=== design 1 ===
Fig. 1: design 1, metal 3
Drawn at 2 px/um.
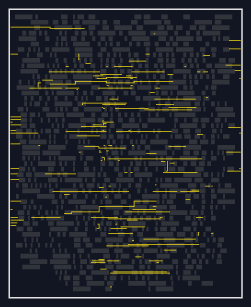
Fig. 2: design 1, cells colored by class
Drawn at 3 px/um.
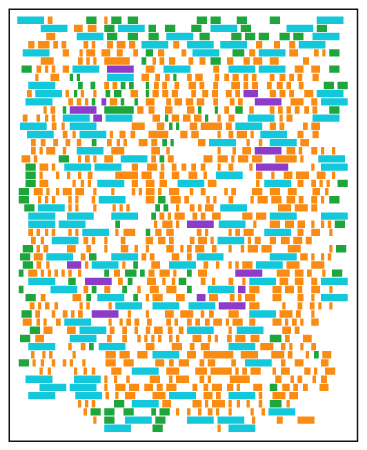
==> config.mk <==
export PLATFORM = sky130hd
export DESIGN_NAME = alu_sequencer
export DESIGN_NICKNAME = d
export VERILOG_FILES = /design/src/rtl/calc_pkg.sv /design/src/rtl/alu_shared_adder.sv /design/src/rtl/alu_sequencer.sv
export SDC_FILE = /design/constraint.sdc
export NUM_CORES = 1
export LEC_CHECK = 0
export ABC_CLOCK_PERIOD_IN_PS = 4800
export CELL_PAD_IN_SITES_DETAIL_PLACEMENT = 1
export CELL_PAD_IN_SITES_GLOBAL_PLACEMENT = 1
export CORE_ASPECT_RATIO = 1.25
export CORE_MARGIN = 2
export CORE_UTILIZATION = 45
export DETAILED_ROUTE_END_ITERATION = 10
export GPL_ROUTABILITY_DRIVEN = 0
export GPL_TIMING_DRIVEN = 0
export MAX_ROUTING_LAYER = met4
export PLACE_DENSITY_LB_ADDON = 0.1
export SYNTH_ARGS = -nofsm -noshare
export SYNTH_HDL_FRONTEND = slang
export SYNTH_HIERARCHICAL = 1
export SYNTH_SLANG_ARGS = --single-unit
==> constraint.sdc <==
create_clock -name clk -period 4.8 [get_ports clk]
set_input_delay 0.96 -clock clk [delete_from_list [all_inputs] [get_ports clk]]
set_output_delay 0.96 -clock clk [all_outputs]
set_load 0.02 [all_outputs]
==> src/rtl/calc_pkg.sv <==
// Shared width, opcode and state definitions for the ALU sequencer and its adder.
package calc_pkg;

  localparam int CALC_WIDTH = 16;

  typedef enum logic [2:0] {
    OP_ADD = 3'b001,
    OP_SUB = 3'b010,
    OP_MUL = 3'b100
  } opcode_t;

  typedef enum logic [2:0] {
    ST_IDLE     = 3'd0,
    ST_ADDSUB   = 3'd1,
    ST_MUL_STEP = 3'd2,
    ST_MUL_FIX  = 3'd3,
    ST_DONE     = 3'd4
  } alu_seq_state_t;

endpackage

==> src/rtl/alu_shared_adder.sv <==
// Combinational (WIDTH+1)-bit adder with optional B inversion and carry-in;
// the single arithmetic resource time-shared by the sequencer.
module alu_shared_adder
  import calc_pkg::*;
#(
  parameter int WIDTH = CALC_WIDTH
) (
  input  logic [WIDTH:0] i_a,
  input  logic [WIDTH:0] i_b,
  input  logic           i_inv_b,
  input  logic           i_cin,
  output logic [WIDTH:0] o_sum
);

  logic [WIDTH:0] w_b_eff;

  assign w_b_eff = i_inv_b ? ~i_b : i_b;
  assign o_sum   = i_a + w_b_eff + {{WIDTH{1'b0}}, i_cin};

endmodule

==> src/rtl/alu_sequencer.sv <==
// Multi-cycle signed add/sub/shift-add-multiply sequencer with valid/ready on both sides.
// Build option: define ALU_SATURATE_EN to clamp overflowing results instead of wrapping.
//
// state       | meaning
// ST_IDLE     | op_ready high, waiting for a request
// ST_ADDSUB   | one pass through the shared adder for A+B or A-B
// ST_MUL_STEP | one shift-add iteration per cycle, counter 0..MUL_STEPS-1
// ST_MUL_FIX  | apply product sign, compute overflow
// ST_DONE     | res_valid high, outputs held until res_ready
module alu_sequencer
  import calc_pkg::*;
#(
  parameter int WIDTH     = CALC_WIDTH,
  parameter int MUL_STEPS = WIDTH
) (
  input  logic             clk,
  input  logic             RST,
  input  logic             op_valid,
  output logic             op_ready,
  input  logic [WIDTH-1:0] op_a,
  input  logic [WIDTH-1:0] op_b,
  input  logic [2:0]       opcode,
  output logic             res_valid,
  input  logic             res_ready,
  output logic [WIDTH-1:0] result,
  output logic             overflow,
  output logic             err_opcode
);

  localparam int                 CNT_W       = (MUL_STEPS > 1) ? $clog2(MUL_STEPS) : 1;
  localparam logic [CNT_W-1:0]   CNT_LAST    = CNT_W'(MUL_STEPS - 1);
  localparam logic [2*WIDTH-1:0] MAG_POS_MAX = {{(WIDTH+1){1'b0}}, {(WIDTH-1){1'b1}}};
  localparam logic [2*WIDTH-1:0] MAG_NEG_MAX = {{WIDTH{1'b0}}, 1'b1, {(WIDTH-1){1'b0}}};

  alu_seq_state_t     r_state;
  logic [WIDTH-1:0]   r_a, r_b, r_mcand, r_result;
  logic [2*WIDTH-1:0] r_prod;
  logic [CNT_W-1:0]   r_cnt;
  logic               r_sub, r_neg, r_overflow, r_err;

  logic [WIDTH:0]     w_add_a, w_add_b, w_sum;
  logic               w_add_inv, w_add_cin;
  logic [WIDTH-1:0]   w_abs_a, w_mf_wrap, w_as_res, w_mf_res;
  logic               w_as_ov, w_mneg, w_mf_ov;

  // In IDLE the adder is otherwise unused, so it negates op_a to form |A| at accept.
  always_comb begin
    w_add_a   = '0;
    w_add_b   = '0;
    w_add_inv = 1'b0;
    w_add_cin = 1'b0;
    case (r_state)
      ST_IDLE: begin
        w_add_b   = {op_a[WIDTH-1], op_a};
        w_add_inv = 1'b1;
        w_add_cin = 1'b1;
      end
      ST_ADDSUB: begin
        w_add_a   = {r_a[WIDTH-1], r_a};
        w_add_b   = {r_b[WIDTH-1], r_b};
        w_add_inv = r_sub;
        w_add_cin = r_sub;
      end
      ST_MUL_STEP: begin
        w_add_a = {1'b0, r_prod[2*WIDTH-1:WIDTH]};
        w_add_b = {1'b0, (r_prod[0] ? r_mcand : {WIDTH{1'b0}})};
      end
      ST_MUL_FIX: begin
        w_add_b   = {1'b0, r_prod[WIDTH-1:0]};
        w_add_inv = 1'b1;
        w_add_cin = 1'b1;
      end
      default: ;
    endcase
  end

  alu_shared_adder #(.WIDTH(WIDTH)) u_adder (
    .i_a     (w_add_a),
    .i_b     (w_add_b),
    .i_inv_b (w_add_inv),
    .i_cin   (w_add_cin),
    .o_sum   (w_sum)
  );

  assign w_abs_a   = op_a[WIDTH-1] ? w_sum[WIDTH-1:0] : op_a;
  assign w_as_ov   = (r_a[WIDTH-1] == (r_b[WIDTH-1] ^ r_sub)) && (w_sum[WIDTH-1] != r_a[WIDTH-1]);
  assign w_mneg    = r_neg && (r_prod != '0);
  assign w_mf_ov   = w_mneg ? (r_prod > MAG_NEG_MAX) : (r_prod > MAG_POS_MAX);
  assign w_mf_wrap = w_mneg ? w_sum[WIDTH-1:0] : r_prod[WIDTH-1:0];

`ifdef ALU_SATURATE_EN
  localparam logic [WIDTH-1:0] SAT_MAX = {1'b0, {(WIDTH-1){1'b1}}};
  localparam logic [WIDTH-1:0] SAT_MIN = {1'b1, {(WIDTH-1){1'b0}}};
  assign w_as_res = w_as_ov ? (r_a[WIDTH-1] ? SAT_MIN : SAT_MAX) : w_sum[WIDTH-1:0];
  assign w_mf_res = w_mf_ov ? (w_mneg ? SAT_MIN : SAT_MAX) : w_mf_wrap;
`else
  assign w_as_res = w_sum[WIDTH-1:0];
  assign w_mf_res = w_mf_wrap;
`endif

  // Negative B is loaded as ~B with |A| pre-seeded in the high half:
  // |A|*~B + |A| = |A|*|B|, so no second negation is needed.
  always_ff @(posedge clk or posedge RST) begin
    if (RST) begin
      r_state    <= ST_IDLE;
      r_a        <= '0;
      r_b        <= '0;
      r_mcand    <= '0;
      r_prod     <= '0;
      r_cnt      <= '0;
      r_sub      <= 1'b0;
      r_neg      <= 1'b0;
      r_result   <= '0;
      r_overflow <= 1'b0;
      r_err      <= 1'b0;
    end else begin
      case (r_state)
        ST_IDLE: begin
          if (op_valid) begin
            r_a     <= op_a;
            r_b     <= op_b;
            r_sub   <= (opcode == OP_SUB);
            r_neg   <= op_a[WIDTH-1] ^ op_b[WIDTH-1];
            r_mcand <= w_abs_a;
            r_prod  <= op_b[WIDTH-1] ? {w_abs_a, ~op_b} : {{WIDTH{1'b0}}, op_b};
            r_cnt   <= '0;
            case (opcode)
              OP_ADD, OP_SUB: r_state <= ST_ADDSUB;
              OP_MUL:         r_state <= ST_MUL_STEP;
              default: begin
                r_result   <= '0;
                r_overflow <= 1'b0;
                r_err      <= 1'b1;
                r_state    <= ST_DONE;
              end
            endcase
          end
        end
        ST_ADDSUB: begin
          r_result   <= w_as_res;
          r_overflow <= w_as_ov;
          r_err      <= 1'b0;
          r_state    <= ST_DONE;
        end
        ST_MUL_STEP: begin
          r_prod <= {w_sum, r_prod[WIDTH-1:1]};
          r_cnt  <= r_cnt + CNT_W'(1);
          if (r_cnt == CNT_LAST) r_state <= ST_MUL_FIX;
        end
        ST_MUL_FIX: begin
          r_result   <= w_mf_res;
          r_overflow <= w_mf_ov;
          r_err      <= 1'b0;
          r_state    <= ST_DONE;
        end
        ST_DONE: begin
          if (res_ready) r_state <= ST_IDLE;
        end
        default: r_state <= ST_IDLE;
      endcase
    end
  end

  assign op_ready   = (r_state == ST_IDLE);
  assign res_valid  = (r_state == ST_DONE);
  assign result     = r_result;
  assign overflow   = r_overflow;
  assign err_opcode = r_err;

endmodule

==> out/metrics.cfg <==
[outcome]
outcome = complete, no violations

[setup_path]
crit_fanout = 10
critPathCaptureType = flop
reg2reg_slack_ns = 0.13
start_kind = flop

[flow_run]
warnings = 26

[placement]
placed_cells = 1092
dpl_cell_area_um2 = 7870
portBuffers = 56

[finish]
clkbuf_count = 11
syn_to_final_growth_pct = 17.4
flop_area_um2 = 2680
layout_top_cell = nand2_1
logic_gate_count = 646

[synthesis]
yosys_most_used_dff = dfrtp_1
synthArstFlopShare_pct = 100
ys_warn_count = 6
syn_avg_cell_area_um2 = 8.52
syn-instance-count = 822
topCellsByArea = dfrtp_1, nand2_1, o21ai_0
synthTopLogicFamily = simple AND/OR/NAND/NOR gates
ys_sh_simple_pct = 22.0
aoi_share_pct = 20.6

[drt]
post_drt_wl_per_cell_um = 23.4
post-route-drc-count = 0
drt_pass1_iterations = 5
via_count = 6645
antenna_left = 0

[sta]
drv_slew = 0
finalHoldViolCount = 0
tightest_slew_ns = 0.814
fmax_mhz = 214

[power]
p_total_mw = 6.32
powerSeq_mw = 1.72
internal_power_mw = 3.09
clock_power_uw = 802

[grt]
grt_pass1_wl_um = 39600

[cts]
htreeDepth = 3
cts_sinks = 107
insertion_delay_ns = 0.36

[min_path]
hold_path_end = r_b[13]$_DFFE_PP0P_

[floorplanning]
die_h_um = 143

About Fig. 1:
nets with wire on the layer	94
wire length on this layer	1170 um
share of all routed wire	4.5%
longest straight run	46.5 um
Routed WL: 25900 um
met3 GRT Util: 4.39%

About Fig. 2:
color	class	cells	share of their area
green	remaining buffers and delay cells	116	11%
cyan	sequential cells	107	34%
orange	combinational and other logic	656	51%
purple	clock drivers and dummy loads	16	3.9%
final core occ: 53.5%
sequential share of cell area: 32.6%
post-route cell area: 8220 um^2
FP Rows: 51
core box area: 15400 um^2

-- metal layers --
layer / track usage, % / wire (um) / vias to the layer above
li1: - / - / 3016
met1: 40.9 / 10900 / 3341
met2: 53.9 / 12600 / 214
met3: 4.39 / 1170 / 74
met4: 14.3 / 1170 / 0
met5: - / 0 / -
-- worst max-delay path, stage by stage (launching register included) --
cell      delay [ns]
dfrtp_1         0.37
buf_4           0.18
clkbuf_1        0.28
a21oi_1         0.22
o31a_1          0.21
buf_2           0.30
clkbuf_4        0.32
xnor2_1         0.13
fa_1            0.45
fa_1            0.43
nand2b_1        0.20
a21oi_2         0.18
o211ai_2        0.21
o21ba_1         0.27
a211oi_4        0.41
nand2b_1        0.10
a21oi_1         0.16
a31oi_1         0.05
o21ai_0         0.09
-- registers in the layout, indices dropped and copies added, names as in the netlist --
| name | count |
|---|---|
| r_prod | 32 |
| r_a | 16 |
| r_b | 16 |
| r_mcand | 16 |
| result | 16 |
| r_cnt | 4 |
| r_state | 3 |
| err_opcode | 1 |
| overflow | 1 |
| r_neg | 1 |
| r_sub | 1 |

=== design 2 ===
--- config.mk ---
export PLATFORM = sky130hd
export DESIGN_NAME = mult_div_unit
export DESIGN_NICKNAME = d
export VERILOG_FILES = /design/src/rtl/mdu_pkg.sv /design/src/rtl/mdu_sign_fix.sv /design/src/rtl/mult_div_unit.sv
export SDC_FILE = /design/constraint.sdc
export NUM_CORES = 1
export LEC_CHECK = 0
export CAP_MARGIN = 20
export CELL_PAD_IN_SITES_DETAIL_PLACEMENT = 0
export CELL_PAD_IN_SITES_GLOBAL_PLACEMENT = 1
export CORE_MARGIN = 2
export CORE_UTILIZATION = 45
export CTS_BUF_LIST = sky130_fd_sc_hd__clkbuf_16
export CTS_CLUSTER_SIZE = 28
export DETAILED_ROUTE_END_ITERATION = 7
export GPL_ROUTABILITY_DRIVEN = 1
export GPL_TIMING_DRIVEN = 1
export PLACE_DENSITY_LB_ADDON = 0.1
export REMOVE_ABC_BUFFERS = 1
export SLEW_MARGIN = 20
export SYNTH_ARGS = -nofsm -noshare
export SYNTH_HDL_FRONTEND = slang
export SYNTH_HIERARCHICAL = 1
export SYNTH_SLANG_ARGS = --single-unit
--- constraint.sdc ---
create_clock -name clk -period 12.75 [get_ports clk]
set_input_delay 1.275 -clock clk [delete_from_list [all_inputs] [get_ports clk]]
set_output_delay 1.275 -clock clk [all_outputs]
set_load 0.03 [all_outputs]
--- src/rtl/mdu_pkg.sv ---
// Shared encodings for the multiply/divide unit, imported by the MDU,
// control unit and hazard detection unit.
package mdu_pkg;

  typedef enum logic [1:0] {
    MDU_MULT  = 2'b00,
    MDU_MULTU = 2'b01,
    MDU_DIV   = 2'b10,
    MDU_DIVU  = 2'b11
  } mdu_op_e;

  typedef enum logic [1:0] {
    MDU_IDLE = 2'b00,
    MDU_RUN  = 2'b01,
    MDU_FIX  = 2'b10
  } mdu_state_e;

  function automatic logic mdu_is_div(input logic [1:0] op);
    return (op == MDU_DIV) || (op == MDU_DIVU);
  endfunction

  function automatic logic mdu_is_signed(input logic [1:0] op);
    return (op == MDU_MULT) || (op == MDU_DIV);
  endfunction

endpackage

--- src/rtl/mdu_sign_fix.sv ---
// Applies two's-complement sign correction to the magnitude results of the
// iterative multiply/divide datapath.
module mdu_sign_fix #(
  parameter int WIDTH = 32
) (
  input  logic             is_div_i,
  input  logic             neg_a_i,
  input  logic             neg_b_i,
  input  logic [WIDTH-1:0] raw_hi_i,
  input  logic [WIDTH-1:0] raw_lo_i,
  output logic [WIDTH-1:0] hi_o,
  output logic [WIDTH-1:0] lo_o
);

  logic [2*WIDTH-1:0] prod;
  logic [2*WIDTH-1:0] prod_neg;

  assign prod     = {raw_hi_i, raw_lo_i};
  assign prod_neg = -prod;

  always_comb begin
    hi_o = raw_hi_i;
    lo_o = raw_lo_i;
    if (is_div_i) begin
      // Quotient follows the sign product, remainder follows the dividend.
      if (neg_a_i ^ neg_b_i) lo_o = -raw_lo_i;
      if (neg_a_i)           hi_o = -raw_hi_i;
    end else if (neg_a_i ^ neg_b_i) begin
      {hi_o, lo_o} = prod_neg;
    end
  end

endmodule

--- src/rtl/mult_div_unit.sv ---
// Iterative MULT/MULTU/DIV/DIVU unit: one shift-add or restoring-divide step
// per cycle on magnitudes, sign correction in a final FIX cycle.
module mult_div_unit
  import mdu_pkg::*;
#(
  parameter int WIDTH = 32
) (
  input  logic             clk,
  input  logic             reset,
  input  logic             start,
  input  logic [1:0]       op,
  input  logic [WIDTH-1:0] op_a,
  input  logic [WIDTH-1:0] op_b,
  input  logic             flush,
  output logic             busy,
  output logic             done,
  output logic             div_by_zero,
  output logic [WIDTH-1:0] hi,
  output logic [WIDTH-1:0] lo
);

  localparam int CNT_W = $clog2(WIDTH);

  mdu_state_e         state_q, state_d;
  logic               is_div_q;
  logic               neg_a_q, neg_b_q;
  logic [WIDTH-1:0]   b_q;
  logic [2*WIDTH-1:0] acc_q;
  logic [WIDTH-1:0]   rem_q;
  logic [CNT_W-1:0]   cnt_q;
  logic [WIDTH-1:0]   hi_q, lo_q;
  logic               busy_q, done_q, dbz_q;

  logic               accept;
  logic               sgn_op;
  logic               neg_a_in, neg_b_in;
  logic [WIDTH-1:0]   a_abs, b_abs;
  logic [WIDTH:0]     mul_sum;
  logic [WIDTH:0]     div_shift;
  logic [WIDTH-1:0]   div_diff;
  logic               div_ge;
  logic [WIDTH-1:0]   raw_hi;
  logic [WIDTH-1:0]   fix_hi, fix_lo;

  assign accept   = (state_q == MDU_IDLE) && start && !flush;
  assign sgn_op   = mdu_is_signed(op);
  assign neg_a_in = sgn_op && op_a[WIDTH-1];
  assign neg_b_in = sgn_op && op_b[WIDTH-1];
  // The most-negative value maps onto itself, which is its correct unsigned magnitude.
  assign a_abs    = neg_a_in ? -op_a : op_a;
  assign b_abs    = neg_b_in ? -op_b : op_b;

  assign mul_sum   = {1'b0, acc_q[2*WIDTH-1:WIDTH]} + (acc_q[0] ? {1'b0, b_q} : '0);
  assign div_shift = {rem_q, acc_q[WIDTH-1]};
  assign div_ge    = (div_shift >= {1'b0, b_q});
  // The true difference is below 2^WIDTH whenever it is used, so WIDTH bits suffice.
  assign div_diff  = div_shift[WIDTH-1:0] - b_q;

  assign raw_hi = is_div_q ? rem_q : acc_q[2*WIDTH-1:WIDTH];

  mdu_sign_fix #(
    .WIDTH(WIDTH)
  ) u_sign_fix (
    .is_div_i(is_div_q),
    .neg_a_i (neg_a_q),
    .neg_b_i (neg_b_q),
    .raw_hi_i(raw_hi),
    .raw_lo_i(acc_q[WIDTH-1:0]),
    .hi_o    (fix_hi),
    .lo_o    (fix_lo)
  );

  always_ff @(posedge clk) begin
    if (reset) state_q <= MDU_IDLE;
    else       state_q <= state_d;
  end

  always_comb begin
    state_d = state_q;
    case (state_q)
      MDU_IDLE: if (start && !flush) state_d = MDU_RUN;
      MDU_RUN: begin
        if (flush)              state_d = MDU_IDLE;
        else if (cnt_q == '0)   state_d = MDU_FIX;
      end
      MDU_FIX:  state_d = MDU_IDLE;
      default:  state_d = MDU_IDLE;
    endcase
  end

  always_ff @(posedge clk) begin
    if (reset) begin
      is_div_q <= 1'b0;
      neg_a_q  <= 1'b0;
      neg_b_q  <= 1'b0;
      b_q      <= '0;
      acc_q    <= '0;
      rem_q    <= '0;
      cnt_q    <= '0;
      hi_q     <= '0;
      lo_q     <= '0;
      busy_q   <= 1'b0;
      done_q   <= 1'b0;
      dbz_q    <= 1'b0;
    end else begin
      done_q <= 1'b0;
      dbz_q  <= 1'b0;
      case (state_q)
        MDU_IDLE: begin
          if (accept) begin
            is_div_q <= mdu_is_div(op);
            neg_a_q  <= neg_a_in;
            neg_b_q  <= neg_b_in;
            rem_q    <= '0;
            cnt_q    <= CNT_W'(WIDTH - 1);
            busy_q   <= 1'b1;
            // Low half of the accumulator holds the multiplier or the dividend.
            if (mdu_is_div(op)) begin
              b_q   <= b_abs;
              acc_q <= {{WIDTH{1'b0}}, a_abs};
            end else begin
              b_q   <= a_abs;
              acc_q <= {{WIDTH{1'b0}}, b_abs};
            end
          end
        end
        MDU_RUN: begin
          if (flush) begin
            busy_q <= 1'b0;
          end else begin
            cnt_q <= cnt_q - 1'b1;
            if (is_div_q) begin
              rem_q <= div_ge ? div_diff : div_shift[WIDTH-1:0];
              acc_q <= {acc_q[2*WIDTH-1:WIDTH], acc_q[WIDTH-2:0], div_ge};
            end else begin
              acc_q <= {mul_sum, acc_q[WIDTH-1:1]};
            end
          end
        end
        MDU_FIX: begin
          busy_q <= 1'b0;
          if (!flush) begin
            hi_q   <= fix_hi;
            lo_q   <= fix_lo;
            done_q <= 1'b1;
            dbz_q  <= is_div_q && (b_q == '0);
          end
        end
        default: busy_q <= 1'b0;
      endcase
    end
  end

  assign busy        = busy_q;
  assign done        = done_q;
  assign div_by_zero = dbz_q;
  assign hi          = hi_q;
  assign lo          = lo_q;

endmodule

Fig. 3: design 2, routed metal per tile
Drawn at 2 px/um. 39 x 39 tiles, from dark purple (low) to yellow (high), scaled to the fullest tile. Values are wire area over tile area, all layers added.
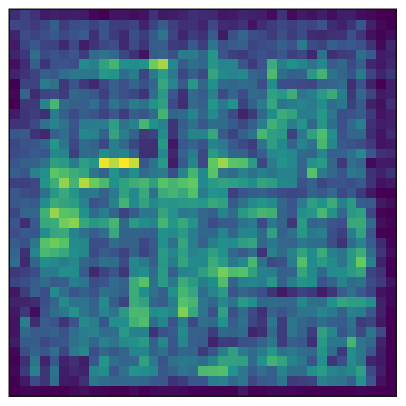
tiles over half the peak	17%
fullest tile	0.76
nearly empty tiles	3.7%
Wirelength per Cell: 21.6 um
Global Route Usage Sum: 30.9%
via count of the routed design: 16300
Routed WL: 58000 um

==> out/metrics.cfg <==
[outcome]
outcome = complete, no violations

[floorplanning]
core_um2 = 35300
dieWidth_um = 193

[placement]
hpwl_um = 44600
portBuffers = 136
dpl_cell_area_um2 = 17600

[sta]
finalSetupViolCount = 0
drv_slew = 0
clock_skew_ns = 0.0244
finalSetupTns_ns = 0
fin_crit_ns = 4.16
fmax_mhz = 241
setup_ws_ns = 8.59
rsz0062_at_grt = false

[finish]
syn_to_final_growth_pct = 15.1
diodes = 0
flop_area_um2 = 4110
layout-drive-gt1-share_pct = 6.61
finish.instance_area_um2 = 18500
lay_top_cells = nand2_1, dfxtp_1, a21oi_1, nor2_1, clkdlybuf4s50_1
layout_top_cell = nand2_1
final_core_util_pct = 52.3
final_cells = 2686

[synthesis]
synthMuxAreaShare_pct = 6.48
ys_chip_area_um2 = 16000
ys_cells = 2144
synth.top_cell.area_share_pct = 25.6
edf_count = 0
aoi_share_pct = 24.1
netlist-cell-type-count = 91
ys_sh_simple_pct = 24.2
synth_xor_xnor_area_share_pct = 9.01
synthTopLogicFamily = simple AND/OR/NAND/NOR gates

[setup_path]
critPathCaptureType = flop
crit_family = simple AND/OR/NAND/NOR gates
r2r_cells = 9
arrival_ns = 4.54
path_buffers = 1
cp.required_ns = 13.13
max_stage_delay_ns = 0.74
start_kind = flop
crit_fanout = 57
r2r_end = hi[30]$_SDFFE_PP0P_

[power]
ir_drop_mv = 0.112
p_seq_share_pct = 37.8
top_power_group = clock
clock_power_uw = 725
p_clk_share_pct = 39.1
power_switching_uw = 603
power.density_nw_per_um2 = 100

[flow_run]
warnings = 26

[grt]
use_met1_pct = 41.4
antenna_found_initial = 3
overflow = 0
grt_pass1_vias = 15300
grt_use_met2_pct = 51.1

[cts]
htreeDepth = 1
cts_root_buf = clkbuf_16
postCtsHoldBufs = 0
cts_resized = 0
insertion_delay_ns = 0.56

[drt]
drt-met1-wl_um = 26200
route.met3.wl_um = 2950
drt_iter0_drc = 1262
dr_wl_met2_um = 26700

[min_path]
hold_path_end = hi[24]$_SDFFE_PP0P_

cells by family (layout without fill, tap and decap cells):
family                   count (synthesis)  count (layout)
AND-OR/OR-AND                          609             609
XOR/XNOR                               165             165
adder cells (fa/ha/maj)                 72              72
buffers and inverters                  195             276
flip-flops                             205             205
multiplexers                            99              99
AND/OR/NAND/NOR                        799             799
stage by stage:
stage	power, mW	hold WS, ns
final	1.85	0.453
after floorplan	0.973	0.434
after detailed placement	1.13	0.449
after CTS	1.86	0.456
after global placement	1.13	0.441
after global routing	1.93	0.472
cell type report:
cell class / count / area share [%]
multi-input combinational: 1744 / 60.5
timing repair buffer: 156 / 8.15
inverter: 74 / 1.50
sequential: 205 / 22.3
clock buffer: 26 / 3.52
clock inverter: 20 / 0.962
tap: 461 / 3.12
cell usage after synthesis (40+ instances only):
cell        n
and2_1     40
a21oi_1   200
inv_1      74
dfxtp_1   205
nand2_1   291
nor2_1    183
nand3_1    51
nor3_1     46
xor2_1     80
clkbuf_1   89
xnor2_1    85
ha_1       70
o21ai_0   128
mux2i_1    60

=== design 3 ===
Fig. 4: design 3, cells colored by class
Drawn at 2 px/um.
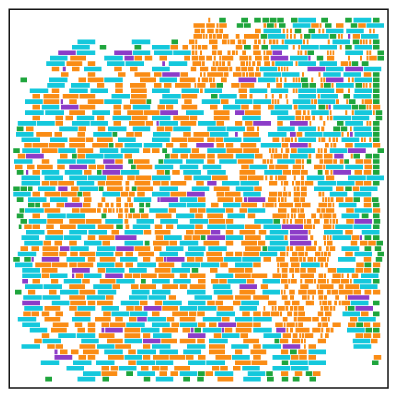
Fig. 5: design 3, metal 3
Drawn at 2 px/um.
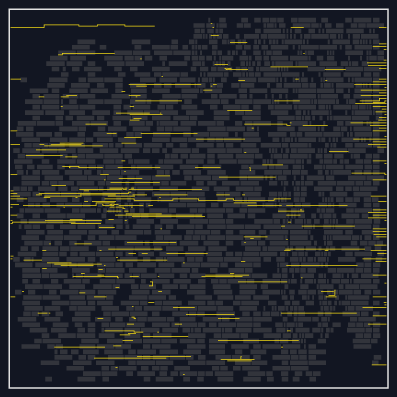
Fig. 6: design 3, cells by drive strength
Drawn at 1.5 px/um.
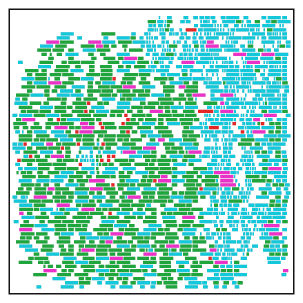
## src/rtl/palette_pkg.sv

```systemverilog
// palette_pkg: shared types and helpers for the 4bpp palette read and write paths.
//   rgb565_t        - RGB565 pixel as {r[4:0], g[5:0], b[4:0]}
//   PIXEL16/PIXEL24 - build an RGB565 value from 5/6/5 components or from RGB888
//   DEFAULT_PALETTE - reset contents of the 16-entry palette (index 0 in the low word)
//   stripe_address  - row-striped framebuffer address used by both paths
//   color_distance  - weighted L1 distance between two RGB565 colours
//   state_t         - encoder FSM states
package palette_pkg;

  typedef struct packed {
    logic [4:0] r;
    logic [5:0] g;
    logic [4:0] b;
  } rgb565_t;

  typedef enum logic [1:0] {
    IDLE      = 2'd0,
    SEARCH_HI = 2'd1,
    SEARCH_LO = 2'd2,
    WRITE     = 2'd3
  } state_t;

  function automatic rgb565_t PIXEL16(input logic [4:0] r, input logic [5:0] g,
                                      input logic [4:0] b);
    return rgb565_t'({r, g, b});
  endfunction

  function automatic rgb565_t PIXEL24(input logic [23:0] rgb);
    return rgb565_t'({rgb[23:19], rgb[15:10], rgb[7:3]});
  endfunction

  // Black, white, red, green, blue, cyan, magenta, yellow, twice; entry 15 first.
  localparam logic [15:0][15:0] DEFAULT_PALETTE = {
    16'hFFE0, 16'hF81F, 16'h07FF, 16'h001F, 16'h07E0, 16'hF800, 16'hFFFF, 16'h0000,
    16'hFFE0, 16'hF81F, 16'h07FF, 16'h001F, 16'h07E0, 16'hF800, 16'hFFFF, 16'h0000
  };

  // The stripe thresholds are the multiples 1..7 of 16'h1FE0; each threshold
  // crossed pushes the low half of the address up by one 32-byte gap.
  function automatic logic [23:0] stripe_address(input logic [23:0] addr);
    logic [3:0] k;
    k = 4'd0;
    for (int i = 1; i <= 7; i++) begin
      if (addr[15:0] >= 16'(i * 16'h1FE0)) begin
        k = k + 4'd1;
      end else begin
        k = k;
      end
    end
    return {addr[23:16], addr[15:0] + {7'd0, k, 5'd0}};
  endfunction

  // d = 2*|dr| + |dg| + 2*|db|; the maximum is 187 so 8 bits never overflow.
  function automatic logic [7:0] color_distance(input rgb565_t a, input rgb565_t b);
    logic [4:0] dr;
    logic [5:0] dg;
    logic [4:0] db;
    dr = (a.r > b.r) ? (a.r - b.r) : (b.r - a.r);
    dg = (a.g > b.g) ? (a.g - b.g) : (b.g - a.g);
    db = (a.b > b.b) ? (a.b - b.b) : (b.b - a.b);
    return {2'd0, dr, 1'b0} + {2'd0, dg} + {2'd0, db, 1'b0};
  endfunction

endpackage

```

## src/rtl/palette_nearest.sv

```systemverilog
// palette_nearest: one step of the sequential nearest-colour search.
//   start     - this step is the first of a new search (best treated as 8'hFF)
//   step      - compare entry/entry_idx against the running best this cycle
//   pixel     - colour being searched for
//   entry     - palette entry at entry_idx
//   index     - best index including this cycle's step
//   distance  - best distance including this cycle's step
// The outputs show the result the registers will hold after this edge, so
// the caller can take the final answer during the last step.
import palette_pkg::*;

module palette_nearest (
  input  logic        clk,
  input  logic        reset,
  input  logic        start,
  input  logic        step,
  input  logic [15:0] pixel,
  input  logic [15:0] entry,
  input  logic [3:0]  entry_idx,
  output logic [3:0]  index,
  output logic [7:0]  distance
);

  logic [3:0] best_idx;
  logic [7:0] best_dist;
  logic [7:0] cand_dist;
  logic [3:0] base_idx;
  logic [7:0] base_dist;
  logic       take;

  // Candidate comparison; strict less-than keeps the lowest index on ties.
  always_comb begin
    cand_dist = color_distance(rgb565_t'(pixel), rgb565_t'(entry));
    base_dist = start ? 8'hFF : best_dist;
    base_idx  = start ? 4'd0  : best_idx;
    take      = step && (cand_dist < base_dist);
    if (take) begin
      index    = entry_idx;
      distance = cand_dist;
    end else begin
      index    = base_idx;
      distance = base_dist;
    end
  end

  // Running best registers.
  always_ff @(posedge clk or posedge reset) begin
    if (reset) begin
      best_idx  <= 4'd0;
      best_dist <= 8'hFF;
    end else if (step) begin
      best_idx  <= index;
      best_dist <= distance;
    end
  end

endmodule

```

## src/rtl/palette_encoder.sv

```systemverilog
// palette_encoder: packs two RGB565 pixels per slave write into one 4bpp byte.
//   clk, reset                - clock, asynchronous active-high reset
//   avs_slave_*               - pixel-pair write port (address unstriped)
//   avm_master_*              - packed byte write to framebuffer (address striped)
//   avs_palette_*             - 16-entry palette write and 1-cycle readback
// Flow: IDLE accepts a word, SEARCH_HI and SEARCH_LO each scan entries 0..15
// one per cycle, WRITE holds the master write until it is not stalled.
import palette_pkg::*;

module palette_encoder (
  input  logic        clk,
  input  logic        reset,
  input  logic        avs_slave_write,
  input  logic [23:0] avs_slave_address,
  input  logic [31:0] avs_slave_writedata,
  output logic        avs_slave_waitrequest,
  output logic        avm_master_write,
  output logic [23:0] avm_master_address,
  output logic [7:0]  avm_master_writedata,
  input  logic        avm_master_waitrequest,
  input  logic [3:0]  avs_palette_address,
  input  logic [15:0] avs_palette_writedata,
  input  logic        avs_palette_write,
  output logic [15:0] avs_palette_readdata
);

  state_t      state;
  logic [3:0]  cnt;
  logic [23:0] cap_addr;
  logic [15:0] pix_hi;
  logic [15:0] pix_lo;
  logic [3:0]  idx_hi;
  logic [15:0] palette [16];
  logic [3:0]  best_index;
  logic [7:0]  best_dist_unused;
  logic        search_start;
  logic        search_step;
  logic [15:0] search_pixel;

  assign avs_slave_waitrequest = (state != IDLE);
  assign search_step  = (state == SEARCH_HI) || (state == SEARCH_LO);
  assign search_start = (cnt == 4'd0);
  assign search_pixel = (state == SEARCH_HI) ? pix_hi : pix_lo;

  palette_nearest u_nearest (
    .clk       (clk),
    .reset     (reset),
    .start     (search_start),
    .step      (search_step),
    .pixel     (search_pixel),
    .entry     (palette[cnt]),
    .entry_idx (cnt),
    .index     (best_index),
    .distance  (best_dist_unused)
  );

  // Palette storage and registered readback (a same-cycle write reads old data).
  always_ff @(posedge clk or posedge reset) begin
    if (reset) begin
      for (int i = 0; i < 16; i++) begin
        palette[i] <= DEFAULT_PALETTE[i];
      end
      avs_palette_readdata <= 16'h0000;
    end else begin
      if (avs_palette_write) begin
        palette[avs_palette_address] <= avs_palette_writedata;
      end
      avs_palette_readdata <= palette[avs_palette_address];
    end
  end

  // Encoder FSM with registered master outputs.
  always_ff @(posedge clk or posedge reset) begin
    if (reset) begin
      state                <= IDLE;
      cnt                  <= 4'd0;
      cap_addr             <= 24'h000000;
      pix_hi               <= 16'h0000;
      pix_lo               <= 16'h0000;
      idx_hi               <= 4'd0;
      avm_master_write     <= 1'b0;
      avm_master_address   <= 24'h000000;
      avm_master_writedata <= 8'h00;
    end else begin
      case (state)
        IDLE: begin
          if (avs_slave_write) begin
            cap_addr <= stripe_address(avs_slave_address);
            pix_hi   <= avs_slave_writedata[31:16];
            pix_lo   <= avs_slave_writedata[15:0];
            cnt      <= 4'd0;
            state    <= SEARCH_HI;
          end
        end
        SEARCH_HI: begin
          cnt <= cnt + 4'd1;
          if (cnt == 4'd15) begin
            idx_hi <= best_index;
            state  <= SEARCH_LO;
          end
        end
        SEARCH_LO: begin
          cnt <= cnt + 4'd1;
          if (cnt == 4'd15) begin
            avm_master_write     <= 1'b1;
            avm_master_address   <= cap_addr;
            avm_master_writedata <= {idx_hi, best_index};
            state                <= WRITE;
          end
        end
        WRITE: begin
          if (!avm_master_waitrequest) begin
            avm_master_write <= 1'b0;
            state            <= IDLE;
          end
        end
        default: begin
          avm_master_write <= 1'b0;
          state            <= IDLE;
        end
      endcase
    end
  end

endmodule

```

## config.mk

```make
export PLATFORM = sky130hd
export DESIGN_NAME = palette_encoder
export DESIGN_NICKNAME = d
export VERILOG_FILES = /design/src/rtl/palette_pkg.sv /design/src/rtl/palette_nearest.sv /design/src/rtl/palette_encoder.sv
export SDC_FILE = /design/constraint.sdc
export NUM_CORES = 1
export LEC_CHECK = 0
export CAP_MARGIN = 0
export CORE_UTILIZATION = 60
export CTS_CLUSTER_SIZE = 28
export DETAILED_ROUTE_END_ITERATION = 8
export PLACE_DENSITY = 0.78
export SLEW_MARGIN = 0
export SYNTH_ARGS = -nofsm -noshare
export SYNTH_HDL_FRONTEND = slang
export SYNTH_SLANG_ARGS = --single-unit
```

## constraint.sdc

```tcl
create_clock -name clk -period 16.3 [get_ports clk]
set_input_delay 3.26 -clock clk [delete_from_list [all_inputs] [get_ports clk]]
set_output_delay 3.26 -clock clk [all_outputs]
set_load 0.01 [all_outputs]
```

==> out/metrics.cfg <==
[setup_path]
cp-startpoint = cnt[1]$_DFFE_PP0P_
arrival_ns = 9.13
critPathCapture = idx_hi[0]$_DFFE_PP0P_
cp_slowest_cell = dfrtp_2
start_kind = flop
r2r_start = cnt[1]$_DFFE_PP0P_
crit_fanout = 43
r2r_end = idx_hi[0]$_DFFE_PP0P_
reg2reg_slack_ns = 7.58

[placement]
gp_congestion = 0.861
place_ws_ns = 7.20
hpwl_um = 31200

[cts]
cts_root_buf = clkbuf_16
post-cts-setup-buffers = 0
cts_made_buffers = 43
cts_resized = 0
htreeDepth = 2
postCtsHoldBufs = 0
cts.path.max_buffers = 3
path_clk_slew_ns = 0.06

[flow_run]
maxCapViolCount = 0
warnings = 46

[synthesis]
ys_chip_area_um2 = 20900
syn_avg_cell_area_um2 = 14.0
ys.flops = 383
synth_xor_xnor_area_share_pct = 1.69
synthArstFlopShare_pct = 100
postSynthSeqShare_pct = 46.7
top_cells_by_count = mux2_2, dfrtp_1, mux4_2
synth.top_cell.area_share_pct = 29.6
syn_area_um2 = 20900
synth.most_common_cell = mux2_2
netlist-cell-type-count = 64

[finish]
final_net_count = 1749
fill_cells = 2261
finish.instance_area_um2 = 24000

[floorplanning]
core_um2 = 33900
fp_util_pct = 61.7
num_rows = 67
dieWidth_um = 189

[sta]
relSlewSlack_pct = 21.1
hold-worst-slack_ns = 0.460
finalSetupTns_ns = 0

[grt]
overflow = 0
grt_max_degree = 124
grt_use_total_pct = 28.5
use_met1_pct = 38.5

[min_path]
hold_depth = 2

[drt]
drt-met1-wl_um = 20100
post-route-drc-count = 0
dr_wl_met2_um = 24300
drt_pass1_iterations = 5

[outcome]
outcome = complete, no violations

## Picture notes: Fig. 4
color	class	cells	share of their area
orange	combinational and other logic	1010	46%
green	remaining buffers and delay cells	159	6.4%
purple	clock drivers and dummy loads	80	6.2%
cyan	sequential cells	383	42%

## Picture notes: Fig. 5
main direction	horizontal
wire length on this layer	2590 um
share of all routed wire	5.3%
nets with wire on the layer	173
longest straight run	44.9 um
via count of the routed design: 13100
met3 GRT Util: 3.86%
Routed WL: 48500 um

## Picture notes: Fig. 6
color	size	cells
green	_2 cells	646
magenta	_6 and larger	61
red	_3 and _4 cells	33
cyan	_0 and _1 cells	892
area grow syn2layout: 15.0%
Non-CTS buffers: 159

-- layout make-up --
type | instances | area (um^2) | share of cell area [%]
multi-input combinational | 945 | 10500 | 43.7
sequential | 383 | 9760 | 40.6
timing repair buffer | 159 | 1510 | 6.29
clock buffer | 65 | 1260 | 5.24
tap | 448 | 561 | 2.33
inverter | 65 | 251 | 1.05
clock inverter | 15 | 194 | 0.807
-- flip-flops by register name, indices dropped and copies added (netlist names) --
signal / count
idx_hi: 4
avs_palette_readdata: 16
palette: 256
u_nearest.best_idx: 4
u_nearest.best_dist: 8
avm_master_writedata: 8
cnt: 4
state: 2
pix_hi: 16
avm_master_address: 24
cap_addr: 24
pix_lo: 16
avm_master_write: 1
-- logic make-up after synthesis --
| logic type | Yosys count |
|---|---|
| adders and majority gates | 71 |
| DFF | 383 |
| muxes | 493 |
| buffers and inverters | 163 |
| and+or+nand+nor | 226 |
| xor gates and xnor gates | 38 |
| AOI/OAI and AO/OA | 117 |

=== design 4 ===
Fig. 7: design 4, clock nets
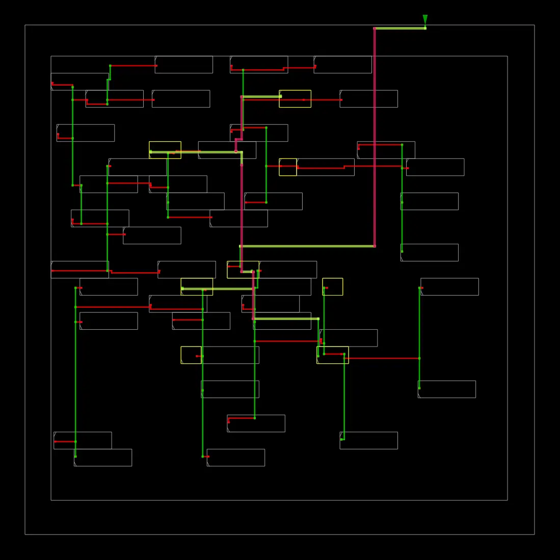
Fig. 8: design 4, cells by drive strength
Drawn at 3 px/um.
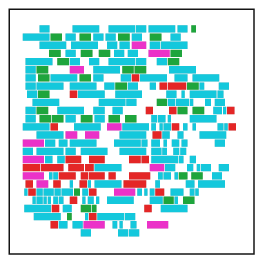
--- src/rtl/control_sequencer.sv ---
// rtl/control_sequencer.sv - 8051 instruction sequencer with operand fetch, multi-cycle execute and interrupt entry
//
// Purpose: steps START -> FETCH -> DECODE -> [OPERAND] -> EXECUTE -> (INT) -> FETCH,
// pacing program-memory reads with mem_ready and entering interrupts only at
// instruction boundaries.
//
// Ports:
//   clock        system clock, rising edge
//   reset        asynchronous active-low reset
//   mem_data     program memory read byte
//   mem_ready    mem_data valid this cycle
//   instr_bytes  decoder instruction length (sampled in DECODE)
//   exec_cycles  decoder execute-cycle count (sampled in DECODE)
//   int_req      level-sensitive interrupt requests, index 0 highest priority
//   int_en       global interrupt enable
//   reti         return-from-interrupt pulse, clears in_service
//   fetch        high in FETCH and OPERAND
//   decode       high in DECODE
//   execute      high in EXECUTE
//   exec_last    high on the final EXECUTE cycle
//   pc_inc       fetch & mem_ready
//   opcode_q     latched opcode
//   operand_q    latched operand bytes, byte 1 in the low bits
//   int_ack      one-hot acknowledge during INT
//   int_vec      index of the last accepted interrupt
//   in_service   interrupt service active
module control_sequencer #(
  parameter int OP_W      = 8,
  parameter int N_INT     = 5,
  parameter int CYC_W     = 3,
  parameter int MAX_BYTES = 3,
  localparam int LEN_W    = $clog2(MAX_BYTES + 1),
  localparam int VEC_W    = $clog2(N_INT)
) (
  input  logic                          clock,
  input  logic                          reset,
  input  logic [OP_W-1:0]               mem_data,
  input  logic                          mem_ready,
  input  logic [LEN_W-1:0]              instr_bytes,
  input  logic [CYC_W-1:0]              exec_cycles,
  input  logic [N_INT-1:0]              int_req,
  input  logic                          int_en,
  input  logic                          reti,
  output logic                          fetch,
  output logic                          decode,
  output logic                          execute,
  output logic                          exec_last,
  output logic                          pc_inc,
  output logic [OP_W-1:0]               opcode_q,
  output logic [(MAX_BYTES-1)*OP_W-1:0] operand_q,
  output logic [N_INT-1:0]              int_ack,
  output logic [VEC_W-1:0]              int_vec,
  output logic                          in_service
);

  typedef enum logic [2:0] {
    ST_START   = 3'd0,
    ST_FETCH   = 3'd1,
    ST_DECODE  = 3'd2,
    ST_OPERAND = 3'd3,
    ST_EXECUTE = 3'd4,
    ST_INT     = 3'd5
  } state_t;

  localparam logic [LEN_W:0] MAX_B = (LEN_W + 1)'(MAX_BYTES);

  state_t                          state_q, state_d;
  logic [OP_W-1:0]                 opcode_d;
  logic [(MAX_BYTES-1)*OP_W-1:0]   operand_d;
  logic [LEN_W-1:0]                len_q, len_d;
  logic [LEN_W-1:0]                byte_idx_q, byte_idx_d;
  logic [CYC_W-1:0]                cyc_cnt_q, cyc_cnt_d;
  logic [VEC_W-1:0]                int_vec_q, int_vec_d;
  logic                            in_service_q, in_service_d;
  logic [N_INT-1:0]                pend_q, pend_d;

  logic [LEN_W:0]                  ib_w;
  logic [LEN_W-1:0]                len_dec;
  logic [N_INT-1:0]                sel_req;
  logic [N_INT-1:0]                enc_ack;
  logic [VEC_W-1:0]                enc_vec;

  // Length clamp to 1..MAX_BYTES; compared one bit wider so the upper bound
  // stays meaningful for any MAX_BYTES.
  always_comb begin
    ib_w = {1'b0, instr_bytes};
    if (ib_w == '0)
      len_dec = LEN_W'(1);
    else if (ib_w > MAX_B)
      len_dec = LEN_W'(MAX_BYTES);
    else
      len_dec = instr_bytes;
  end

  // Requests are resampled in INT; if they have all gone away, the set seen
  // at the EXECUTE decision still selects the vector.
  always_comb begin
    sel_req = (|int_req) ? int_req : pend_q;
    enc_ack = '0;
    enc_vec = '0;
    for (int i = N_INT - 1; i >= 0; i--) begin
      if (sel_req[i]) begin
        enc_ack    = '0;
        enc_ack[i] = 1'b1;
        enc_vec    = VEC_W'(i);
      end
    end
  end

  always_comb begin
    state_d      = state_q;
    opcode_d     = opcode_q;
    operand_d    = operand_q;
    len_d        = len_q;
    byte_idx_d   = byte_idx_q;
    cyc_cnt_d    = cyc_cnt_q;
    int_vec_d    = int_vec_q;
    in_service_d = in_service_q;
    pend_d       = pend_q;
    fetch        = 1'b0;
    decode       = 1'b0;
    execute      = 1'b0;
    exec_last    = 1'b0;
    int_ack      = '0;

    if (reti)
      in_service_d = 1'b0;

    case (state_q)
      ST_START: state_d = ST_FETCH;

      ST_FETCH: begin
        fetch = 1'b1;
        if (mem_ready) begin
          opcode_d = mem_data;
          state_d  = ST_DECODE;
        end
      end

      ST_DECODE: begin
        decode = 1'b1;
        len_d  = len_dec;
        // The execute counter is loaded here and held untouched through OPERAND.
        cyc_cnt_d = (exec_cycles == '0) ? CYC_W'(1) : exec_cycles;
        if (len_dec == LEN_W'(1)) begin
          state_d = ST_EXECUTE;
        end else begin
          byte_idx_d = LEN_W'(1);
          state_d    = ST_OPERAND;
        end
      end

      ST_OPERAND: begin
        fetch = 1'b1;
        if (mem_ready) begin
          for (int i = 1; i < MAX_BYTES; i++) begin
            if (byte_idx_q == LEN_W'(i))
              operand_d[(i-1)*OP_W +: OP_W] = mem_data;
          end
          if (byte_idx_q == len_q - LEN_W'(1))
            state_d = ST_EXECUTE;
          else
            byte_idx_d = byte_idx_q + LEN_W'(1);
        end
      end

      ST_EXECUTE: begin
        execute = 1'b1;
        if (cyc_cnt_q <= CYC_W'(1)) begin
          exec_last = 1'b1;
          if (int_en && (|int_req) && !in_service_q) begin
            pend_d  = int_req;
            state_d = ST_INT;
          end else begin
            state_d = ST_FETCH;
          end
        end else begin
          cyc_cnt_d = cyc_cnt_q - CYC_W'(1);
        end
      end

      ST_INT: begin
        int_ack      = enc_ack;
        int_vec_d    = enc_vec;
        in_service_d = 1'b1;  // overrides a coincident reti
        state_d      = ST_FETCH;
      end

      default: state_d = ST_START;
    endcase
  end

  assign pc_inc     = fetch & mem_ready;
  assign int_vec    = int_vec_q;
  assign in_service = in_service_q;

  always_ff @(posedge clock or negedge reset) begin
    if (!reset) begin
      state_q      <= ST_START;
      opcode_q     <= '0;
      operand_q    <= '0;
      len_q        <= '0;
      byte_idx_q   <= '0;
      cyc_cnt_q    <= '0;
      int_vec_q    <= '0;
      in_service_q <= 1'b0;
      pend_q       <= '0;
    end else begin
      state_q      <= state_d;
      opcode_q     <= opcode_d;
      operand_q    <= operand_d;
      len_q        <= len_d;
      byte_idx_q   <= byte_idx_d;
      cyc_cnt_q    <= cyc_cnt_d;
      int_vec_q    <= int_vec_d;
      in_service_q <= in_service_d;
      pend_q       <= pend_d;
    end
  end

endmodule

--- config.mk ---
export PLATFORM = sky130hd
export DESIGN_NAME = control_sequencer
export DESIGN_NICKNAME = d
export VERILOG_FILES = /design/src/rtl/control_sequencer.sv
export SDC_FILE = /design/constraint.sdc
export NUM_CORES = 1
export LEC_CHECK = 0
export CORE_MARGIN = 4
export CORE_UTILIZATION = 40
export CTS_CLUSTER_DIAMETER = 50
export DETAILED_ROUTE_END_ITERATION = 6
export PLACE_DENSITY = 0.69
export SLEW_MARGIN = 10
export SYNTH_ARGS = -nofsm -noshare
export SYNTH_HDL_FRONTEND = slang
export SYNTH_SLANG_ARGS = --single-unit
--- constraint.sdc ---
create_clock -name clock -period 3 [get_ports clock]
set_input_delay 0.9 -clock clock [delete_from_list [all_inputs] [get_ports clock]]
set_output_delay 0.9 -clock clock [all_outputs]
set_load 0.05 [all_outputs]
==> out/metrics.cfg <==
[min_path]
hp-class = flop to flop

[finish]
diodes = 0
fill_cells = 459
final_net_count = 281
final_core_util_pct = 60.4

[drt]
via_count = 1603
post_drt_wl_per_cell_um = 15.3
drt_iter0_drc = 63
totalWireLength_um = 4980
post-route-drc-count = 0

[setup_path]
r2r_end = operand_q[15]$_DFFE_PN0P_
arrival_ns = 2.04
r2r_start = state_q[0]$_DFFE_PN0P_
path_class = input pin to primary output
r2r_cells = 7
crit_fanout = 4

[outcome]
outcome = complete, no violations

[synthesis]
synthTopLogicFamily = multiplexers
synthArstFlopShare_pct = 100
ys_sh_simple_pct = 14.0
ys_cells = 174
syn_avg_cell_area_um2 = 12.3
topCellsByArea = dfrtp_1, mux2_2, mux2_4

[sta]
finalHoldViolCount = 0
period_used_pct = 98.0

[floorplanning]
fp_util_pct = 41.6

[cts]
path_clk_slew_ns = 0.08
cts_made_buffers = 5
cts_root_buf = clkbuf_8
cts_resized = 22

[power]
p_total_mw = 3.36
ir_drop_mv = 0.728

[grt]
grt_max_degree = 19
grt_pass1_wl_um = 8230

[flow_run]
maxCapViolCount = 0

[placement]
dpl_cell_area_um2 = 2980
placed_cells = 314

## Picture notes: Fig. 7
clock latency (worst-skew pair): 0.30 ns
Clock Sinks: 43

## Picture notes: Fig. 8
color	size	cells
magenta	_6 and larger	14
cyan	_0 and _1 cells	169
green	_2 cells	36
red	_3 and _4 cells	36

synthesized netlist by cell type, types with 2 or more instances:
library cell and n:
dfrtp_1 43, mux2_2 26, inv_1 12, nor2_1 8, nand2b_1 6, o21ai_0 6
a31oi_1 5, nor3_1 5, ha_1 4, mux2_4 4, nand2_1 4, a21oi_1 3
buf_2 3, mux2i_1 3, nor2b_1 3, a21o_1 2, nand3_1 2, o211a_1 2
layer usage:
metal	global-route usage, %	wire length, um
met1	22.0	2230
met2	24.3	2310
met3	6.10	330
met4	6.25	99
met5	0	0
power breakdown:
group / total (mW) / internal (mW) / switching [mW]
clock: 0.382 / 0.167 / 0.215
sequential: 1.04 / 0.846 / 0.191
combinational: 1.94 / 0.786 / 1.15
area by class of cell:
class	instances	area share [%]
Clock buffer	5	2.22
Timing Repair Buffer	78	25.3
Clock inverter	3	0.806
Multi-Input combinational cell	113	32.4
Inverter	13	1.73
Sequential cell	43	34.7
Tap cell	70	2.82
state kept, by name, summed over array words and instances (netlist names):
name,flops
operand_q,16
opcode_q,8
pend_q,5
cyc_cnt_q,3
int_vec,3
state_q,3
byte_idx_q,2
len_q,2
in_service,1

=== design 5 ===
Fig. 9: design 5, cells colored by class
Drawn at 4 px/um.
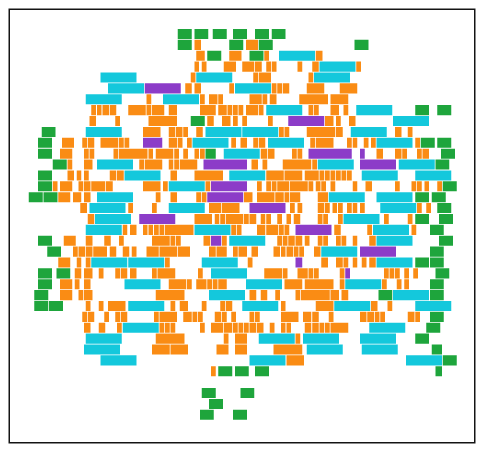
Fig. 10: design 5, routed metal per tile
Drawn at 3 px/um. 23 x 22 tiles, from dark purple (low) to yellow (high), scaled to the fullest tile. Values are wire area over tile area, all layers added.
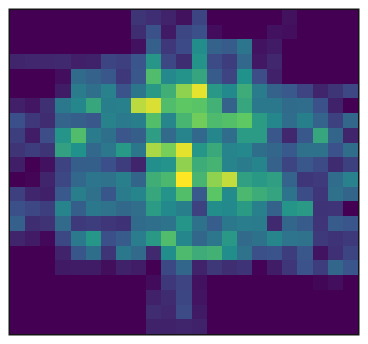
[config.mk]
export PLATFORM = sky130hd
export DESIGN_NAME = cla_alu_pipelined
export DESIGN_NICKNAME = d
export VERILOG_FILES = /design/src/rtl/cla_alu_pipelined.sv
export SDC_FILE = /design/constraint.sdc
export NUM_CORES = 1
export LEC_CHECK = 0
export ABC_AREA = 1
export CAP_MARGIN = 10
export CORE_AREA = 4 4 112 104
export DETAILED_ROUTE_END_ITERATION = 10
export DIE_AREA = 0 0 116 108
export PLACE_DENSITY = 0.71
export SYNTH_ARGS = -nofsm -noshare
export SYNTH_HDL_FRONTEND = slang
export SYNTH_SLANG_ARGS = --single-unit
[constraint.sdc]
create_clock -name clk -period 6.7 [get_ports clk]
set_clock_uncertainty 0.2 [all_clocks]
set_input_delay 1.005 -clock clk [delete_from_list [all_inputs] [get_ports clk]]
set_output_delay 1.005 -clock clk [all_outputs]
set_load 0.01 [all_outputs]
[src/rtl/cla_alu_pipelined.sv]
// WIDTH-bit two-level carry-lookahead ALU behind a 2-stage valid/ready pipeline.
// S1 holds conditioned operands and group P/G; S2 holds resolved result and flags.
module cla_alu_pipelined #(
    parameter int WIDTH = 16,
    parameter int GROUP = 4
) (
    input  logic             clk,
    input  logic             reset_n,
    input  logic             in_valid,
    output logic             in_ready,
    input  logic [WIDTH-1:0] in_a,
    input  logic [WIDTH-1:0] in_b,
    input  logic [2:0]       in_alu_op,
    input  logic             in_c_in,
    output logic             out_valid,
    input  logic             out_ready,
    output logic [WIDTH-1:0] out_result,
    output logic             out_c_last,
    output logic             out_overflow,
    output logic             out_zero,
    output logic             out_p,
    output logic             out_g,
    output logic             out_op_err
);

    localparam int NG = WIDTH / GROUP;

    localparam logic [2:0] OP_AND = 3'b000;
    localparam logic [2:0] OP_OR  = 3'b001;
    localparam logic [2:0] OP_ADD = 3'b010;
    localparam logic [2:0] OP_ADC = 3'b011;
    localparam logic [2:0] OP_SUB = 3'b110;
    localparam logic [2:0] OP_SLT = 3'b111;

    generate
        if (GROUP < 1 || WIDTH < GROUP || (WIDTH % GROUP) != 0) begin : g_bad_params
            $error("cla_alu_pipelined: WIDTH must be a non-zero multiple of GROUP");
        end
    endgenerate

    // ---------------- handshake ----------------
    logic s1_valid_q, s1_valid_d;
    logic s2_valid_q, s2_valid_d;
    logic s2_advance, accept, s1_to_s2;

    assign s2_advance = !s2_valid_q | out_ready;
    assign in_ready   = !s1_valid_q | s2_advance;
    assign accept     = in_valid & in_ready;
    assign s1_to_s2   = s1_valid_q & s2_advance;

    // ---------------- operand conditioning + first-level lookahead ----------------
    logic             is_sub;
    logic [WIDTH-1:0] b_cond;
    logic             c0;
    logic [NG-1:0]    grp_p, grp_g;

    always_comb begin : s0_cll
        logic gp, gg;
        is_sub = in_alu_op[2] & in_alu_op[1];
        b_cond = is_sub ? ~in_b : in_b;
        c0     = is_sub | ((in_alu_op == OP_ADC) & in_c_in);
        grp_p  = '0;
        grp_g  = '0;
        gp     = 1'b1;
        gg     = 1'b0;
        for (int j = 0; j < NG; j++) begin
            gp = 1'b1;
            gg = 1'b0;
            for (int k = 0; k < GROUP; k++) begin
                gg = (in_a[j*GROUP+k] & b_cond[j*GROUP+k])
                   | ((in_a[j*GROUP+k] | b_cond[j*GROUP+k]) & gg);
                gp = gp & (in_a[j*GROUP+k] | b_cond[j*GROUP+k]);
            end
            grp_p[j] = gp;
            grp_g[j] = gg;
        end
    end

    // ---------------- S1 registers ----------------
    logic [WIDTH-1:0] a_q, a_d, b_q, b_d;
    logic             c0_q, c0_d;
    logic [2:0]       op_q, op_d;
    logic [NG-1:0]    grp_p_q, grp_p_d, grp_g_q, grp_g_d;

    always_comb begin
        s1_valid_d = accept | (s1_valid_q & !s2_advance);
        a_d        = accept ? in_a      : a_q;
        b_d        = accept ? b_cond    : b_q;
        c0_d       = accept ? c0        : c0_q;
        op_d       = accept ? in_alu_op : op_q;
        grp_p_d    = accept ? grp_p     : grp_p_q;
        grp_g_d    = accept ? grp_g     : grp_g_q;
    end

    always_ff @(posedge clk or negedge reset_n) begin
        if (!reset_n) begin
            s1_valid_q <= 1'b0;
            a_q        <= '0;
            b_q        <= '0;
            c0_q       <= 1'b0;
            op_q       <= '0;
            grp_p_q    <= '0;
            grp_g_q    <= '0;
        end else begin
            s1_valid_q <= s1_valid_d;
            a_q        <= a_d;
            b_q        <= b_d;
            c0_q       <= c0_d;
            op_q       <= op_d;
            grp_p_q    <= grp_p_d;
            grp_g_q    <= grp_g_d;
        end
    end

    // ---------------- second-level lookahead and in-group carries ----------------
    logic [WIDTH-1:0] sum;
    logic             c_msb_in, c_msb_out, blk_p, blk_g;

    always_comb begin : s1_carries
        logic [WIDTH:0] c;
        logic [NG:0]    cg;
        logic           bg;
        c     = '0;
        cg    = '0;
        cg[0] = c0_q;
        bg    = 1'b0;
        for (int j = 0; j < NG; j++) begin
            cg[j+1] = grp_g_q[j] | (grp_p_q[j] & cg[j]);
            bg      = grp_g_q[j] | (grp_p_q[j] & bg);
        end
        for (int j = 0; j < NG; j++) begin
            c[j*GROUP] = cg[j];
            for (int k = 1; k < GROUP; k++) begin
                c[j*GROUP+k] = (a_q[j*GROUP+k-1] & b_q[j*GROUP+k-1])
                             | ((a_q[j*GROUP+k-1] | b_q[j*GROUP+k-1]) & c[j*GROUP+k-1]);
            end
        end
        c[WIDTH]  = cg[NG];
        sum       = a_q ^ b_q ^ c[WIDTH-1:0];
        c_msb_in  = c[WIDTH-1];
        c_msb_out = c[WIDTH];
        blk_p     = &grp_p_q;
        blk_g     = bg;
    end

    // ---------------- result / flag select ----------------
    logic [WIDTH-1:0] res;
    logic             res_c, res_v, res_z, res_p, res_g, res_err, ovf_raw;

    always_comb begin
        ovf_raw = c_msb_in ^ c_msb_out;
        res     = '0;
        res_c   = 1'b0;
        res_v   = 1'b0;
        res_p   = 1'b0;
        res_g   = 1'b0;
        res_err = 1'b0;
        case (op_q)
            OP_AND: res = a_q & b_q;
            OP_OR:  res = a_q | b_q;
            OP_ADD, OP_ADC, OP_SUB: begin
                res   = sum;
                res_c = c_msb_out;
                res_v = ovf_raw;
                res_p = blk_p;
                res_g = blk_g;
            end
            OP_SLT: res = {{(WIDTH-1){1'b0}}, sum[WIDTH-1] ^ ovf_raw};
            default: res_err = 1'b1;
        endcase
        // an illegal opcode reports only op_err, so zero is suppressed too
        res_z = !res_err & (res == '0);
    end

    // ---------------- S2 registers ----------------
    logic [WIDTH-1:0] result_q, result_d;
    logic             c_last_q, c_last_d, ovf_q, ovf_d, zero_q, zero_d;
    logic             p_q, p_d, g_q, g_d, op_err_q, op_err_d;

    always_comb begin
        s2_valid_d = s2_advance ? s1_valid_q : s2_valid_q;
        result_d   = s1_to_s2 ? res     : result_q;
        c_last_d   = s1_to_s2 ? res_c   : c_last_q;
        ovf_d      = s1_to_s2 ? res_v   : ovf_q;
        zero_d     = s1_to_s2 ? res_z   : zero_q;
        p_d        = s1_to_s2 ? res_p   : p_q;
        g_d        = s1_to_s2 ? res_g   : g_q;
        op_err_d   = s1_to_s2 ? res_err : op_err_q;
    end

    always_ff @(posedge clk or negedge reset_n) begin
        if (!reset_n) begin
            s2_valid_q <= 1'b0;
            result_q   <= '0;
            c_last_q   <= 1'b0;
            ovf_q      <= 1'b0;
            zero_q     <= 1'b0;
            p_q        <= 1'b0;
            g_q        <= 1'b0;
            op_err_q   <= 1'b0;
        end else begin
            s2_valid_q <= s2_valid_d;
            result_q   <= result_d;
            c_last_q   <= c_last_d;
            ovf_q      <= ovf_d;
            zero_q     <= zero_d;
            p_q        <= p_d;
            g_q        <= g_d;
            op_err_q   <= op_err_d;
        end
    end

    assign out_valid    = s2_valid_q;
    assign out_result   = result_q;
    assign out_c_last   = c_last_q;
    assign out_overflow = ovf_q;
    assign out_zero     = zero_q;
    assign out_p        = p_q;
    assign out_g        = g_q;
    assign out_op_err   = op_err_q;

endmodule

==> out/metrics.cfg <==
[outcome]
outcome = complete, no violations

[setup_path]
start_kind = input pin
critPathCaptureType = primary output
critPathCapture = in_ready
crit_path_frequent_cell = clkdlybuf4s50_1
cp.required_ns = 5.49
cp_cell_sequence = clkdlybuf4s50_1, inv_1, nand3_1, clkdlybuf4s50_1
crit_family = buffers and inverters
reg2reg_slack_ns = 3.41
crit_fanout = 3

[power]
top_power_group = sequential cells
comb_cell_power_uw = 496
p_seq_share_pct = 35.4
leakage_nw = 2.46
ir_drop_mv = 0.189
power.density_nw_per_um2 = 303
power_switching_uw = 506
p_comb_share_pct = 32.0

[finish]
final_net_count = 628
final_cells = 682
flop_area_um2 = 1700
fill_cells = 999
layout_top_cell = nand2_1
syn_to_final_growth_pct = 25.3
final_core_util_pct = 48.7
finish.instance_area_um2 = 5130
layout-drive-gt1-share_pct = 5.10

[drt]
top_layer_used = met4
dr_wl_met2_um = 4440
drt_iter0_drc = 221
viasPerCell = 4.89
via_count = 3335
antenna_left = 0
route.met3.wl_um = 587

[synthesis]
ys_chip_area_um2 = 4100
ys_sh_simple_pct = 16.5
synthArstFlopShare_pct = 100
synth_xor_xnor_area_share_pct = 4.27
ys_cells = 483
netlist-cell-type-count = 29
syn_avg_cell_area_um2 = 8.48
syn_area_um2 = 4100
synthesis.nets = 567
synthTopLogicFamily = simple AND/OR/NAND/NOR gates
synthMuxAreaShare_pct = 0

[grt]
grt_max_degree = 69
grt_use_total_pct = 16.6
top_usage_layer = met2

[sta]
relSlewSlack_pct = 41.5
tightest_slew_ns = 0.875
fin_crit_ns = 3.38
finalHoldViolCount = 0
finalSetupTns_ns = 0

[placement]
dpl_cell_area_um2 = 4810
hpwl_um = 7250
place_ws_ns = 3.26

[min_path]
hp-class = flop to flop
hold_path_end = out_result[0]$_DFFE_PN0P_

[cts]
post-cts-setup-buffers = 0
path_clk_slew_ns = 0.05
cts_resized = 0
htreeDepth = 3
cts_sinks = 68

[floorplanning]
core_um2 = 10500
fp_util_pct = 38.9
dieWidth_um = 116
die_h_um = 108

[flow_run]
maxCapViolCount = 0

About Fig. 9:
color	class	cells	share of their area
purple	clock drivers and dummy loads	16	6.4%
cyan	sequential cells	68	34%
green	remaining buffers and delay cells	65	13%
orange	combinational and other logic	400	46%

About Fig. 10:
fullest tile	0.52
densest ninth of the die	center
emptiest ninth of the die	south-west

==> synth_stat cells (8+ instances only) <==
| master | count |
|---|---|
| fa_1 | 12 |
| xnor2_1 | 13 |
| dfrtp_1 | 68 |
| clkbuf_1 | 8 |
| o22ai_1 | 14 |
| o21ai_0 | 61 |
| ha_1 | 32 |
| nand3_1 | 8 |
| nand2_1 | 120 |
| inv_1 | 68 |
| a21oi_1 | 14 |
| nor2_1 | 27 |
==> sequential cells by signal, indices dropped and copies added (netlist names) <==
signal	flops
out_zero	1
out_valid	1
out_c_last	1
out_p	1
op_q	3
out_result	16
s1_valid_q	1
b_q	16
out_op_err	1
grp_g_q	4
c0_q	1
out_overflow	1
a_q	16
grp_p_q	4
out_g	1
==> logic make-up after synthesis <==
family / after synthesis
fa+ha+maj: 44
buf+inv: 85
compound gates: 99
flops: 68
simple gates: 167
xor+xnor: 20
==> final cells by class <==
cell class / instances / share of cell area (%)
clock inverters: 4 / 1.41
repair buffers: 65 / 12.5
multi-input cells: 330 / 39.8
inverters: 70 / 5.12
well taps: 133 / 3.24
flip-flops and latches: 68 / 33.1
clock buffers: 12 / 4.80

=== design 6 ===
Fig. 11: design 6, cells colored by class
Drawn at 4 px/um.
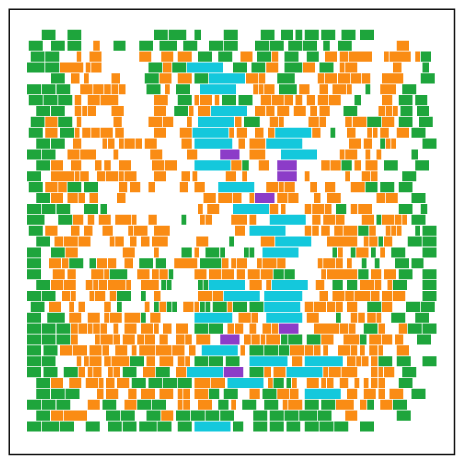
Fig. 12: design 6, cells by drive strength
Drawn at 2 px/um.
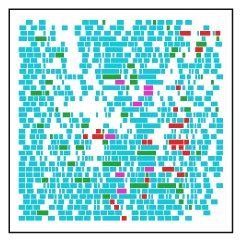
`src/rtl/npc_pkg.sv`:
```
// Shared types and helpers for the next-PC predictor: counter encodings, BTB entry layout.
// BTB entry fields are sized for XLEN_DEFAULT; tags are stored zero-extended.
package npc_pkg;

   localparam int XLEN_DEFAULT = 32;

   typedef enum logic [1:0] {
      SNT = 2'b00,
      WNT = 2'b01,
      WT  = 2'b10,
      ST  = 2'b11
   } ctr_t;

   typedef struct packed {
      logic                    valid;
      logic [XLEN_DEFAULT-1:0] tag;
      logic [XLEN_DEFAULT-1:0] target;
      ctr_t                    ctr;
   } btb_entry_t;

   function automatic int idx_w(input int entries);
      return $clog2(entries);
   endfunction

   function automatic int tag_w(input int xlen, input int entries);
      return xlen - $clog2(entries) - 2;
   endfunction

endpackage

```
`src/rtl/npc_btb.sv`:
```
// Direct-mapped branch target buffer with 2-bit saturating counters.
// Lookup is combinational on the fetch word address; update comes from EX-resolved branches.
module npc_btb
   import npc_pkg::*;
#(
   parameter int XLEN        = XLEN_DEFAULT,
   parameter int BTB_ENTRIES = 16
) (
   input  logic            clk,
   input  logic            rst_n,
   input  logic [XLEN-3:0] lookup_word,
   output logic            hit_taken,
   output logic [XLEN-1:0] hit_target,
   input  logic            upd_en,
   input  logic [XLEN-3:0] upd_word,
   input  logic            upd_taken,
   input  logic [XLEN-1:0] upd_target
);

   localparam int IDX_W = idx_w(BTB_ENTRIES);
   localparam int TAG_W = tag_w(XLEN, BTB_ENTRIES);
   localparam int FW    = XLEN_DEFAULT;

   btb_entry_t tbl [BTB_ENTRIES];

   logic [IDX_W-1:0] l_idx, u_idx;
   logic [TAG_W-1:0] l_tag, u_tag;
   btb_entry_t       l_ent, u_ent;
   logic             u_hit;

   assign l_idx = lookup_word[IDX_W-1:0];
   assign l_tag = lookup_word[XLEN-3:IDX_W];
   assign u_idx = upd_word[IDX_W-1:0];
   assign u_tag = upd_word[XLEN-3:IDX_W];

   // Lookup reads the array before any same-cycle write lands.
   assign l_ent      = tbl[l_idx];
   assign hit_taken  = l_ent.valid && (l_ent.tag == FW'(l_tag)) && l_ent.ctr[1];
   assign hit_target = l_ent.target[XLEN-1:0];

   assign u_ent = tbl[u_idx];
   assign u_hit = u_ent.valid && (u_ent.tag == FW'(u_tag));

   always_ff @(posedge clk or negedge rst_n) begin
      if (!rst_n) begin
         for (int i = 0; i < BTB_ENTRIES; i++) tbl[i] <= '0;
      end else if (upd_en) begin
         if (u_hit) begin
            if (upd_taken) begin
               tbl[u_idx].ctr    <= (u_ent.ctr == ST) ? ST : ctr_t'(u_ent.ctr + 2'd1);
               tbl[u_idx].target <= FW'(upd_target);
            end else begin
               tbl[u_idx].ctr    <= (u_ent.ctr == SNT) ? SNT : ctr_t'(u_ent.ctr - 2'd1);
            end
         end else if (upd_taken) begin
            tbl[u_idx] <= '{valid: 1'b1, tag: FW'(u_tag), target: FW'(upd_target), ctr: WT};
         end
      end
   end

endmodule

```
`src/rtl/npc_predict_unit.sv`:
```
// Fetch PC register with next-PC priority, EX misprediction recovery and flush generation.
// Define NPC_BTB_EN to add the branch target buffer; otherwise fetch always falls through.
module npc_predict_unit
   import npc_pkg::*;
#(
   parameter int              XLEN        = XLEN_DEFAULT,
   parameter logic [XLEN-1:0] RESET_PC    = '0,
   parameter int              BTB_ENTRIES = 16
) (
   input  logic            clk,
   input  logic            rst_n,
   input  logic            stall_f,
   input  logic            jal_d,
   input  logic [XLEN-1:0] jal_target_d,
   input  logic            br_e,
   input  logic            br_taken_e,
   input  logic [XLEN-1:0] br_target_e,
   input  logic            jalr_e,
   input  logic [XLEN-1:0] jalr_target_e,
   input  logic [XLEN-1:0] pc_e,
   input  logic            pred_taken_e,
   input  logic [XLEN-1:0] pred_target_e,
   output logic [XLEN-1:0] pc_f,
   output logic            pred_taken_f,
   output logic [XLEN-1:0] pred_target_f,
   output logic            flush_d,
   output logic            flush_e
);

   logic [XLEN-1:0] fall_f, fall_e, fix_target, pc_next;
   logic            mispredict_e, redirect_e, jal_go;

   assign fall_f = pc_f + XLEN'(4);
   assign fall_e = pc_e + XLEN'(4);

`ifdef NPC_BTB_EN
   logic            btb_taken;
   logic [XLEN-1:0] btb_target;

   npc_btb #(.XLEN(XLEN), .BTB_ENTRIES(BTB_ENTRIES)) u_btb (
      .clk         (clk),
      .rst_n       (rst_n),
      .lookup_word (pc_f[XLEN-1:2]),
      .hit_taken   (btb_taken),
      .hit_target  (btb_target),
      .upd_en      (br_e),
      .upd_word    (pc_e[XLEN-1:2]),
      .upd_taken   (br_taken_e),
      .upd_target  (br_target_e)
   );

   assign pred_taken_f  = btb_taken;
   assign pred_target_f = btb_taken ? btb_target : fall_f;
`else
   assign pred_taken_f  = 1'b0;
   assign pred_target_f = fall_f;
`endif

   // A taken branch is only correct if both direction and target matched the prediction.
   assign mispredict_e = br_e & ((br_taken_e != pred_taken_e) |
                                 (br_taken_e & (br_target_e != pred_target_e)));
   assign redirect_e   = mispredict_e | jalr_e;
   assign fix_target   = jalr_e ? jalr_target_e : (br_taken_e ? br_target_e : fall_e);
   assign jal_go       = jal_d & ~stall_f;

   assign flush_d = redirect_e | jal_go;
   assign flush_e = redirect_e;

   always_comb begin
      pc_next = pred_target_f;
      if (redirect_e)   pc_next = fix_target;
      else if (jal_go)  pc_next = jal_target_d;
      else if (stall_f) pc_next = pc_f;
   end

   always_ff @(posedge clk or negedge rst_n) begin
      if (!rst_n) pc_f <= RESET_PC;
      else        pc_f <= pc_next;
   end

endmodule

```
`config.mk`:
```
export PLATFORM = sky130hd
export DESIGN_NAME = npc_predict_unit
export DESIGN_NICKNAME = d
export VERILOG_FILES = /design/src/rtl/npc_pkg.sv /design/src/rtl/npc_btb.sv /design/src/rtl/npc_predict_unit.sv
export SDC_FILE = /design/constraint.sdc
export NUM_CORES = 1
export LEC_CHECK = 0
export ABC_CLOCK_PERIOD_IN_PS = 3390
export CAP_MARGIN = 0
export CORE_MARGIN = 4
export CORE_UTILIZATION = 40
export DETAILED_ROUTE_END_ITERATION = 12
export GPL_TIMING_DRIVEN = 0
export PLACE_DENSITY = 0.9
export SYNTH_ARGS = -nofsm -noshare
export SYNTH_HDL_FRONTEND = slang
export SYNTH_SLANG_ARGS = --single-unit
```
`constraint.sdc`:
```
create_clock -name clk -period 3.39 [get_ports clk]
set_clock_uncertainty 0.1 [all_clocks]
set_input_delay 0.678 -clock clk [delete_from_list [all_inputs] [get_ports clk]]
set_output_delay 0.678 -clock clk [all_outputs]
set_load 0.02 [all_outputs]
```
==> out/metrics.cfg <==
[cts]
path_clk_slew_ns = 0.07
cts_tree = built
cts_made_buffers = 5
cts_root_buf = clkbuf_8

[setup_path]
r2r_end = pc_f[22]$_DFFE_PN0P_
cp-startpoint = pc_f[8]$_DFFE_PN0P_
cp.required_ns = 2.61
critPathCapture = pred_target_f[18]

[synthesis]
synthTopLogicFamily = AND-OR/OR-AND gates
topCellsByArea = dfrtp_1, xnor2_1, nand2_1
synth.top_cell.area_share_pct = 18.9
syn-instance-count = 564
synthMuxAreaShare_pct = 5.28
syn_area_um2 = 4240
ys.flops = 32
yosys_most_used_dff = dfrtp_1
synth_xor_xnor_area_share_pct = 16.3
edf_count = 0
ys_chip_area_um2 = 4240

[finish]
fill_cells = 900
final_cells = 949
clk_share_pct = 1.37
comb_area_share_pct = 46.9
largest_reg_flops = 32
largestClassByArea = combinational gates

[sta]
period_used_pct = 99.0
drv_slew = 0
finalHoldViolCount = 0
hold-worst-slack_ns = 0.342
relSlewSlack_pct = 49.8
tightest_slew_ns = 0.734

[power]
sw_frac_of_total_pct = 39.6
p_total_mw = 1.85
p_seq_share_pct = 27.6
power.density_nw_per_um2 = 263

[grt]
antenna_found_initial = 0
grt_use_met2_pct = 54.4
use_met1_pct = 37.9

[drt]
dr_wl_met2_um = 9940
drt_iter0_drc = 478
viasPerCell = 6.18

[floorplanning]
io_pins = 235

[outcome]
outcome = complete, no violations

[placement]
place_ws_ns = -1.27
portBuffers = 232

About Fig. 11:
color	class	cells	share of their area
purple	clock drivers and dummy loads	7	1.4%
cyan	sequential cells	32	12%
orange	combinational and other logic	488	49%
green	remaining buffers and delay cells	286	38%
core box area: 10300 um^2
post-route cell area: 7030 um^2

About Fig. 12:
color	size	cells
green	_2 cells	51
red	_3 and _4 cells	25
cyan	_0 and _1 cells	729
magenta	_6 and larger	8
Non-CTS buffers: 286
area grow syn2layout: 65.9%
setup ws final: 0.0336 ns

==> power groups by stage <==
stage | combinational [mW] | clock, mW | sequential (mW)
2_1_floorplan | 0.413 | 0 | 0.539
3_3_place_gp | 0.997 | 0 | 0.503
3_5_place_dp | 1.01 | 0 | 0.505
4_1_cts | 1.01 | 0.315 | 0.505
5_1_grt | 1.07 | 0.328 | 0.517
6_report | 1.02 | 0.320 | 0.511
==> metrics by stage <==
| stage | cell area [um^2] | TNS (ns) | util, % |
|---|---|---|---|
| global placement | 6730 | -5.11 | 65.2 |
| floorplan | 4240 | 0 | - |
| finish | 7030 | 0 | 68.1 |
| CTS | 6950 | -0.0338 | 67.3 |
| detailed placement | 6730 | -6.29 | 65.1 |
| global route | 7030 | -0.0145 | 68.1 |
==> critical path, cell delays in order (launching register included) <==
cell             delay (ns)
dfrtp_1                0.38
buf_2                  0.21
nand4_1                0.23
or4_4                  0.59
buf_2                  0.23
nor2_1                 0.15
xor2_1                 0.19
clkdlybuf4s15_2        0.30
==> what timing repair did <==
item | 4_1_cts | 5_1_grt
setup endpoints to repair | 20 | 14
resized | 45 | 31
buffers inserted | 8 | 4
pin swaps | 7 | 9

=== design 7 ===
Fig. 13: design 7, clock nets
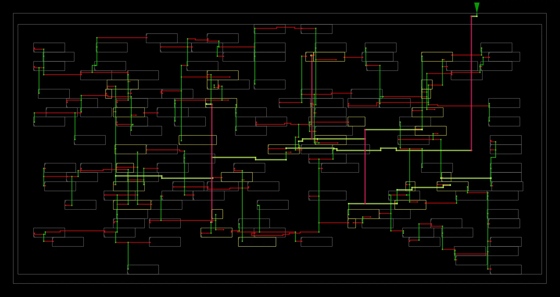
Fig. 14: design 7, routed metal per tile
Drawn at 3 px/um. 31 x 16 tiles, from dark purple (low) to yellow (high), scaled to the fullest tile. Values are wire area over tile area, all layers added.
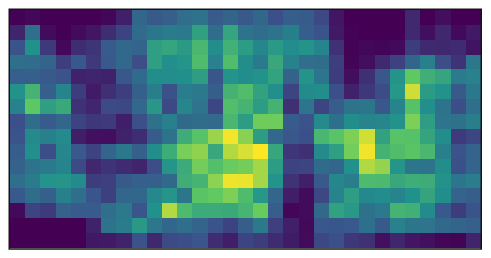
Fig. 15: design 7, cells by drive strength
Drawn at 2 px/um.
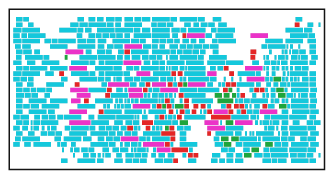
## src/rtl/risc_v_lsu_sequencer.sv

```systemverilog
`timescale 1ns/1ps
// ---------------------------------------------------------------------------
// risc_v_lsu_sequencer
//
// Multi-cycle load/store sequencer sitting between decode/control and a
// handshaked data memory. A decoded memory instruction becomes one bus
// transaction (word address, byte strobes, lane-replicated store data). Load
// data is sign/zero extended, and the core is stalled until the access
// completes, faults (illegal or misaligned) or times out.
//
// Ports
//   clk, rst_n          core clock (rising edge), async active-low reset
//   start               decoded memory instruction valid this cycle
//   is_load, is_store   decoder access type
//   funct3              access size / sign field
//   addr, wdata         effective byte address, store source (rs2)
//   stall               freeze PC/pipeline (combinational)
//   done, fault         one-cycle completion / fault pulses
//   fault_code          0 none, 1 misaligned, 2 illegal, 3 timeout
//   load_data           extended load result, valid with done
//   mem_req, mem_we     bus request / write enable
//   mem_addr            word-aligned bus address
//   mem_wstrb           byte lane enables (0 on reads)
//   mem_wdata           lane-replicated store data
//   mem_ack, mem_rdata  single-cycle accept/complete and read word
// ---------------------------------------------------------------------------
module risc_v_lsu_sequencer #(
    parameter int WORD_LENGTH = 32,
    parameter int TIMEOUT     = 16
) (
    input  logic                   clk,
    input  logic                   rst_n,
    input  logic                   start,
    input  logic                   is_load,
    input  logic                   is_store,
    input  logic [2:0]             funct3,
    input  logic [WORD_LENGTH-1:0] addr,
    input  logic [WORD_LENGTH-1:0] wdata,
    output logic                   stall,
    output logic                   done,
    output logic                   fault,
    output logic [1:0]             fault_code,
    output logic [WORD_LENGTH-1:0] load_data,
    output logic                   mem_req,
    output logic                   mem_we,
    output logic [WORD_LENGTH-1:0] mem_addr,
    output logic [3:0]             mem_wstrb,
    output logic [WORD_LENGTH-1:0] mem_wdata,
    input  logic                   mem_ack,
    input  logic [WORD_LENGTH-1:0] mem_rdata
);

    localparam int CNT_W = $clog2(TIMEOUT);

    typedef enum logic [1:0] {
        S_IDLE,
        S_REQ,
        S_DONE,
        S_FAULT
    } state_t;

    state_t                 state_q, state_d;
    logic [CNT_W-1:0]       cnt_q, cnt_d;
    logic [1:0]             fault_code_q, fault_code_d;
    logic [WORD_LENGTH-1:0] load_data_q, load_data_d;
    logic                   mem_req_q, mem_req_d;
    logic                   mem_we_q, mem_we_d;
    logic [WORD_LENGTH-1:0] mem_addr_q, mem_addr_d;
    logic [3:0]             mem_wstrb_q, mem_wstrb_d;
    logic [WORD_LENGTH-1:0] mem_wdata_q, mem_wdata_d;

    // Access attributes latched at start, needed again when the read returns.
    logic [2:0]             f3_q;
    logic                   is_load_q;
    logic [1:0]             off_q;

    logic                   illegal;
    logic                   misaligned;

    // Byte lane enables for a store of the given size at byte offset off.
    function automatic logic [3:0] byte_strobe(input logic [2:0] f3,
                                               input logic [1:0] off);
        case (f3[1:0])
            2'b00:   return 4'b0001 << off;
            2'b01:   return 4'b0011 << off;
            default: return 4'b1111;
        endcase
    endfunction

    // Replicate the store operand across all lanes so the strobes alone
    // select which bytes memory updates.
    function automatic logic [WORD_LENGTH-1:0] replicate(input logic [2:0] f3,
                                                         input logic [WORD_LENGTH-1:0] wd);
        case (f3[1:0])
            2'b00:   return {4{wd[7:0]}};
            2'b01:   return {2{wd[15:0]}};
            default: return wd;
        endcase
    endfunction

    // Pick the addressed byte/half out of the read word and extend it.
    function automatic logic [WORD_LENGTH-1:0] format_load(input logic [2:0] f3,
                                                           input logic [1:0] off,
                                                           input logic [WORD_LENGTH-1:0] rd);
        logic        [7:0]             ub;
        logic        [15:0]            uh;
        logic signed [7:0]             sb;
        logic signed [15:0]            sh;
        logic signed [WORD_LENGTH-1:0] ext;
        ub  = rd[8*off +: 8];
        uh  = rd[16*off[1] +: 16];
        sb  = ub;
        sh  = uh;
        ext = '0;
        case (f3)
            3'b000:  ext = sb;
            3'b001:  ext = sh;
            3'b100:  ext = {{(WORD_LENGTH-8){1'b0}}, ub};
            3'b101:  ext = {{(WORD_LENGTH-16){1'b0}}, uh};
            default: ext = rd;
        endcase
        return $unsigned(ext);
    endfunction

    // Decode checks on the live decoder inputs (only consulted in IDLE).
    always_comb begin
        illegal    = (is_load == is_store)
                   || (is_load  && (funct3 == 3'b011 || funct3[2:1] == 2'b11))
                   || (is_store && (funct3[2] || funct3[1:0] == 2'b11));
        misaligned = (funct3[1:0] == 2'b01 && addr[0])
                   || (funct3[1:0] == 2'b10 && addr[1:0] != 2'b00);
    end

    always_comb begin
        state_d      = state_q;
        cnt_d        = cnt_q;
        fault_code_d = fault_code_q;
        load_data_d  = load_data_q;
        mem_req_d    = mem_req_q;
        mem_we_d     = mem_we_q;
        mem_addr_d   = mem_addr_q;
        mem_wstrb_d  = mem_wstrb_q;
        mem_wdata_d  = mem_wdata_q;

        case (state_q)
            S_IDLE: begin
                if (start) begin
                    fault_code_d = 2'd0;
                    if (illegal) begin
                        fault_code_d = 2'd2;
                        state_d      = S_FAULT;
                    end else if (misaligned) begin
                        fault_code_d = 2'd1;
                        state_d      = S_FAULT;
                    end else begin
                        state_d     = S_REQ;
                        cnt_d       = '0;
                        mem_req_d   = 1'b1;
                        mem_we_d    = is_store;
                        mem_addr_d  = {addr[WORD_LENGTH-1:2], 2'b00};
                        mem_wstrb_d = is_store ? byte_strobe(funct3, addr[1:0]) : 4'b0000;
                        mem_wdata_d = replicate(funct3, wdata);
                    end
                end
            end

            S_REQ: begin
                if (mem_ack || cnt_q == CNT_W'(TIMEOUT - 1)) begin
                    // Leaving REQ either way: release the bus next cycle.
                    mem_req_d   = 1'b0;
                    mem_we_d    = 1'b0;
                    mem_addr_d  = '0;
                    mem_wstrb_d = 4'b0000;
                    mem_wdata_d = '0;
                    if (mem_ack) begin
                        state_d     = S_DONE;
                        load_data_d = is_load_q ? format_load(f3_q, off_q, mem_rdata) : '0;
                    end else begin
                        state_d      = S_FAULT;
                        fault_code_d = 2'd3;
                    end
                end else begin
                    cnt_d = cnt_q + 1'b1;
                end
            end

            S_DONE:  state_d = S_IDLE;
            S_FAULT: state_d = S_IDLE;
            default: state_d = S_IDLE;
        endcase
    end

    always_ff @(posedge clk or negedge rst_n) begin
        if (!rst_n) begin
            state_q      <= S_IDLE;
            cnt_q        <= '0;
            fault_code_q <= 2'd0;
            load_data_q  <= '0;
            mem_req_q    <= 1'b0;
            mem_we_q     <= 1'b0;
            mem_addr_q   <= '0;
            mem_wstrb_q  <= 4'b0000;
            mem_wdata_q  <= '0;
        end else begin
            state_q      <= state_d;
            cnt_q        <= cnt_d;
            fault_code_q <= fault_code_d;
            load_data_q  <= load_data_d;
            mem_req_q    <= mem_req_d;
            mem_we_q     <= mem_we_d;
            mem_addr_q   <= mem_addr_d;
            mem_wstrb_q  <= mem_wstrb_d;
            mem_wdata_q  <= mem_wdata_d;
        end
    end

    // Pure datapath capture; only read back while a transaction is in flight.
    always_ff @(posedge clk) begin
        if (state_q == S_IDLE && start) begin
            f3_q      <= funct3;
            is_load_q <= is_load;
            off_q     <= addr[1:0];
        end
    end

    assign stall      = (state_q == S_IDLE && start) || (state_q == S_REQ);
    assign done       = (state_q == S_DONE);
    assign fault      = (state_q == S_FAULT);
    assign fault_code = fault_code_q;
    assign load_data  = load_data_q;
    assign mem_req    = mem_req_q;
    assign mem_we     = mem_we_q;
    assign mem_addr   = mem_addr_q;
    assign mem_wstrb  = mem_wstrb_q;
    assign mem_wdata  = mem_wdata_q;

endmodule

```

## config.mk

```make
export PLATFORM = sky130hd
export DESIGN_NAME = risc_v_lsu_sequencer
export DESIGN_NICKNAME = d
export VERILOG_FILES = /design/src/rtl/risc_v_lsu_sequencer.sv
export SDC_FILE = /design/constraint.sdc
export NUM_CORES = 1
export LEC_CHECK = 0
export CAP_MARGIN = 0
export CORE_ASPECT_RATIO = 0.5
export CORE_MARGIN = 1
export CORE_UTILIZATION = 43
export DETAILED_ROUTE_END_ITERATION = 10
export PLACE_DENSITY = 0.9
export SLEW_MARGIN = 10
export SYNTH_ARGS = -nofsm -noshare
export SYNTH_HDL_FRONTEND = slang
export SYNTH_SLANG_ARGS = --single-unit
```

## constraint.sdc

```tcl
create_clock -name clk -period 2 [get_ports clk]
set_input_delay 0.4 -clock clk [delete_from_list [all_inputs] [get_ports clk]]
set_output_delay 0.4 -clock clk [all_outputs]
set_load 0.05 [all_outputs]
```

==> out/metrics.cfg <==
[outcome]
outcome = complete, no violations

[sta]
finalSetupTns_ns = 0
fmax_mhz = 504
finalSetupViolCount = 0
fin_crit_ns = 1.98
relSlewSlack_pct = 56.4
finalHoldViolCount = 0
drv_slew = 0
period_used_pct = 99.2

[synthesis]
synth_xor_xnor_area_share_pct = 0
syn-instance-count = 440
synth.most_common_cell = dfrtp_1
synthTopLogicFamily = AND-OR/OR-AND gates
topCellsByArea = dfrtp_1, a22o_1, mux2i_1
ys_chip_area_um2 = 5160
syn_avg_cell_area_um2 = 11.7
netlist-cell-type-count = 47
postSynthSeqShare_pct = 55.9
synth.top_cell.area_share_pct = 52.4
synthArstFlopShare_pct = 94.7
edf_count = 6
yosys_most_used_dff = dfrtp_1

[placement]
hpwl_um = 11600
placed_cells = 818
gp_congestion = 0.853
place_ws_ns = -0.406

[setup_path]
cp-startpoint = load_data[3]$_DFFE_PN0P_
arrival_ns = 1.58
r2r_cells = 8
path_class = flop to primary output
critPathCapture = load_data[3]
max_stage_delay_ns = 0.83
critPathCaptureType = primary output
r2r_end = mem_wdata[30]$_DFFE_PN0P_
start_kind = flop
cp.required_ns = 1.60
cp_slowest_cell = clkdlybuf4s50_1
crit_fanout = 2

[grt]
grt_max_degree = 42
grt_use_total_pct = 27.5
grt_pass1_wl_um = 25800

[power]
p_total_mw = 13.3
ir_drop_mv = 0.768

[cts]
postCtsHoldBufs = 1
cts_made_buffers = 17
cts_resized = 24
cts.path.max_buffers = 2
htreeDepth = 4
cts_root_buf = clkbuf_16
cts_sinks = 114

[floorplanning]
fp_util_pct = 45.6
die_h_um = 79.4
core_um2 = 11300
num_rows = 27

[finish]
lay_top_cells = clkdlybuf4s50_1, dfrtp_1, dlymetal6s2s_1, a22o_1, buf_4
flop_area_um2 = 2880
finish.instance_area_um2 = 8480
final_net_count = 788
logic_area_um2 = 2120

[drt]
post-route-drc-count = 0
viasPerCell = 5.72

[min_path]
hp-class = input pin to flop
hold_path_end = f3_q[1]$_DFFE_PP_

[flow_run]
warnings = 26
maxCapViolCount = 0

## Picture notes: Fig. 13
Clock group: 3.14 mW
clock latency (worst-skew pair): 0.41 ns
Flops: 114
skew final: 0.00656 ns

## Picture notes: Fig. 14
fullest tile	0.63
tiles over half the peak	25%
mean over tiles	0.23
via count of the routed design: 4877
Wirelength per Cell: 20.0 um
Routed WL: 17100 um

## Picture notes: Fig. 15
color	size	cells
green	_2 cells	22
red	_3 and _4 cells	58
magenta	_6 and larger	30
cyan	_0 and _1 cells	584

[final cells by class]
| cell class | instances | area share (%) |
|---|---|---|
| Sequential cell | 114 | 34.0 |
| Timing Repair Buffer | 256 | 31.3 |
| Multi-Input combinational cell | 289 | 25.0 |
| Clock buffer | 19 | 5.34 |
| Tap cell | 159 | 2.35 |
| Clock inverter | 12 | 1.85 |
| Inverter | 4 | 0.177 |
[per-layer routing]
layer,up-vias,global-route usage (%),part of all wire (%)
li1,2166,-,-
met1,2396,32.8,39
met2,249,46.0,50
met3,66,6.84,7.3
met4,0,15.2,3.8
met5,-,0,0
[registers in the layout (all words and copies together), names as in the netlist]
name        flops
load_data      32
mem_wdata      32
mem_addr       30
cnt_q           4
mem_wstrb       4
f3_q            3
fault_code      2
off_q           2
state_q         2
is_load_q       1
mem_req         1
mem_we          1
[report_power, final]
| part | switching, mW | internal, mW |
|---|---|---|
| Sequential | 0.521 | 3.15 |
| Combinational | 4.23 | 2.28 |
| Clock | 1.12 | 2.02 |

=== design 8 ===
File: config.mk
export PLATFORM = sky130hd
export DESIGN_NAME = dmem_store_buffer
export DESIGN_NICKNAME = d
export VERILOG_FILES = /design/src/rtl/dmem_pkg.sv /design/src/rtl/dmem_store_buffer_fifo.sv /design/src/rtl/dmem_store_buffer.sv
export SDC_FILE = /design/constraint.sdc
export NUM_CORES = 2
export LEC_CHECK = 0
export CORE_MARGIN = 10
export CORE_UTILIZATION = 35
export DETAILED_ROUTE_END_ITERATION = 10
export MAX_ROUTING_LAYER = met4
export SLEW_MARGIN = 20
export SYNTH_ARGS = -nofsm -noshare
export SYNTH_HDL_FRONTEND = slang
export SYNTH_SLANG_ARGS = --single-unit
File: constraint.sdc
create_clock -name clk -period 6.44 [get_ports clk]
set_input_delay 1.288 -clock clk [delete_from_list [all_inputs] [get_ports clk]]
set_output_delay 1.288 -clock clk [all_outputs]
set_load 0.005 [all_outputs]
File: src/rtl/dmem_pkg.sv
// Shared types and default sizing for the data-memory store buffer.
package dmem_pkg;

    localparam int DMEM_AW      = 6;
    localparam int DMEM_DEPTH   = 4;
    localparam int DMEM_WR_WAIT = 2;

    // One posted store: word index plus write data.
    typedef struct packed {
        logic [DMEM_AW-1:0] addr;
        logic [31:0]        data;
    } sb_entry_t;

    typedef enum logic {
        IDLE  = 1'b0,
        WRITE = 1'b1
    } drain_state_t;

endpackage

File: src/rtl/dmem_store_buffer_fifo.sv
// Store-buffer storage: circular FIFO of posted stores with a youngest-match
// forwarding lookup across all valid entries.
module sb_fifo
    import dmem_pkg::*;
#(
    parameter int  DEPTH = DMEM_DEPTH,
    localparam int PW    = $clog2(DEPTH)
) (
    input  logic               clk,
    input  logic               reset,
    input  logic               push,
    input  logic               pop,
    input  sb_entry_t          push_entry,
    output sb_entry_t          head,
    output logic [PW:0]        count,
    input  logic [DMEM_AW-1:0] lookup_addr,
    output logic               hit,
    output logic [31:0]        hit_data
);

    localparam logic [PW-1:0] PTR_ONE = PW'(1);
    localparam logic [PW:0]   CNT_ONE = (PW + 1)'(1);

    sb_entry_t     mem [DEPTH];
    logic [PW-1:0] head_ptr;
    logic [PW-1:0] tail_ptr;
    logic [PW-1:0] slot;

    // Pointer and occupancy bookkeeping; pointers wrap naturally at DEPTH
    always_ff @(posedge clk or negedge reset) begin
        if (!reset) begin
            head_ptr <= '0;
            tail_ptr <= '0;
            count    <= '0;
        end else begin
            if (push) tail_ptr <= tail_ptr + PTR_ONE;
            if (pop)  head_ptr <= head_ptr + PTR_ONE;
            case ({push, pop})
                2'b10:   count <= count + CNT_ONE;
                2'b01:   count <= count - CNT_ONE;
                default: count <= count;
            endcase
        end
    end

    // Entry storage; contents are only meaningful while counted as valid
    always_ff @(posedge clk) begin
        if (push) mem[tail_ptr] <= push_entry;
    end

    assign head = mem[head_ptr];

    // Walk oldest to youngest so the last match found is the youngest one
    always_comb begin
        hit      = 1'b0;
        hit_data = '0;
        slot     = '0;
        for (int i = 0; i < DEPTH; i++) begin
            slot = head_ptr + PW'(i);
            if (((PW + 1)'(i) < count) && (mem[slot].addr == lookup_addr)) begin
                hit      = 1'b1;
                hit_data = mem[slot].data;
            end
        end
    end

endmodule

File: src/rtl/dmem_store_buffer.sv
// Responder end of the CPU data-memory bus: posts stores into a small FIFO,
// drains them to a word-addressed RAM with a fixed write latency, and answers
// loads combinationally with forwarding from the buffer.
module dmem_store_buffer
    import dmem_pkg::*;
#(
    parameter int  AW      = DMEM_AW,
    parameter int  DEPTH   = DMEM_DEPTH,
    parameter int  WR_WAIT = DMEM_WR_WAIT,
    localparam int CW      = $clog2(DEPTH) + 1
) (
    input  logic          clk,
    input  logic          reset,
    input  logic          memwrite,
    input  logic          memread,
    input  logic [31:0]   a,
    input  logic [31:0]   wd,
    output logic [31:0]   rd,
    output logic          stall,
    output logic          empty,
    output logic [CW-1:0] count
);

    // The entry type carries a DMEM_AW-wide index, so AW tracks the package.
    localparam int            WW        = (WR_WAIT > 1) ? $clog2(WR_WAIT) : 1;
    localparam logic [WW-1:0] WAIT_LOAD = WW'(WR_WAIT - 1);
    localparam logic [WW-1:0] WAIT_ONE  = WW'(1);
    localparam logic [CW-1:0] FULL      = CW'(DEPTH);
    localparam logic [CW-1:0] ONE_LEFT  = CW'(1);

    drain_state_t  state;
    drain_state_t  state_nx;
    logic [WW-1:0] wcnt;
    logic [WW-1:0] wcnt_nx;
    logic [31:0]   ram [2**AW];
    logic [AW-1:0] widx;
    logic          pop_now;
    logic          push;
    sb_entry_t     push_entry;
    sb_entry_t     head;
    logic          hit;
    logic [31:0]   hit_data;
    logic          unused_abits;

    // Only the word index selects a RAM location; upper bits alias.
    assign widx         = a[AW+1:2];
    assign unused_abits = ^{a[31:AW+2], a[1:0]};

    // A pop frees a slot on the same edge, so a full buffer only stalls
    // when it is not retiring an entry this cycle.
    assign pop_now    = (state == WRITE) && (wcnt == '0);
    assign stall      = memwrite && (count == FULL) && !pop_now;
    assign push       = memwrite && !stall;
    assign push_entry = '{addr: widx, data: wd};
    assign empty      = (count == '0) && (state == IDLE);

    sb_fifo #(
        .DEPTH (DEPTH)
    ) u_fifo (
        .clk         (clk),
        .reset       (reset),
        .push        (push),
        .pop         (pop_now),
        .push_entry  (push_entry),
        .head        (head),
        .count       (count),
        .lookup_addr (widx),
        .hit         (hit),
        .hit_data    (hit_data)
    );

    // Drain FSM state and write-port wait counter
    always_ff @(posedge clk or negedge reset) begin
        if (!reset) begin
            state <= IDLE;
            wcnt  <= '0;
        end else begin
            state <= state_nx;
            wcnt  <= wcnt_nx;
        end
    end

    // Start draining when entries are queued; retire one entry each time the
    // counter expires and keep going while anything remains after that edge.
    always_comb begin
        state_nx = state;
        wcnt_nx  = wcnt;
        case (state)
            IDLE: begin
                if (count != '0) begin
                    state_nx = WRITE;
                    wcnt_nx  = WAIT_LOAD;
                end
            end
            WRITE: begin
                if (wcnt != '0) begin
                    wcnt_nx = wcnt - WAIT_ONE;
                end else if ((count > ONE_LEFT) || push) begin
                    state_nx = WRITE;
                    wcnt_nx  = WAIT_LOAD;
                end else begin
                    state_nx = IDLE;
                end
            end
            default: begin
                state_nx = IDLE;
                wcnt_nx  = '0;
            end
        endcase
    end

    // RAM write port: the head entry lands in the array on its pop edge
    always_ff @(posedge clk) begin
        if (pop_now) ram[head.addr] <= head.data;
    end

    // Load data: youngest buffered match first, RAM otherwise; a cycle that
    // also carries a store is treated as a store and returns zero
    always_comb begin
        rd = '0;
        if (memread && !memwrite) begin
            rd = hit ? hit_data : ram[widx];
        end
    end

endmodule
Fig. 16: design 8, clock nets
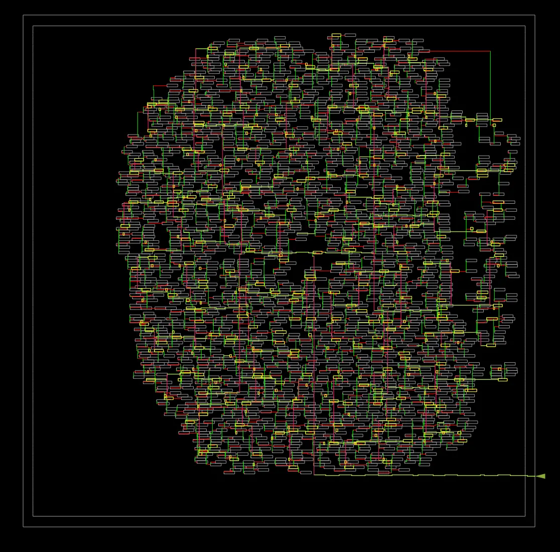
Flops: 2209
Clock group: 12.7 mW
clock latency (worst-skew pair): 0.87 ns

==> out/metrics.cfg <==
[synthesis]
synth.most_common_cell = edfxtp_1
ys_cells = 4450
yosys_most_used_dff = edfxtp_1
netlist-cell-type-count = 73
synthesis.nets = 4527
synth.top_cell.area_share_pct = 74.0
adder_share_pct = 0.126
topCellsByArea = edfxtp_1, mux4_2, mux2i_1
edf_count = 2200
aoi_share_pct = 4.93

[drt]
post-route-drc-count = 0
drt-met1-wl_um = 104000
route.met3.wl_um = 24100
top_layer_used = met4
antenna_left = 0

[grt]
grt_pass1_vias = 47300
overflow = 0
grt_use_met2_pct = 28.4

[placement]
place_ws_ns = -0.0616

[finish]
flop_area_um2 = 66300
clkbuf_count = 267
diodes = 7
logic_gate_count = 1940
final_core_util_pct = 40.8
seq_share_pct = 63.9
top_register = ram

[setup_path]
crit_family = AND-OR/OR-AND gates
r2r_start = u_fifo.head_ptr[1]$_DFFE_PN0P_
cp_slowest_cell = a211oi_1
start_kind = input pin

[outcome]
outcome = complete, no violations

[cts]
cts.path.max_buffers = 3

[power]
p_seq_share_pct = 48.0
sw_frac_of_total_pct = 30.0
power.density_nw_per_um2 = 400

[flow_run]
warnings = 65

[floorplanning]
die_h_um = 525

how the worst max path moves through the flow:
stage	depth (start not counted)	end	slack, ns	from
6_report	12	rd[27]	0.08	a[7]
5_1_grt	13	rd[31]	0.02	a[2]
4_1_cts	11	rd[22]	0.08	u_fifo.head_ptr[1]$_DFFE_PN0P_
3_5_place_dp	13	rd[1]	-0.06	a[6]
3_3_place_gp	13	rd[1]	-0.04	a[6]
2_1_floorplan	11	rd[28]	1.06	u_fifo.head_ptr[0]$_DFFE_PN0P_
cell usage in the layout, fill, tap and decap left out, drive strengths merged, types with 8 or more instances in the layout:
cell type,count
nor3b,9
o21ai,104
bufinv,21
mux2,34
clkinv,102
edfxtp,2200
o22ai,12
buf,371
nor2,145
o211ai,12
o21a,11
a22oi,77
a21o,11
mux4,454
inv,19
a211o,11
a21oi,85
ha,9
a221o,26
nand3,50
xnor2,26
a221oi,107
a211oi,62
a2111oi,8
nand2b,21
and2,17
nor3,63
a31oi,28
clkbuf,267
dfrtp,9
mux2i,342
o221ai,23
clkdlybuf4s50,73
nand4,16
nand2,73
nor4,14
nor2b,36

=== design 9 ===
Fig. 17: design 9, clock nets
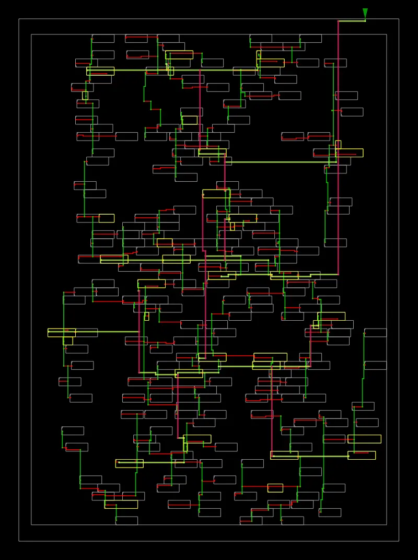
## src/rtl/clk_enable_gen.sv

```systemverilog
`default_nettype none
// ============================================================================
// Module   : clk_enable_gen
// Brief    : Fractional-rate clock-enable generator (phase accumulators) with
//            PLL lock synchronisation and stability qualification.
// Revision : 1.0 - initial release
// ============================================================================
module clk_enable_gen #(
    parameter int                              CHANNELS           = 4,
    parameter int                              ACC_WIDTH          = 24,
    parameter int                              LOCK_STABLE_CYCLES = 1024,
    parameter logic [CHANNELS*ACC_WIDTH-1:0]   INC_INIT           = {4{24'h100000}}
) (
    input  logic                  clkin,
    input  logic                  rstn,
    input  logic                  pll_locked,
    input  logic [CHANNELS-1:0]   ch_en,
    input  logic                  inc_we,
    input  logic [3:0]            inc_sel,
    input  logic [ACC_WIDTH-1:0]  inc_data,
    output logic [CHANNELS-1:0]   ce,
    output logic                  sys_ready
);

    localparam int                 c_cnt_w   = $clog2(LOCK_STABLE_CYCLES + 1);
    localparam logic [c_cnt_w-1:0] c_cnt_max = c_cnt_w'(LOCK_STABLE_CYCLES);

    logic               r_s1;
    logic               r_s2;
    logic [c_cnt_w-1:0] r_cnt;
    logic               w_run_ok;

    // Lock synchroniser and saturating stability counter
    always_ff @(posedge clkin) begin
        if (!rstn) begin
            r_s1  <= 1'b0;
            r_s2  <= 1'b0;
            r_cnt <= '0;
        end else begin
            r_s1 <= pll_locked;
            r_s2 <= r_s1;
            if (!r_s2) begin
                r_cnt <= '0;
            end else if (r_cnt != c_cnt_max) begin
                r_cnt <= r_cnt + c_cnt_w'(1);
            end
        end
    end

    assign sys_ready = (r_cnt == c_cnt_max);

    // r_s2 low means the counter clears on this edge, so channels stop together with sys_ready
    assign w_run_ok = sys_ready & r_s2;

    for (genvar gi = 0; gi < CHANNELS; gi++) begin : g_ch
        logic [ACC_WIDTH-1:0] r_acc;
        logic [ACC_WIDTH-1:0] r_inc;
        logic                 r_ce;
        logic [ACC_WIDTH:0]   w_sum;
        logic                 w_we;

        assign w_sum = {1'b0, r_acc} + {1'b0, r_inc};
        assign w_we  = inc_we && (inc_sel == 4'(gi));

        always_ff @(posedge clkin) begin
            if (!rstn) begin
                r_acc <= '0;
                r_ce  <= 1'b0;
                r_inc <= INC_INIT[gi*ACC_WIDTH +: ACC_WIDTH];
            end else begin
                if (w_we) begin
                    r_inc <= inc_data;
                end
                if (ch_en[gi] && w_run_ok) begin
                    r_acc <= w_sum[ACC_WIDTH-1:0];
                    r_ce  <= w_sum[ACC_WIDTH];
                end else begin
                    r_acc <= '0;
                    r_ce  <= 1'b0;
                end
            end
        end

        assign ce[gi] = r_ce;
    end

endmodule
`default_nettype wire

```

## config.mk

```make
export PLATFORM = sky130hd
export DESIGN_NAME = clk_enable_gen
export DESIGN_NICKNAME = d
export VERILOG_FILES = /design/src/rtl/clk_enable_gen.sv
export SDC_FILE = /design/constraint.sdc
export NUM_CORES = 1
export LEC_CHECK = 0
export CAP_MARGIN = 20
export CORE_ASPECT_RATIO = 1.4
export CORE_MARGIN = 4
export CORE_UTILIZATION = 55
export DETAILED_ROUTE_END_ITERATION = 10
export PLACE_DENSITY = 0.85
export SYNTH_ARGS = -nofsm -noshare
export SYNTH_HDL_FRONTEND = slang
export SYNTH_SLANG_ARGS = --single-unit
```

## constraint.sdc

```tcl
create_clock -name clkin -period 4.5 [get_ports clkin]
set_input_delay 0.45 -clock clkin [delete_from_list [all_inputs] [get_ports clkin]]
set_output_delay 0.45 -clock clkin [all_outputs]
set_load 0.05 [all_outputs]
```

==> out/metrics.cfg <==
[cts]
path_clk_slew_ns = 0.06
cts_tree = built
htreeDepth = 1

[setup_path]
r2r_cells = 11
cp_cell_sequence = ha_1, fa_1, a211oi_1, o21ai_0, nand4_1, nand2_1, o21ai_0, a31o_2, o21ai_0, a211oi_1, nor3_1
cp.required_ns = 4.84

[floorplanning]
core_um2 = 19300
fp_util_pct = 56.0
dieWidth_um = 126

[flow_run]
warnings = 27

[grt]
overflow = 0

[synthesis]
ys_chip_area_um2 = 10800
ys.flops = 209
synthesis.nets = 1406
synth_area_leader_cell = dfxtp_1
netlist-cell-type-count = 61
yosys_most_used_dff = dfxtp_1

[power]
internal_power_mw = 3.02
clock_power_mw = 1.82
p_total_mw = 3.83

[sta]
tightest_slew_ns = 1.02
rsz0062_at_grt = false
fin_crit_ns = 2.92

[outcome]
outcome = complete, no violations

[drt]
post-route-drc-count = 0
viasPerCell = 5.73

[min_path]
hp-start = g_ch[3].r_inc[15]$_SDFFE_PN0P_

[finish]
layout-drive-gt1-share_pct = 4.48

About Fig. 17:
clock buf count: 29
skew final: 0.0119 ns
Inserted Clock Buffers: 21
Flops: 209

## final cells by class
cell class	instances	area (um^2)
clock buffers	29	596
clock inverters	8	119
fillers	1576	7270
inverters	20	75.1
multi-input cells	986	6330
flip-flops and latches	209	4180
well taps	248	310
repair buffers	42	410
## logic make-up after synthesis
| group | share of synthesized area, % |
|---|---|
| AND/OR/NAND/NOR | 18.6 |
| AND-OR/OR-AND | 20.6 |
| flip-flops | 38.7 |
| adder cells (fa/ha/maj) | 12.1 |
| XOR/XNOR | 7.22 |
| buffers and inverters | 2.71 |
| multiplexers | 0.0927 |
## per-layer routing
layer / global-route usage [%] / part of all wire [%] / vias up
li1: - / - / 4417
met1: 27.0 / 42 / 4164
met2: 39.0 / 48 / 164
met3: 2.77 / 3.9 / 84
met4: 13.0 / 6.2 / 0
met5: 0 / 0 / -
## metrics by stage
step / cells / instance area [um^2] / hold slack (ns)
after floorplan: 1268 / 10800 / 0.412
final: 1542 / 12000 / 0.471
after detailed placement: 1505 / 11300 / 0.467
after CTS: 1542 / 12000 / 0.475
after global placement: 1505 / 11300 / 0.457
after global routing: 1542 / 12000 / 0.488

=== design 10 ===
$ cat config.mk
export PLATFORM = sky130hd
export DESIGN_NAME = instr_fetch
export DESIGN_NICKNAME = d
export VERILOG_FILES = /design/src/rtl/instr_fetch.sv
export SDC_FILE = /design/constraint.sdc
export NUM_CORES = 1
export LEC_CHECK = 0
export CAP_MARGIN = 20
export CORE_MARGIN = 2
export CORE_UTILIZATION = 30
export DETAILED_ROUTE_END_ITERATION = 8
export PLACE_DENSITY_LB_ADDON = 0.12
export REMOVE_ABC_BUFFERS = 1
export SETUP_SLACK_MARGIN = 0.02
export SLEW_MARGIN = 10
export SYNTH_ARGS = -nofsm -noshare
export SYNTH_HDL_FRONTEND = slang
export SYNTH_SLANG_ARGS = --single-unit
export TNS_END_PERCENT = 30
$ cat constraint.sdc
create_clock -name CLK -period 3.9 [get_ports CLK]
set_input_delay 0.975 -clock CLK [delete_from_list [all_inputs] [get_ports CLK]]
set_output_delay 0.975 -clock CLK [all_outputs]
set_load 0.05 [all_outputs]
$ cat src/rtl/instr_fetch.sv
// Program counter for the 8-bit basic processor's fetch stage.
// Each clock edge the PC holds on Halt, loads Target on Branch, or increments.
module instr_fetch #(
  parameter int              PC_W     = 8,
  parameter logic [PC_W-1:0] RESET_PC = '0
) (
  input  logic            CLK,
  input  logic            Init,
  input  logic            Branch,
  input  logic [PC_W-1:0] Target,
  input  logic            Halt,
  output logic [PC_W-1:0] PC
);

  logic [PC_W-1:0] pc_q;
  logic [PC_W-1:0] pc_d;

  // Halt outranks Branch, so a branch that arrives while halted is dropped
  always_comb begin
    pc_d = pc_q;
    if (Halt) begin
      pc_d = pc_q;
    end else if (Branch) begin
      pc_d = Target;
    end else begin
      pc_d = pc_q + PC_W'(1);
    end
  end

  always_ff @(posedge CLK or posedge Init) begin
    if (Init) begin
      pc_q <= RESET_PC;
    end else begin
      pc_q <= pc_d;
    end
  end

  assign PC = pc_q;

endmodule

Fig. 18: design 10, metal 3
Drawn at 8 px/um.
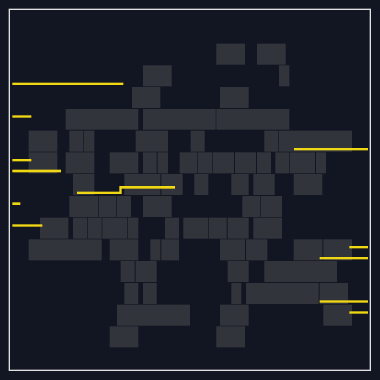
main direction	horizontal
nets with wire on the layer	12
longest straight run	13.6 um
share of all routed wire	5.6%
met3 GRT Util: 6.00%
Routed WL: 1150 um
via count of the routed design: 491

Fig. 19: design 10, routed metal per tile
Drawn at 8 px/um. 9 x 9 tiles, from dark purple (low) to yellow (high), scaled to the fullest tile. Values are wire area over tile area, all layers added.
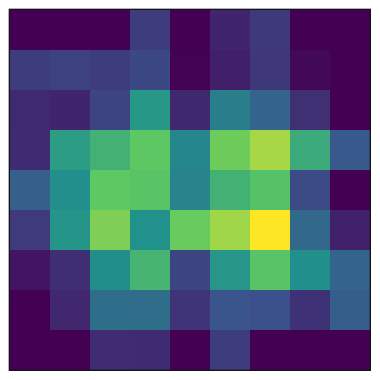
nearly empty tiles	21%
densest ninth of the die	center
mean over tiles	0.090
emptiest ninth of the die	north-east
fullest tile	0.31
tiles over half the peak	25%
Global Route Usage Sum: 13.0%
Wirelength per Cell: 12.8 um

Fig. 20: design 10, cells colored by class
Drawn at 12 px/um.
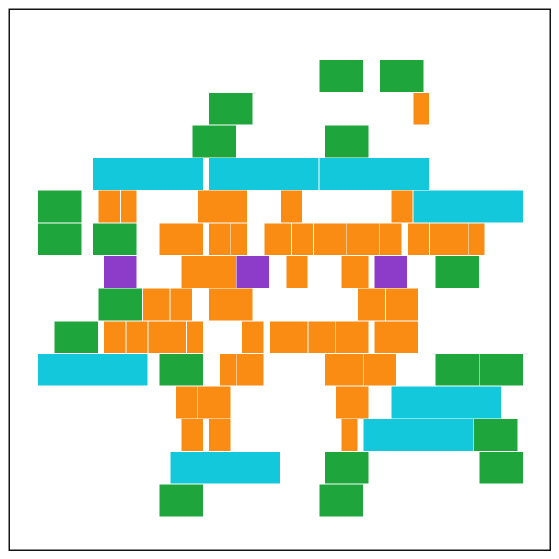
color	class	cells	share of their area
orange	combinational and other logic	44	40%
purple	clock drivers	3	3.2%
green	remaining buffers and delay cells	19	27%
cyan	sequential cells	8	29%
sequential share of cell area: 28.1%
final core occ: 46.3%
FP Rows: 14
core box area: 1540 um^2

-- worst max-delay path by stage --
stage	endpoint	slack, ns	cells past startpoint
2_1_floorplan	PC[2]	2.25	0
3_3_place_gp	PC[6]$_DFFE_PP0N_	1.41	4
3_5_place_dp	PC[6]$_DFFE_PP0N_	1.41	4
4_1_cts	PC[2]	1.37	1
5_1_grt	PC[2]	1.31	1
6_report	PC[2]	1.38	1
-- stage by stage --
step | cell area (um^2) | worst slack, ns | util, %
floorplan | 480 | 2.25 | -
global placement | 691 | 1.41 | 44.8
detailed placement | 691 | 1.41 | 44.8
CTS | 713 | 1.37 | 46.3
global route | 713 | 1.31 | 46.3
finish | 713 | 1.38 | 46.3
-- where the power goes --
part	leakage, nW	switching, mW	internal (mW)
logic	0.184	0.0767	0.0513
clock network	0.0138	0.0283	0.0352
registers	0.0952	0.0209	0.0970
-- layer usage --
layer | track usage, % | vias up
met2 | 20.0 | 13
met5 | 0 | -
met1 | 16.3 | 229
li1 | - | 249
met4 | 3.53 | 0
met3 | 6.00 | 0
-- cell type report --
class,count,area (um^2)
timing repair buffer,19,190
inverter,2,7.51
tap,16,20.0
sequential,8,200
clock buffer,3,22.5
multi-input combinational,42,273
fill,143,828
==> out/metrics.cfg <==
[cts]
cts_sinks = 8
cts_root_buf = clkbuf_4
post-cts-setup-buffers = 0
cts_tree = built
cts.path.max_buffers = 2

[grt]
grt_pass1_vias = 402
grt_max_degree = 19
overflow = 0
antenna_found_initial = 0

[synthesis]
ys_chip_area_um2 = 503
synth.top_cell.area_share_pct = 39.8
ys.flops = 8

[sta]
period_used_pct = 64.7
relSlewSlack_pct = 61.7

[setup_path]
start_kind = flop
crit_family = buffers and inverters
cp_cell_sequence = clkdlybuf4s50_1
max_stage_delay_ns = 0.84

[placement]
gp_congestion = 0.751

[drt]
drt-met1-wl_um = 578
post-route-drc-count = 0
route.met3.wl_um = 64
top_layer_used = met3
viasPerCell = 5.46

[min_path]
hold_path_end = PC[1]$_DFFE_PP0N_

[power]
power.density_nw_per_um2 = 434
ir_drop_mv = 0.225

[finish]
final_cells = 90
syn_to_final_growth_pct = 41.8

[floorplanning]
io_pins = 20
die_h_um = 44.9
chip_area_um2 = 2020

[outcome]
outcome = complete, no violations

[flow_run]
warnings = 25
maxCapViolCount = 0


=== design 11 ===
Fig. 21: design 11, cells colored by class
Drawn at 8 px/um.
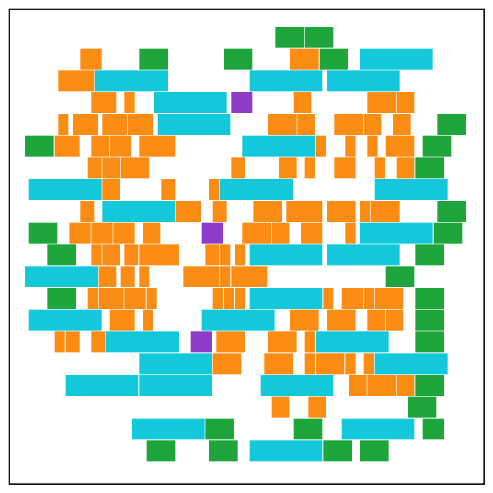
Fig. 22: design 11, metal 3
Drawn at 6 px/um.
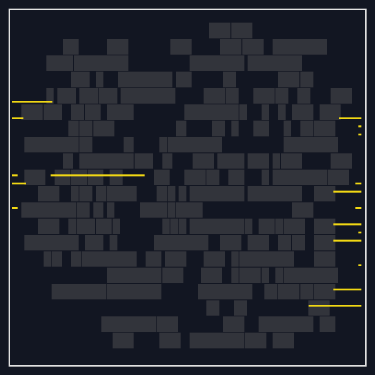
### src/rtl/prune_ctrl_pkg.sv
// Shared types and defaults for the head-pruning accumulator controller.
//   state_e      : controller FSM states (3-bit encoding)
//   *_D          : default build parameters
//   clog2_min1() : counter/index width helper that never returns 0
package prune_ctrl_pkg;

  localparam int unsigned NUM_HEADS_D      = 12;
  localparam int unsigned TILES_PER_HEAD_D = 8;
  localparam int unsigned SETTLE_CYC_D     = 2;

  localparam int unsigned STATE_W = 3;

  typedef enum logic [STATE_W-1:0] {
    ST_IDLE    = 3'd0,
    ST_CLEAR   = 3'd1,
    ST_ACCUM   = 3'd2,
    ST_SETTLE  = 3'd3,
    ST_COMPARE = 3'd4,
    ST_CAPTURE = 3'd5,
    ST_DONE    = 3'd6
  } state_e;

  // Width for a counter/index covering 0..v-1; a 1-entry range still needs one bit.
  function automatic int unsigned clog2_min1(input int unsigned v);
    return (v <= 32'd1) ? 32'd1 : 32'($clog2(v));
  endfunction

endpackage

### src/rtl/prune_mask_bank.sv
// Per-head prune mask register with synchronous clear and indexed single-bit write.
// Optional macro PRUNE_HEAD_STATS_EN adds a running count of set mask bits.
// Ports:
//   i_clk, i_rst_n   clock, async active-low reset
//   i_clr            clear mask (and count) this edge
//   i_wr_en          write i_wr_bit into mask[i_wr_idx] this edge
//   i_wr_idx         head index to write
//   i_wr_bit         prune decision to store
//   o_mask           registered mask, bit h = head h pruned
//   o_pruned_cnt     (PRUNE_HEAD_STATS_EN only) number of set bits
module prune_mask_bank
  import prune_ctrl_pkg::*;
#(
  parameter  int unsigned NUM_HEADS = NUM_HEADS_D,
  localparam int unsigned HW        = clog2_min1(NUM_HEADS)
) (
  input  logic                 i_clk,
  input  logic                 i_rst_n,
  input  logic                 i_clr,
  input  logic                 i_wr_en,
  input  logic [HW-1:0]        i_wr_idx,
  input  logic                 i_wr_bit,
  output logic [NUM_HEADS-1:0] o_mask
`ifdef PRUNE_HEAD_STATS_EN
  ,
  output logic [HW:0]          o_pruned_cnt
`endif
);

  logic [NUM_HEADS-1:0] r_mask;

  // Mask storage; each head bit is written exactly once per layer.
  always_ff @(posedge i_clk or negedge i_rst_n) begin : mask_reg
    if (!i_rst_n) begin
      r_mask <= '0;
    end else if (i_clr) begin
      r_mask <= '0;
    end else if (i_wr_en) begin
      for (int unsigned i = 0; i < NUM_HEADS; i++) begin
        if (i_wr_idx == HW'(i)) r_mask[i] <= i_wr_bit;
      end
    end
  end

  assign o_mask = r_mask;

`ifdef PRUNE_HEAD_STATS_EN
  logic [HW:0] r_pruned_cnt;

  // Counts pruned heads incrementally rather than popcounting the mask.
  always_ff @(posedge i_clk or negedge i_rst_n) begin : cnt_reg
    if (!i_rst_n) begin
      r_pruned_cnt <= '0;
    end else if (i_clr) begin
      r_pruned_cnt <= '0;
    end else if (i_wr_en && i_wr_bit) begin
      r_pruned_cnt <= r_pruned_cnt + (HW+1)'(1);
    end
  end

  assign o_pruned_cnt = r_pruned_cnt;
`endif

endmodule

### src/rtl/prune_head_ctrl.sv
// Sequences the absolute-sum head-pruning accumulator one head at a time:
// clear, accumulate TILES_PER_HEAD tiles, settle, compare, capture decision.
// Optional macro PRUNE_HEAD_STATS_EN adds o_pruned_cnt.
// Ports:
//   i_clk, i_rst_n  clock, async active-low reset
//   i_start         layer start pulse, honoured only when idle
//   o_busy          high whenever not idle
//   o_done          one-cycle pulse after the last head is captured
//   i_tile_valid    tile presented by the sequencer
//   o_tile_ready    tile accepted (combinational, ACCUM only)
//   o_acc_clear     one-cycle accumulator clear
//   o_acc_enable    accumulator adds the tile this edge (combinational)
//   o_cmp_flag      one-cycle compare strobe
//   i_prune_in      threshold decision, valid the cycle after o_cmp_flag
//   o_head_idx      head being processed
//   o_prune_mask    per-head prune mask
//   o_mask_valid    mask complete and stable
//   o_pruned_cnt    (PRUNE_HEAD_STATS_EN only) count of pruned heads
module prune_head_ctrl
  import prune_ctrl_pkg::*;
#(
  parameter  int unsigned NUM_HEADS      = NUM_HEADS_D,
  parameter  int unsigned TILES_PER_HEAD = TILES_PER_HEAD_D,
  parameter  int unsigned SETTLE_CYC     = SETTLE_CYC_D,
  localparam int unsigned HW             = clog2_min1(NUM_HEADS)
) (
  input  logic                 i_clk,
  input  logic                 i_rst_n,
  input  logic                 i_start,
  output logic                 o_busy,
  output logic                 o_done,
  input  logic                 i_tile_valid,
  output logic                 o_tile_ready,
  output logic                 o_acc_clear,
  output logic                 o_acc_enable,
  output logic                 o_cmp_flag,
  input  logic                 i_prune_in,
  output logic [HW-1:0]        o_head_idx,
  output logic [NUM_HEADS-1:0] o_prune_mask,
  output logic                 o_mask_valid
`ifdef PRUNE_HEAD_STATS_EN
  ,
  output logic [HW:0]          o_pruned_cnt
`endif
);

  localparam int unsigned TW = clog2_min1(TILES_PER_HEAD);
  localparam int unsigned SW = clog2_min1(SETTLE_CYC);

  localparam logic [TW-1:0] TILE_LAST   = TW'(TILES_PER_HEAD - 1);
  localparam logic [SW-1:0] SETTLE_LAST = SW'(SETTLE_CYC - 1);
  localparam logic [HW-1:0] HEAD_LAST   = HW'(NUM_HEADS - 1);

  state_e        r_state;
  state_e        w_state_nxt;
  logic [TW-1:0] r_tile_cnt;
  logic [SW-1:0] r_settle_cnt;
  logic [HW-1:0] r_head_idx;
  logic          r_mask_valid;
  logic          r_busy;
  logic          r_done;
  logic          r_acc_clear;
  logic          r_cmp_flag;

  logic w_tile_last;
  logic w_settle_last;
  logic w_head_last;
  logic w_start_ok;
  logic w_tile_ready;
  logic w_acc_enable;
  logic w_busy_d;
  logic w_done_d;
  logic w_acc_clear_d;
  logic w_cmp_flag_d;

  assign w_tile_last   = (r_tile_cnt == TILE_LAST);
  assign w_settle_last = (r_settle_cnt == SETTLE_LAST);
  assign w_head_last   = (r_head_idx == HEAD_LAST);
  assign w_start_ok    = (r_state == ST_IDLE) && i_start;

  // State register.
  always_ff @(posedge i_clk or negedge i_rst_n) begin : state_reg
    if (!i_rst_n) r_state <= ST_IDLE;
    else          r_state <= w_state_nxt;
  end

  // Next-state logic; in ACCUM tile_ready is 1 so a transfer is just i_tile_valid.
  always_comb begin : next_comb
    w_state_nxt = r_state;
    case (r_state)
      ST_IDLE:    if (i_start) w_state_nxt = ST_CLEAR;
      ST_CLEAR:   w_state_nxt = ST_ACCUM;
      ST_ACCUM:   if (i_tile_valid && w_tile_last) w_state_nxt = ST_SETTLE;
      ST_SETTLE:  if (w_settle_last) w_state_nxt = ST_COMPARE;
      ST_COMPARE: w_state_nxt = ST_CAPTURE;
      ST_CAPTURE: w_state_nxt = w_head_last ? ST_DONE : ST_CLEAR;
      ST_DONE:    w_state_nxt = ST_IDLE;
      default:    w_state_nxt = ST_IDLE;
    endcase
  end

  // Outputs: handshake from current state, strobes decoded from next state so the
  // registered copies line up with the state they describe.
  always_comb begin : out_comb
    w_tile_ready  = 1'b0;
    w_acc_enable  = 1'b0;
    w_busy_d      = 1'b0;
    w_done_d      = 1'b0;
    w_acc_clear_d = 1'b0;
    w_cmp_flag_d  = 1'b0;
    w_tile_ready  = (r_state == ST_ACCUM);
    w_acc_enable  = w_tile_ready && i_tile_valid;
    w_busy_d      = (w_state_nxt != ST_IDLE);
    w_done_d      = (w_state_nxt == ST_DONE);
    w_acc_clear_d = (w_state_nxt == ST_CLEAR);
    w_cmp_flag_d  = (w_state_nxt == ST_COMPARE);
  end

  // Registered strobes and status.
  always_ff @(posedge i_clk or negedge i_rst_n) begin : out_reg
    if (!i_rst_n) begin
      r_busy      <= 1'b0;
      r_done      <= 1'b0;
      r_acc_clear <= 1'b0;
      r_cmp_flag  <= 1'b0;
    end else begin
      r_busy      <= w_busy_d;
      r_done      <= w_done_d;
      r_acc_clear <= w_acc_clear_d;
      r_cmp_flag  <= w_cmp_flag_d;
    end
  end

  // Tile, settle and head counters plus mask-valid flag.
  always_ff @(posedge i_clk or negedge i_rst_n) begin : ctr_reg
    if (!i_rst_n) begin
      r_tile_cnt   <= '0;
      r_settle_cnt <= '0;
      r_head_idx   <= '0;
      r_mask_valid <= 1'b0;
    end else begin
      case (r_state)
        ST_IDLE: begin
          if (i_start) begin
            r_head_idx   <= '0;
            r_mask_valid <= 1'b0;
          end
        end
        ST_CLEAR: r_tile_cnt <= '0;
        ST_ACCUM: begin
          if (w_acc_enable) begin
            r_tile_cnt <= r_tile_cnt + TW'(1);
            if (w_tile_last) r_settle_cnt <= '0;
          end
        end
        ST_SETTLE:  r_settle_cnt <= r_settle_cnt + SW'(1);
        ST_CAPTURE: if (!w_head_last) r_head_idx <= r_head_idx + HW'(1);
        ST_DONE:    r_mask_valid <= 1'b1;
        default: ;
      endcase
    end
  end

  prune_mask_bank #(
    .NUM_HEADS (NUM_HEADS)
  ) u_mask_bank (
    .i_clk        (i_clk),
    .i_rst_n      (i_rst_n),
    .i_clr        (w_start_ok),
    .i_wr_en      (r_state == ST_CAPTURE),
    .i_wr_idx     (r_head_idx),
    .i_wr_bit     (i_prune_in),
    .o_mask       (o_prune_mask)
`ifdef PRUNE_HEAD_STATS_EN
    ,
    .o_pruned_cnt (o_pruned_cnt)
`endif
  );

  assign o_busy       = r_busy;
  assign o_done       = r_done;
  assign o_tile_ready = w_tile_ready;
  assign o_acc_clear  = r_acc_clear;
  assign o_acc_enable = w_acc_enable;
  assign o_cmp_flag   = r_cmp_flag;
  assign o_head_idx   = r_head_idx;
  assign o_mask_valid = r_mask_valid;

endmodule

### config.mk
export PLATFORM = sky130hd
export DESIGN_NAME = prune_head_ctrl
export DESIGN_NICKNAME = d
export VERILOG_FILES = /design/src/rtl/prune_ctrl_pkg.sv /design/src/rtl/prune_mask_bank.sv /design/src/rtl/prune_head_ctrl.sv
export SDC_FILE = /design/constraint.sdc
export NUM_CORES = 1
export LEC_CHECK = 0
export CAP_MARGIN = 40
export CORE_MARGIN = 1.5
export CORE_UTILIZATION = 45
export DETAILED_ROUTE_END_ITERATION = 10
export HOLD_SLACK_MARGIN = 0.1
export PLACE_DENSITY = 0.73
export SYNTH_ARGS = -nofsm -noshare
export SYNTH_HDL_FRONTEND = slang
export SYNTH_HIERARCHICAL = 1
export SYNTH_SLANG_ARGS = --single-unit
export TNS_END_PERCENT = 20
### constraint.sdc
create_clock -name i_clk -period 4 [get_ports i_clk]
set_input_delay 0.8 -clock i_clk [delete_from_list [all_inputs] [get_ports i_clk]]
set_output_delay 0.8 -clock i_clk [all_outputs]
set_load 0.02 [all_outputs]
==> out/metrics.cfg <==
[floorplanning]
io_pins = 28
num_rows = 20

[drt]
drt_pass1_iterations = 4
drt_iter0_drc = 11
post-route-drc-count = 0

[grt]
grt_use_met2_pct = 30.2
top_usage_layer = met2

[synthesis]
synthArstFlopShare_pct = 100
aoi_share_pct = 9.78
syn_area_um2 = 1420

[finish]
logic_area_um2 = 669
syn_to_final_growth_pct = 22.6
final_net_count = 169
diodes = 0
ff_count = 28
final_core_util_pct = 57.5

[outcome]
outcome = complete, no violations

[power]
power_switching_uw = 329
sw_frac_of_total_pct = 38.0

[cts]
postCtsHoldBufs = 0

[min_path]
hp-class = flop to flop

[setup_path]
critPathCaptureType = primary output
crit_fanout = 6

[sta]
drv_slew = 0

## Picture notes: Fig. 21
color	class	cells	share of their area
green	remaining buffers and delay cells	28	16%
purple	clock drivers	3	1.3%
cyan	sequential cells	28	42%
orange	combinational and other logic	100	41%

## Picture notes: Fig. 22
main direction	horizontal
nets with wire on the layer	17
wire length on this layer	58.6 um
via count of the routed design: 1051
met3 GRT Util: 3.06%

==> placed cells by master, fill, tap and decap left out, types with 2 or more instances in the layout <==
cell type,instances
inv_1,4
nand2_1,17
ha_1,3
clkbuf_4,3
dfrtp_1,28
o2bb2ai_1,2
a32oi_1,2
o21ai_0,2
a21oi_1,5
and3b_2,2
nand2b_1,15
nor2_1,7
mux2i_1,16
nor3b_2,2
clkdlybuf4s50_1,27
nand3_1,2
a21o_1,2
and2b_1,3
==> stage by stage <==
stage	cells	hold slack (ns)
2_1_floorplan	134	0.482
3_5_place_dp	200	0.513
6_report	203	0.541
3_3_place_gp	200	0.503
4_1_cts	203	0.545
5_1_grt	203	0.574
==> path summary, 6_finish.rpt <==
| check | endpoint | cells past startpoint | slack [ns] |
|---|---|---|---|
| max | o_acc_enable | 4 | 0.99 |
| min | r_settle_cnt$_DFFE_PN0P_ | 1 | 0.54 |
| max reg2reg | u_mask_bank/o_mask[0]$_DFFE_PN0P_ | 4 | 1.86 |
| min reg2reg | r_settle_cnt$_DFFE_PN0P_ | 1 | 0.54 |
| max in group asynchronous | o_busy$_DFF_PN0_ | 2 | 2.91 |
| min in group asynchronous | u_mask_bank/o_mask[11]$_DFFE_PN0P_ | 2 | 0.83 |


==> layout pictures side by side <==
Cells by drive strength.
panel A
Drawn at 1.5 px/um.
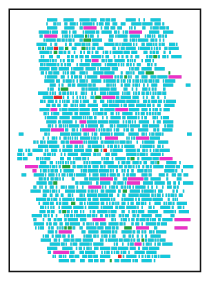
panel B
Drawn at 2 px/um.
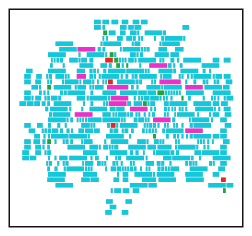
panel C
Drawn at 1.5 px/um.
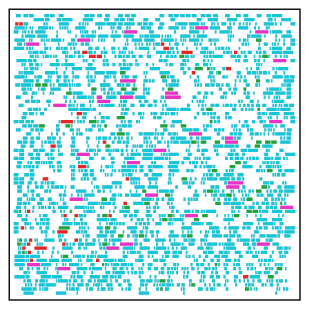
panel D
Drawn at 4 px/um.
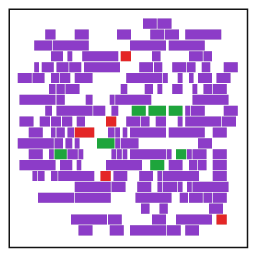
panel E
Drawn at 2 px/um.
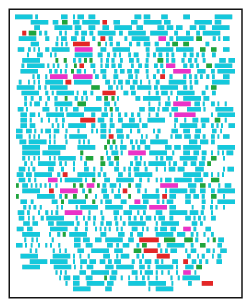
panel F
Drawn at 6 px/um.
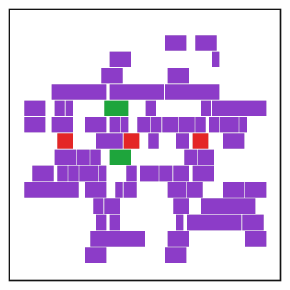
Panel C comes from design 2.
Panel F comes from design 10.
Panel B comes from design 5.
Panel E comes from design 1.
Panel A comes from design 9.
Panel D comes from design 11.


## Gallery

Cells colored by class.
image #1
Drawn at 4 px/um.
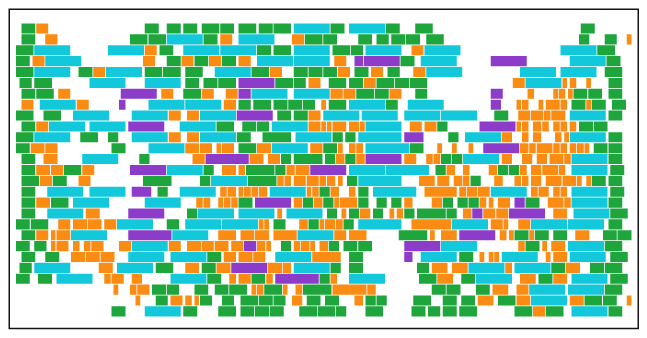
image #2
Drawn at 6 px/um.
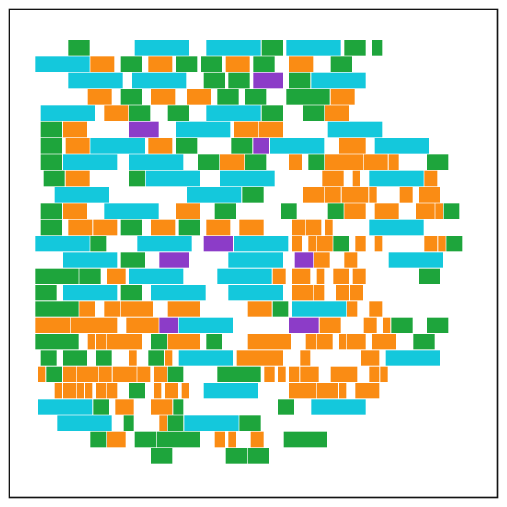
image #3
Drawn at 3 px/um.
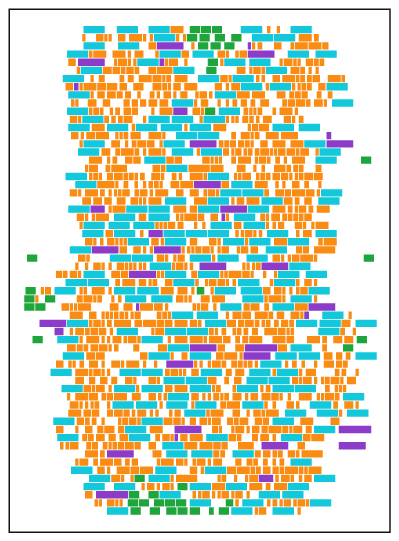
image #4
Drawn at 1 px/um.
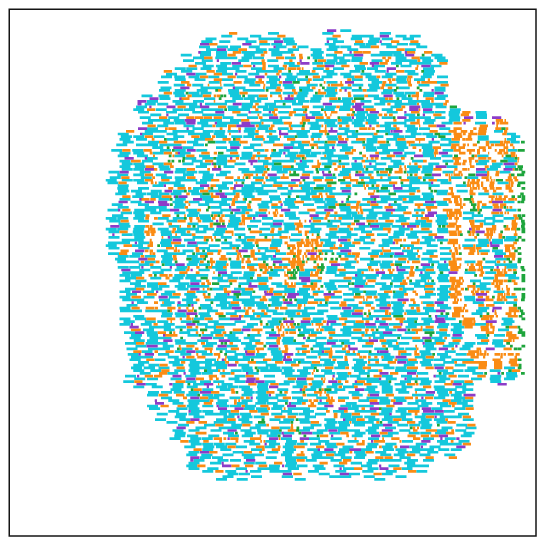
image #5
Drawn at 2 px/um.
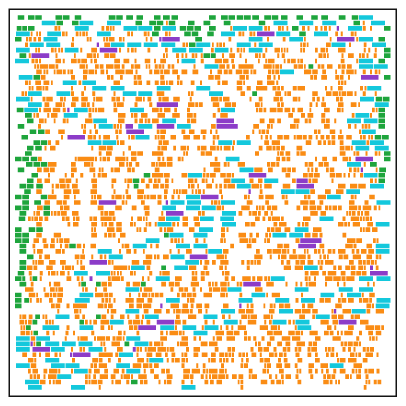
Image #5 comes from design 2.
Image #2 comes from design 4.
Image #3 comes from design 9.
Image #4 comes from design 8.
Image #1 comes from design 7.
The one with the lowest utilization is image #4.

Power is estimated from default activity; no workload was simulated.
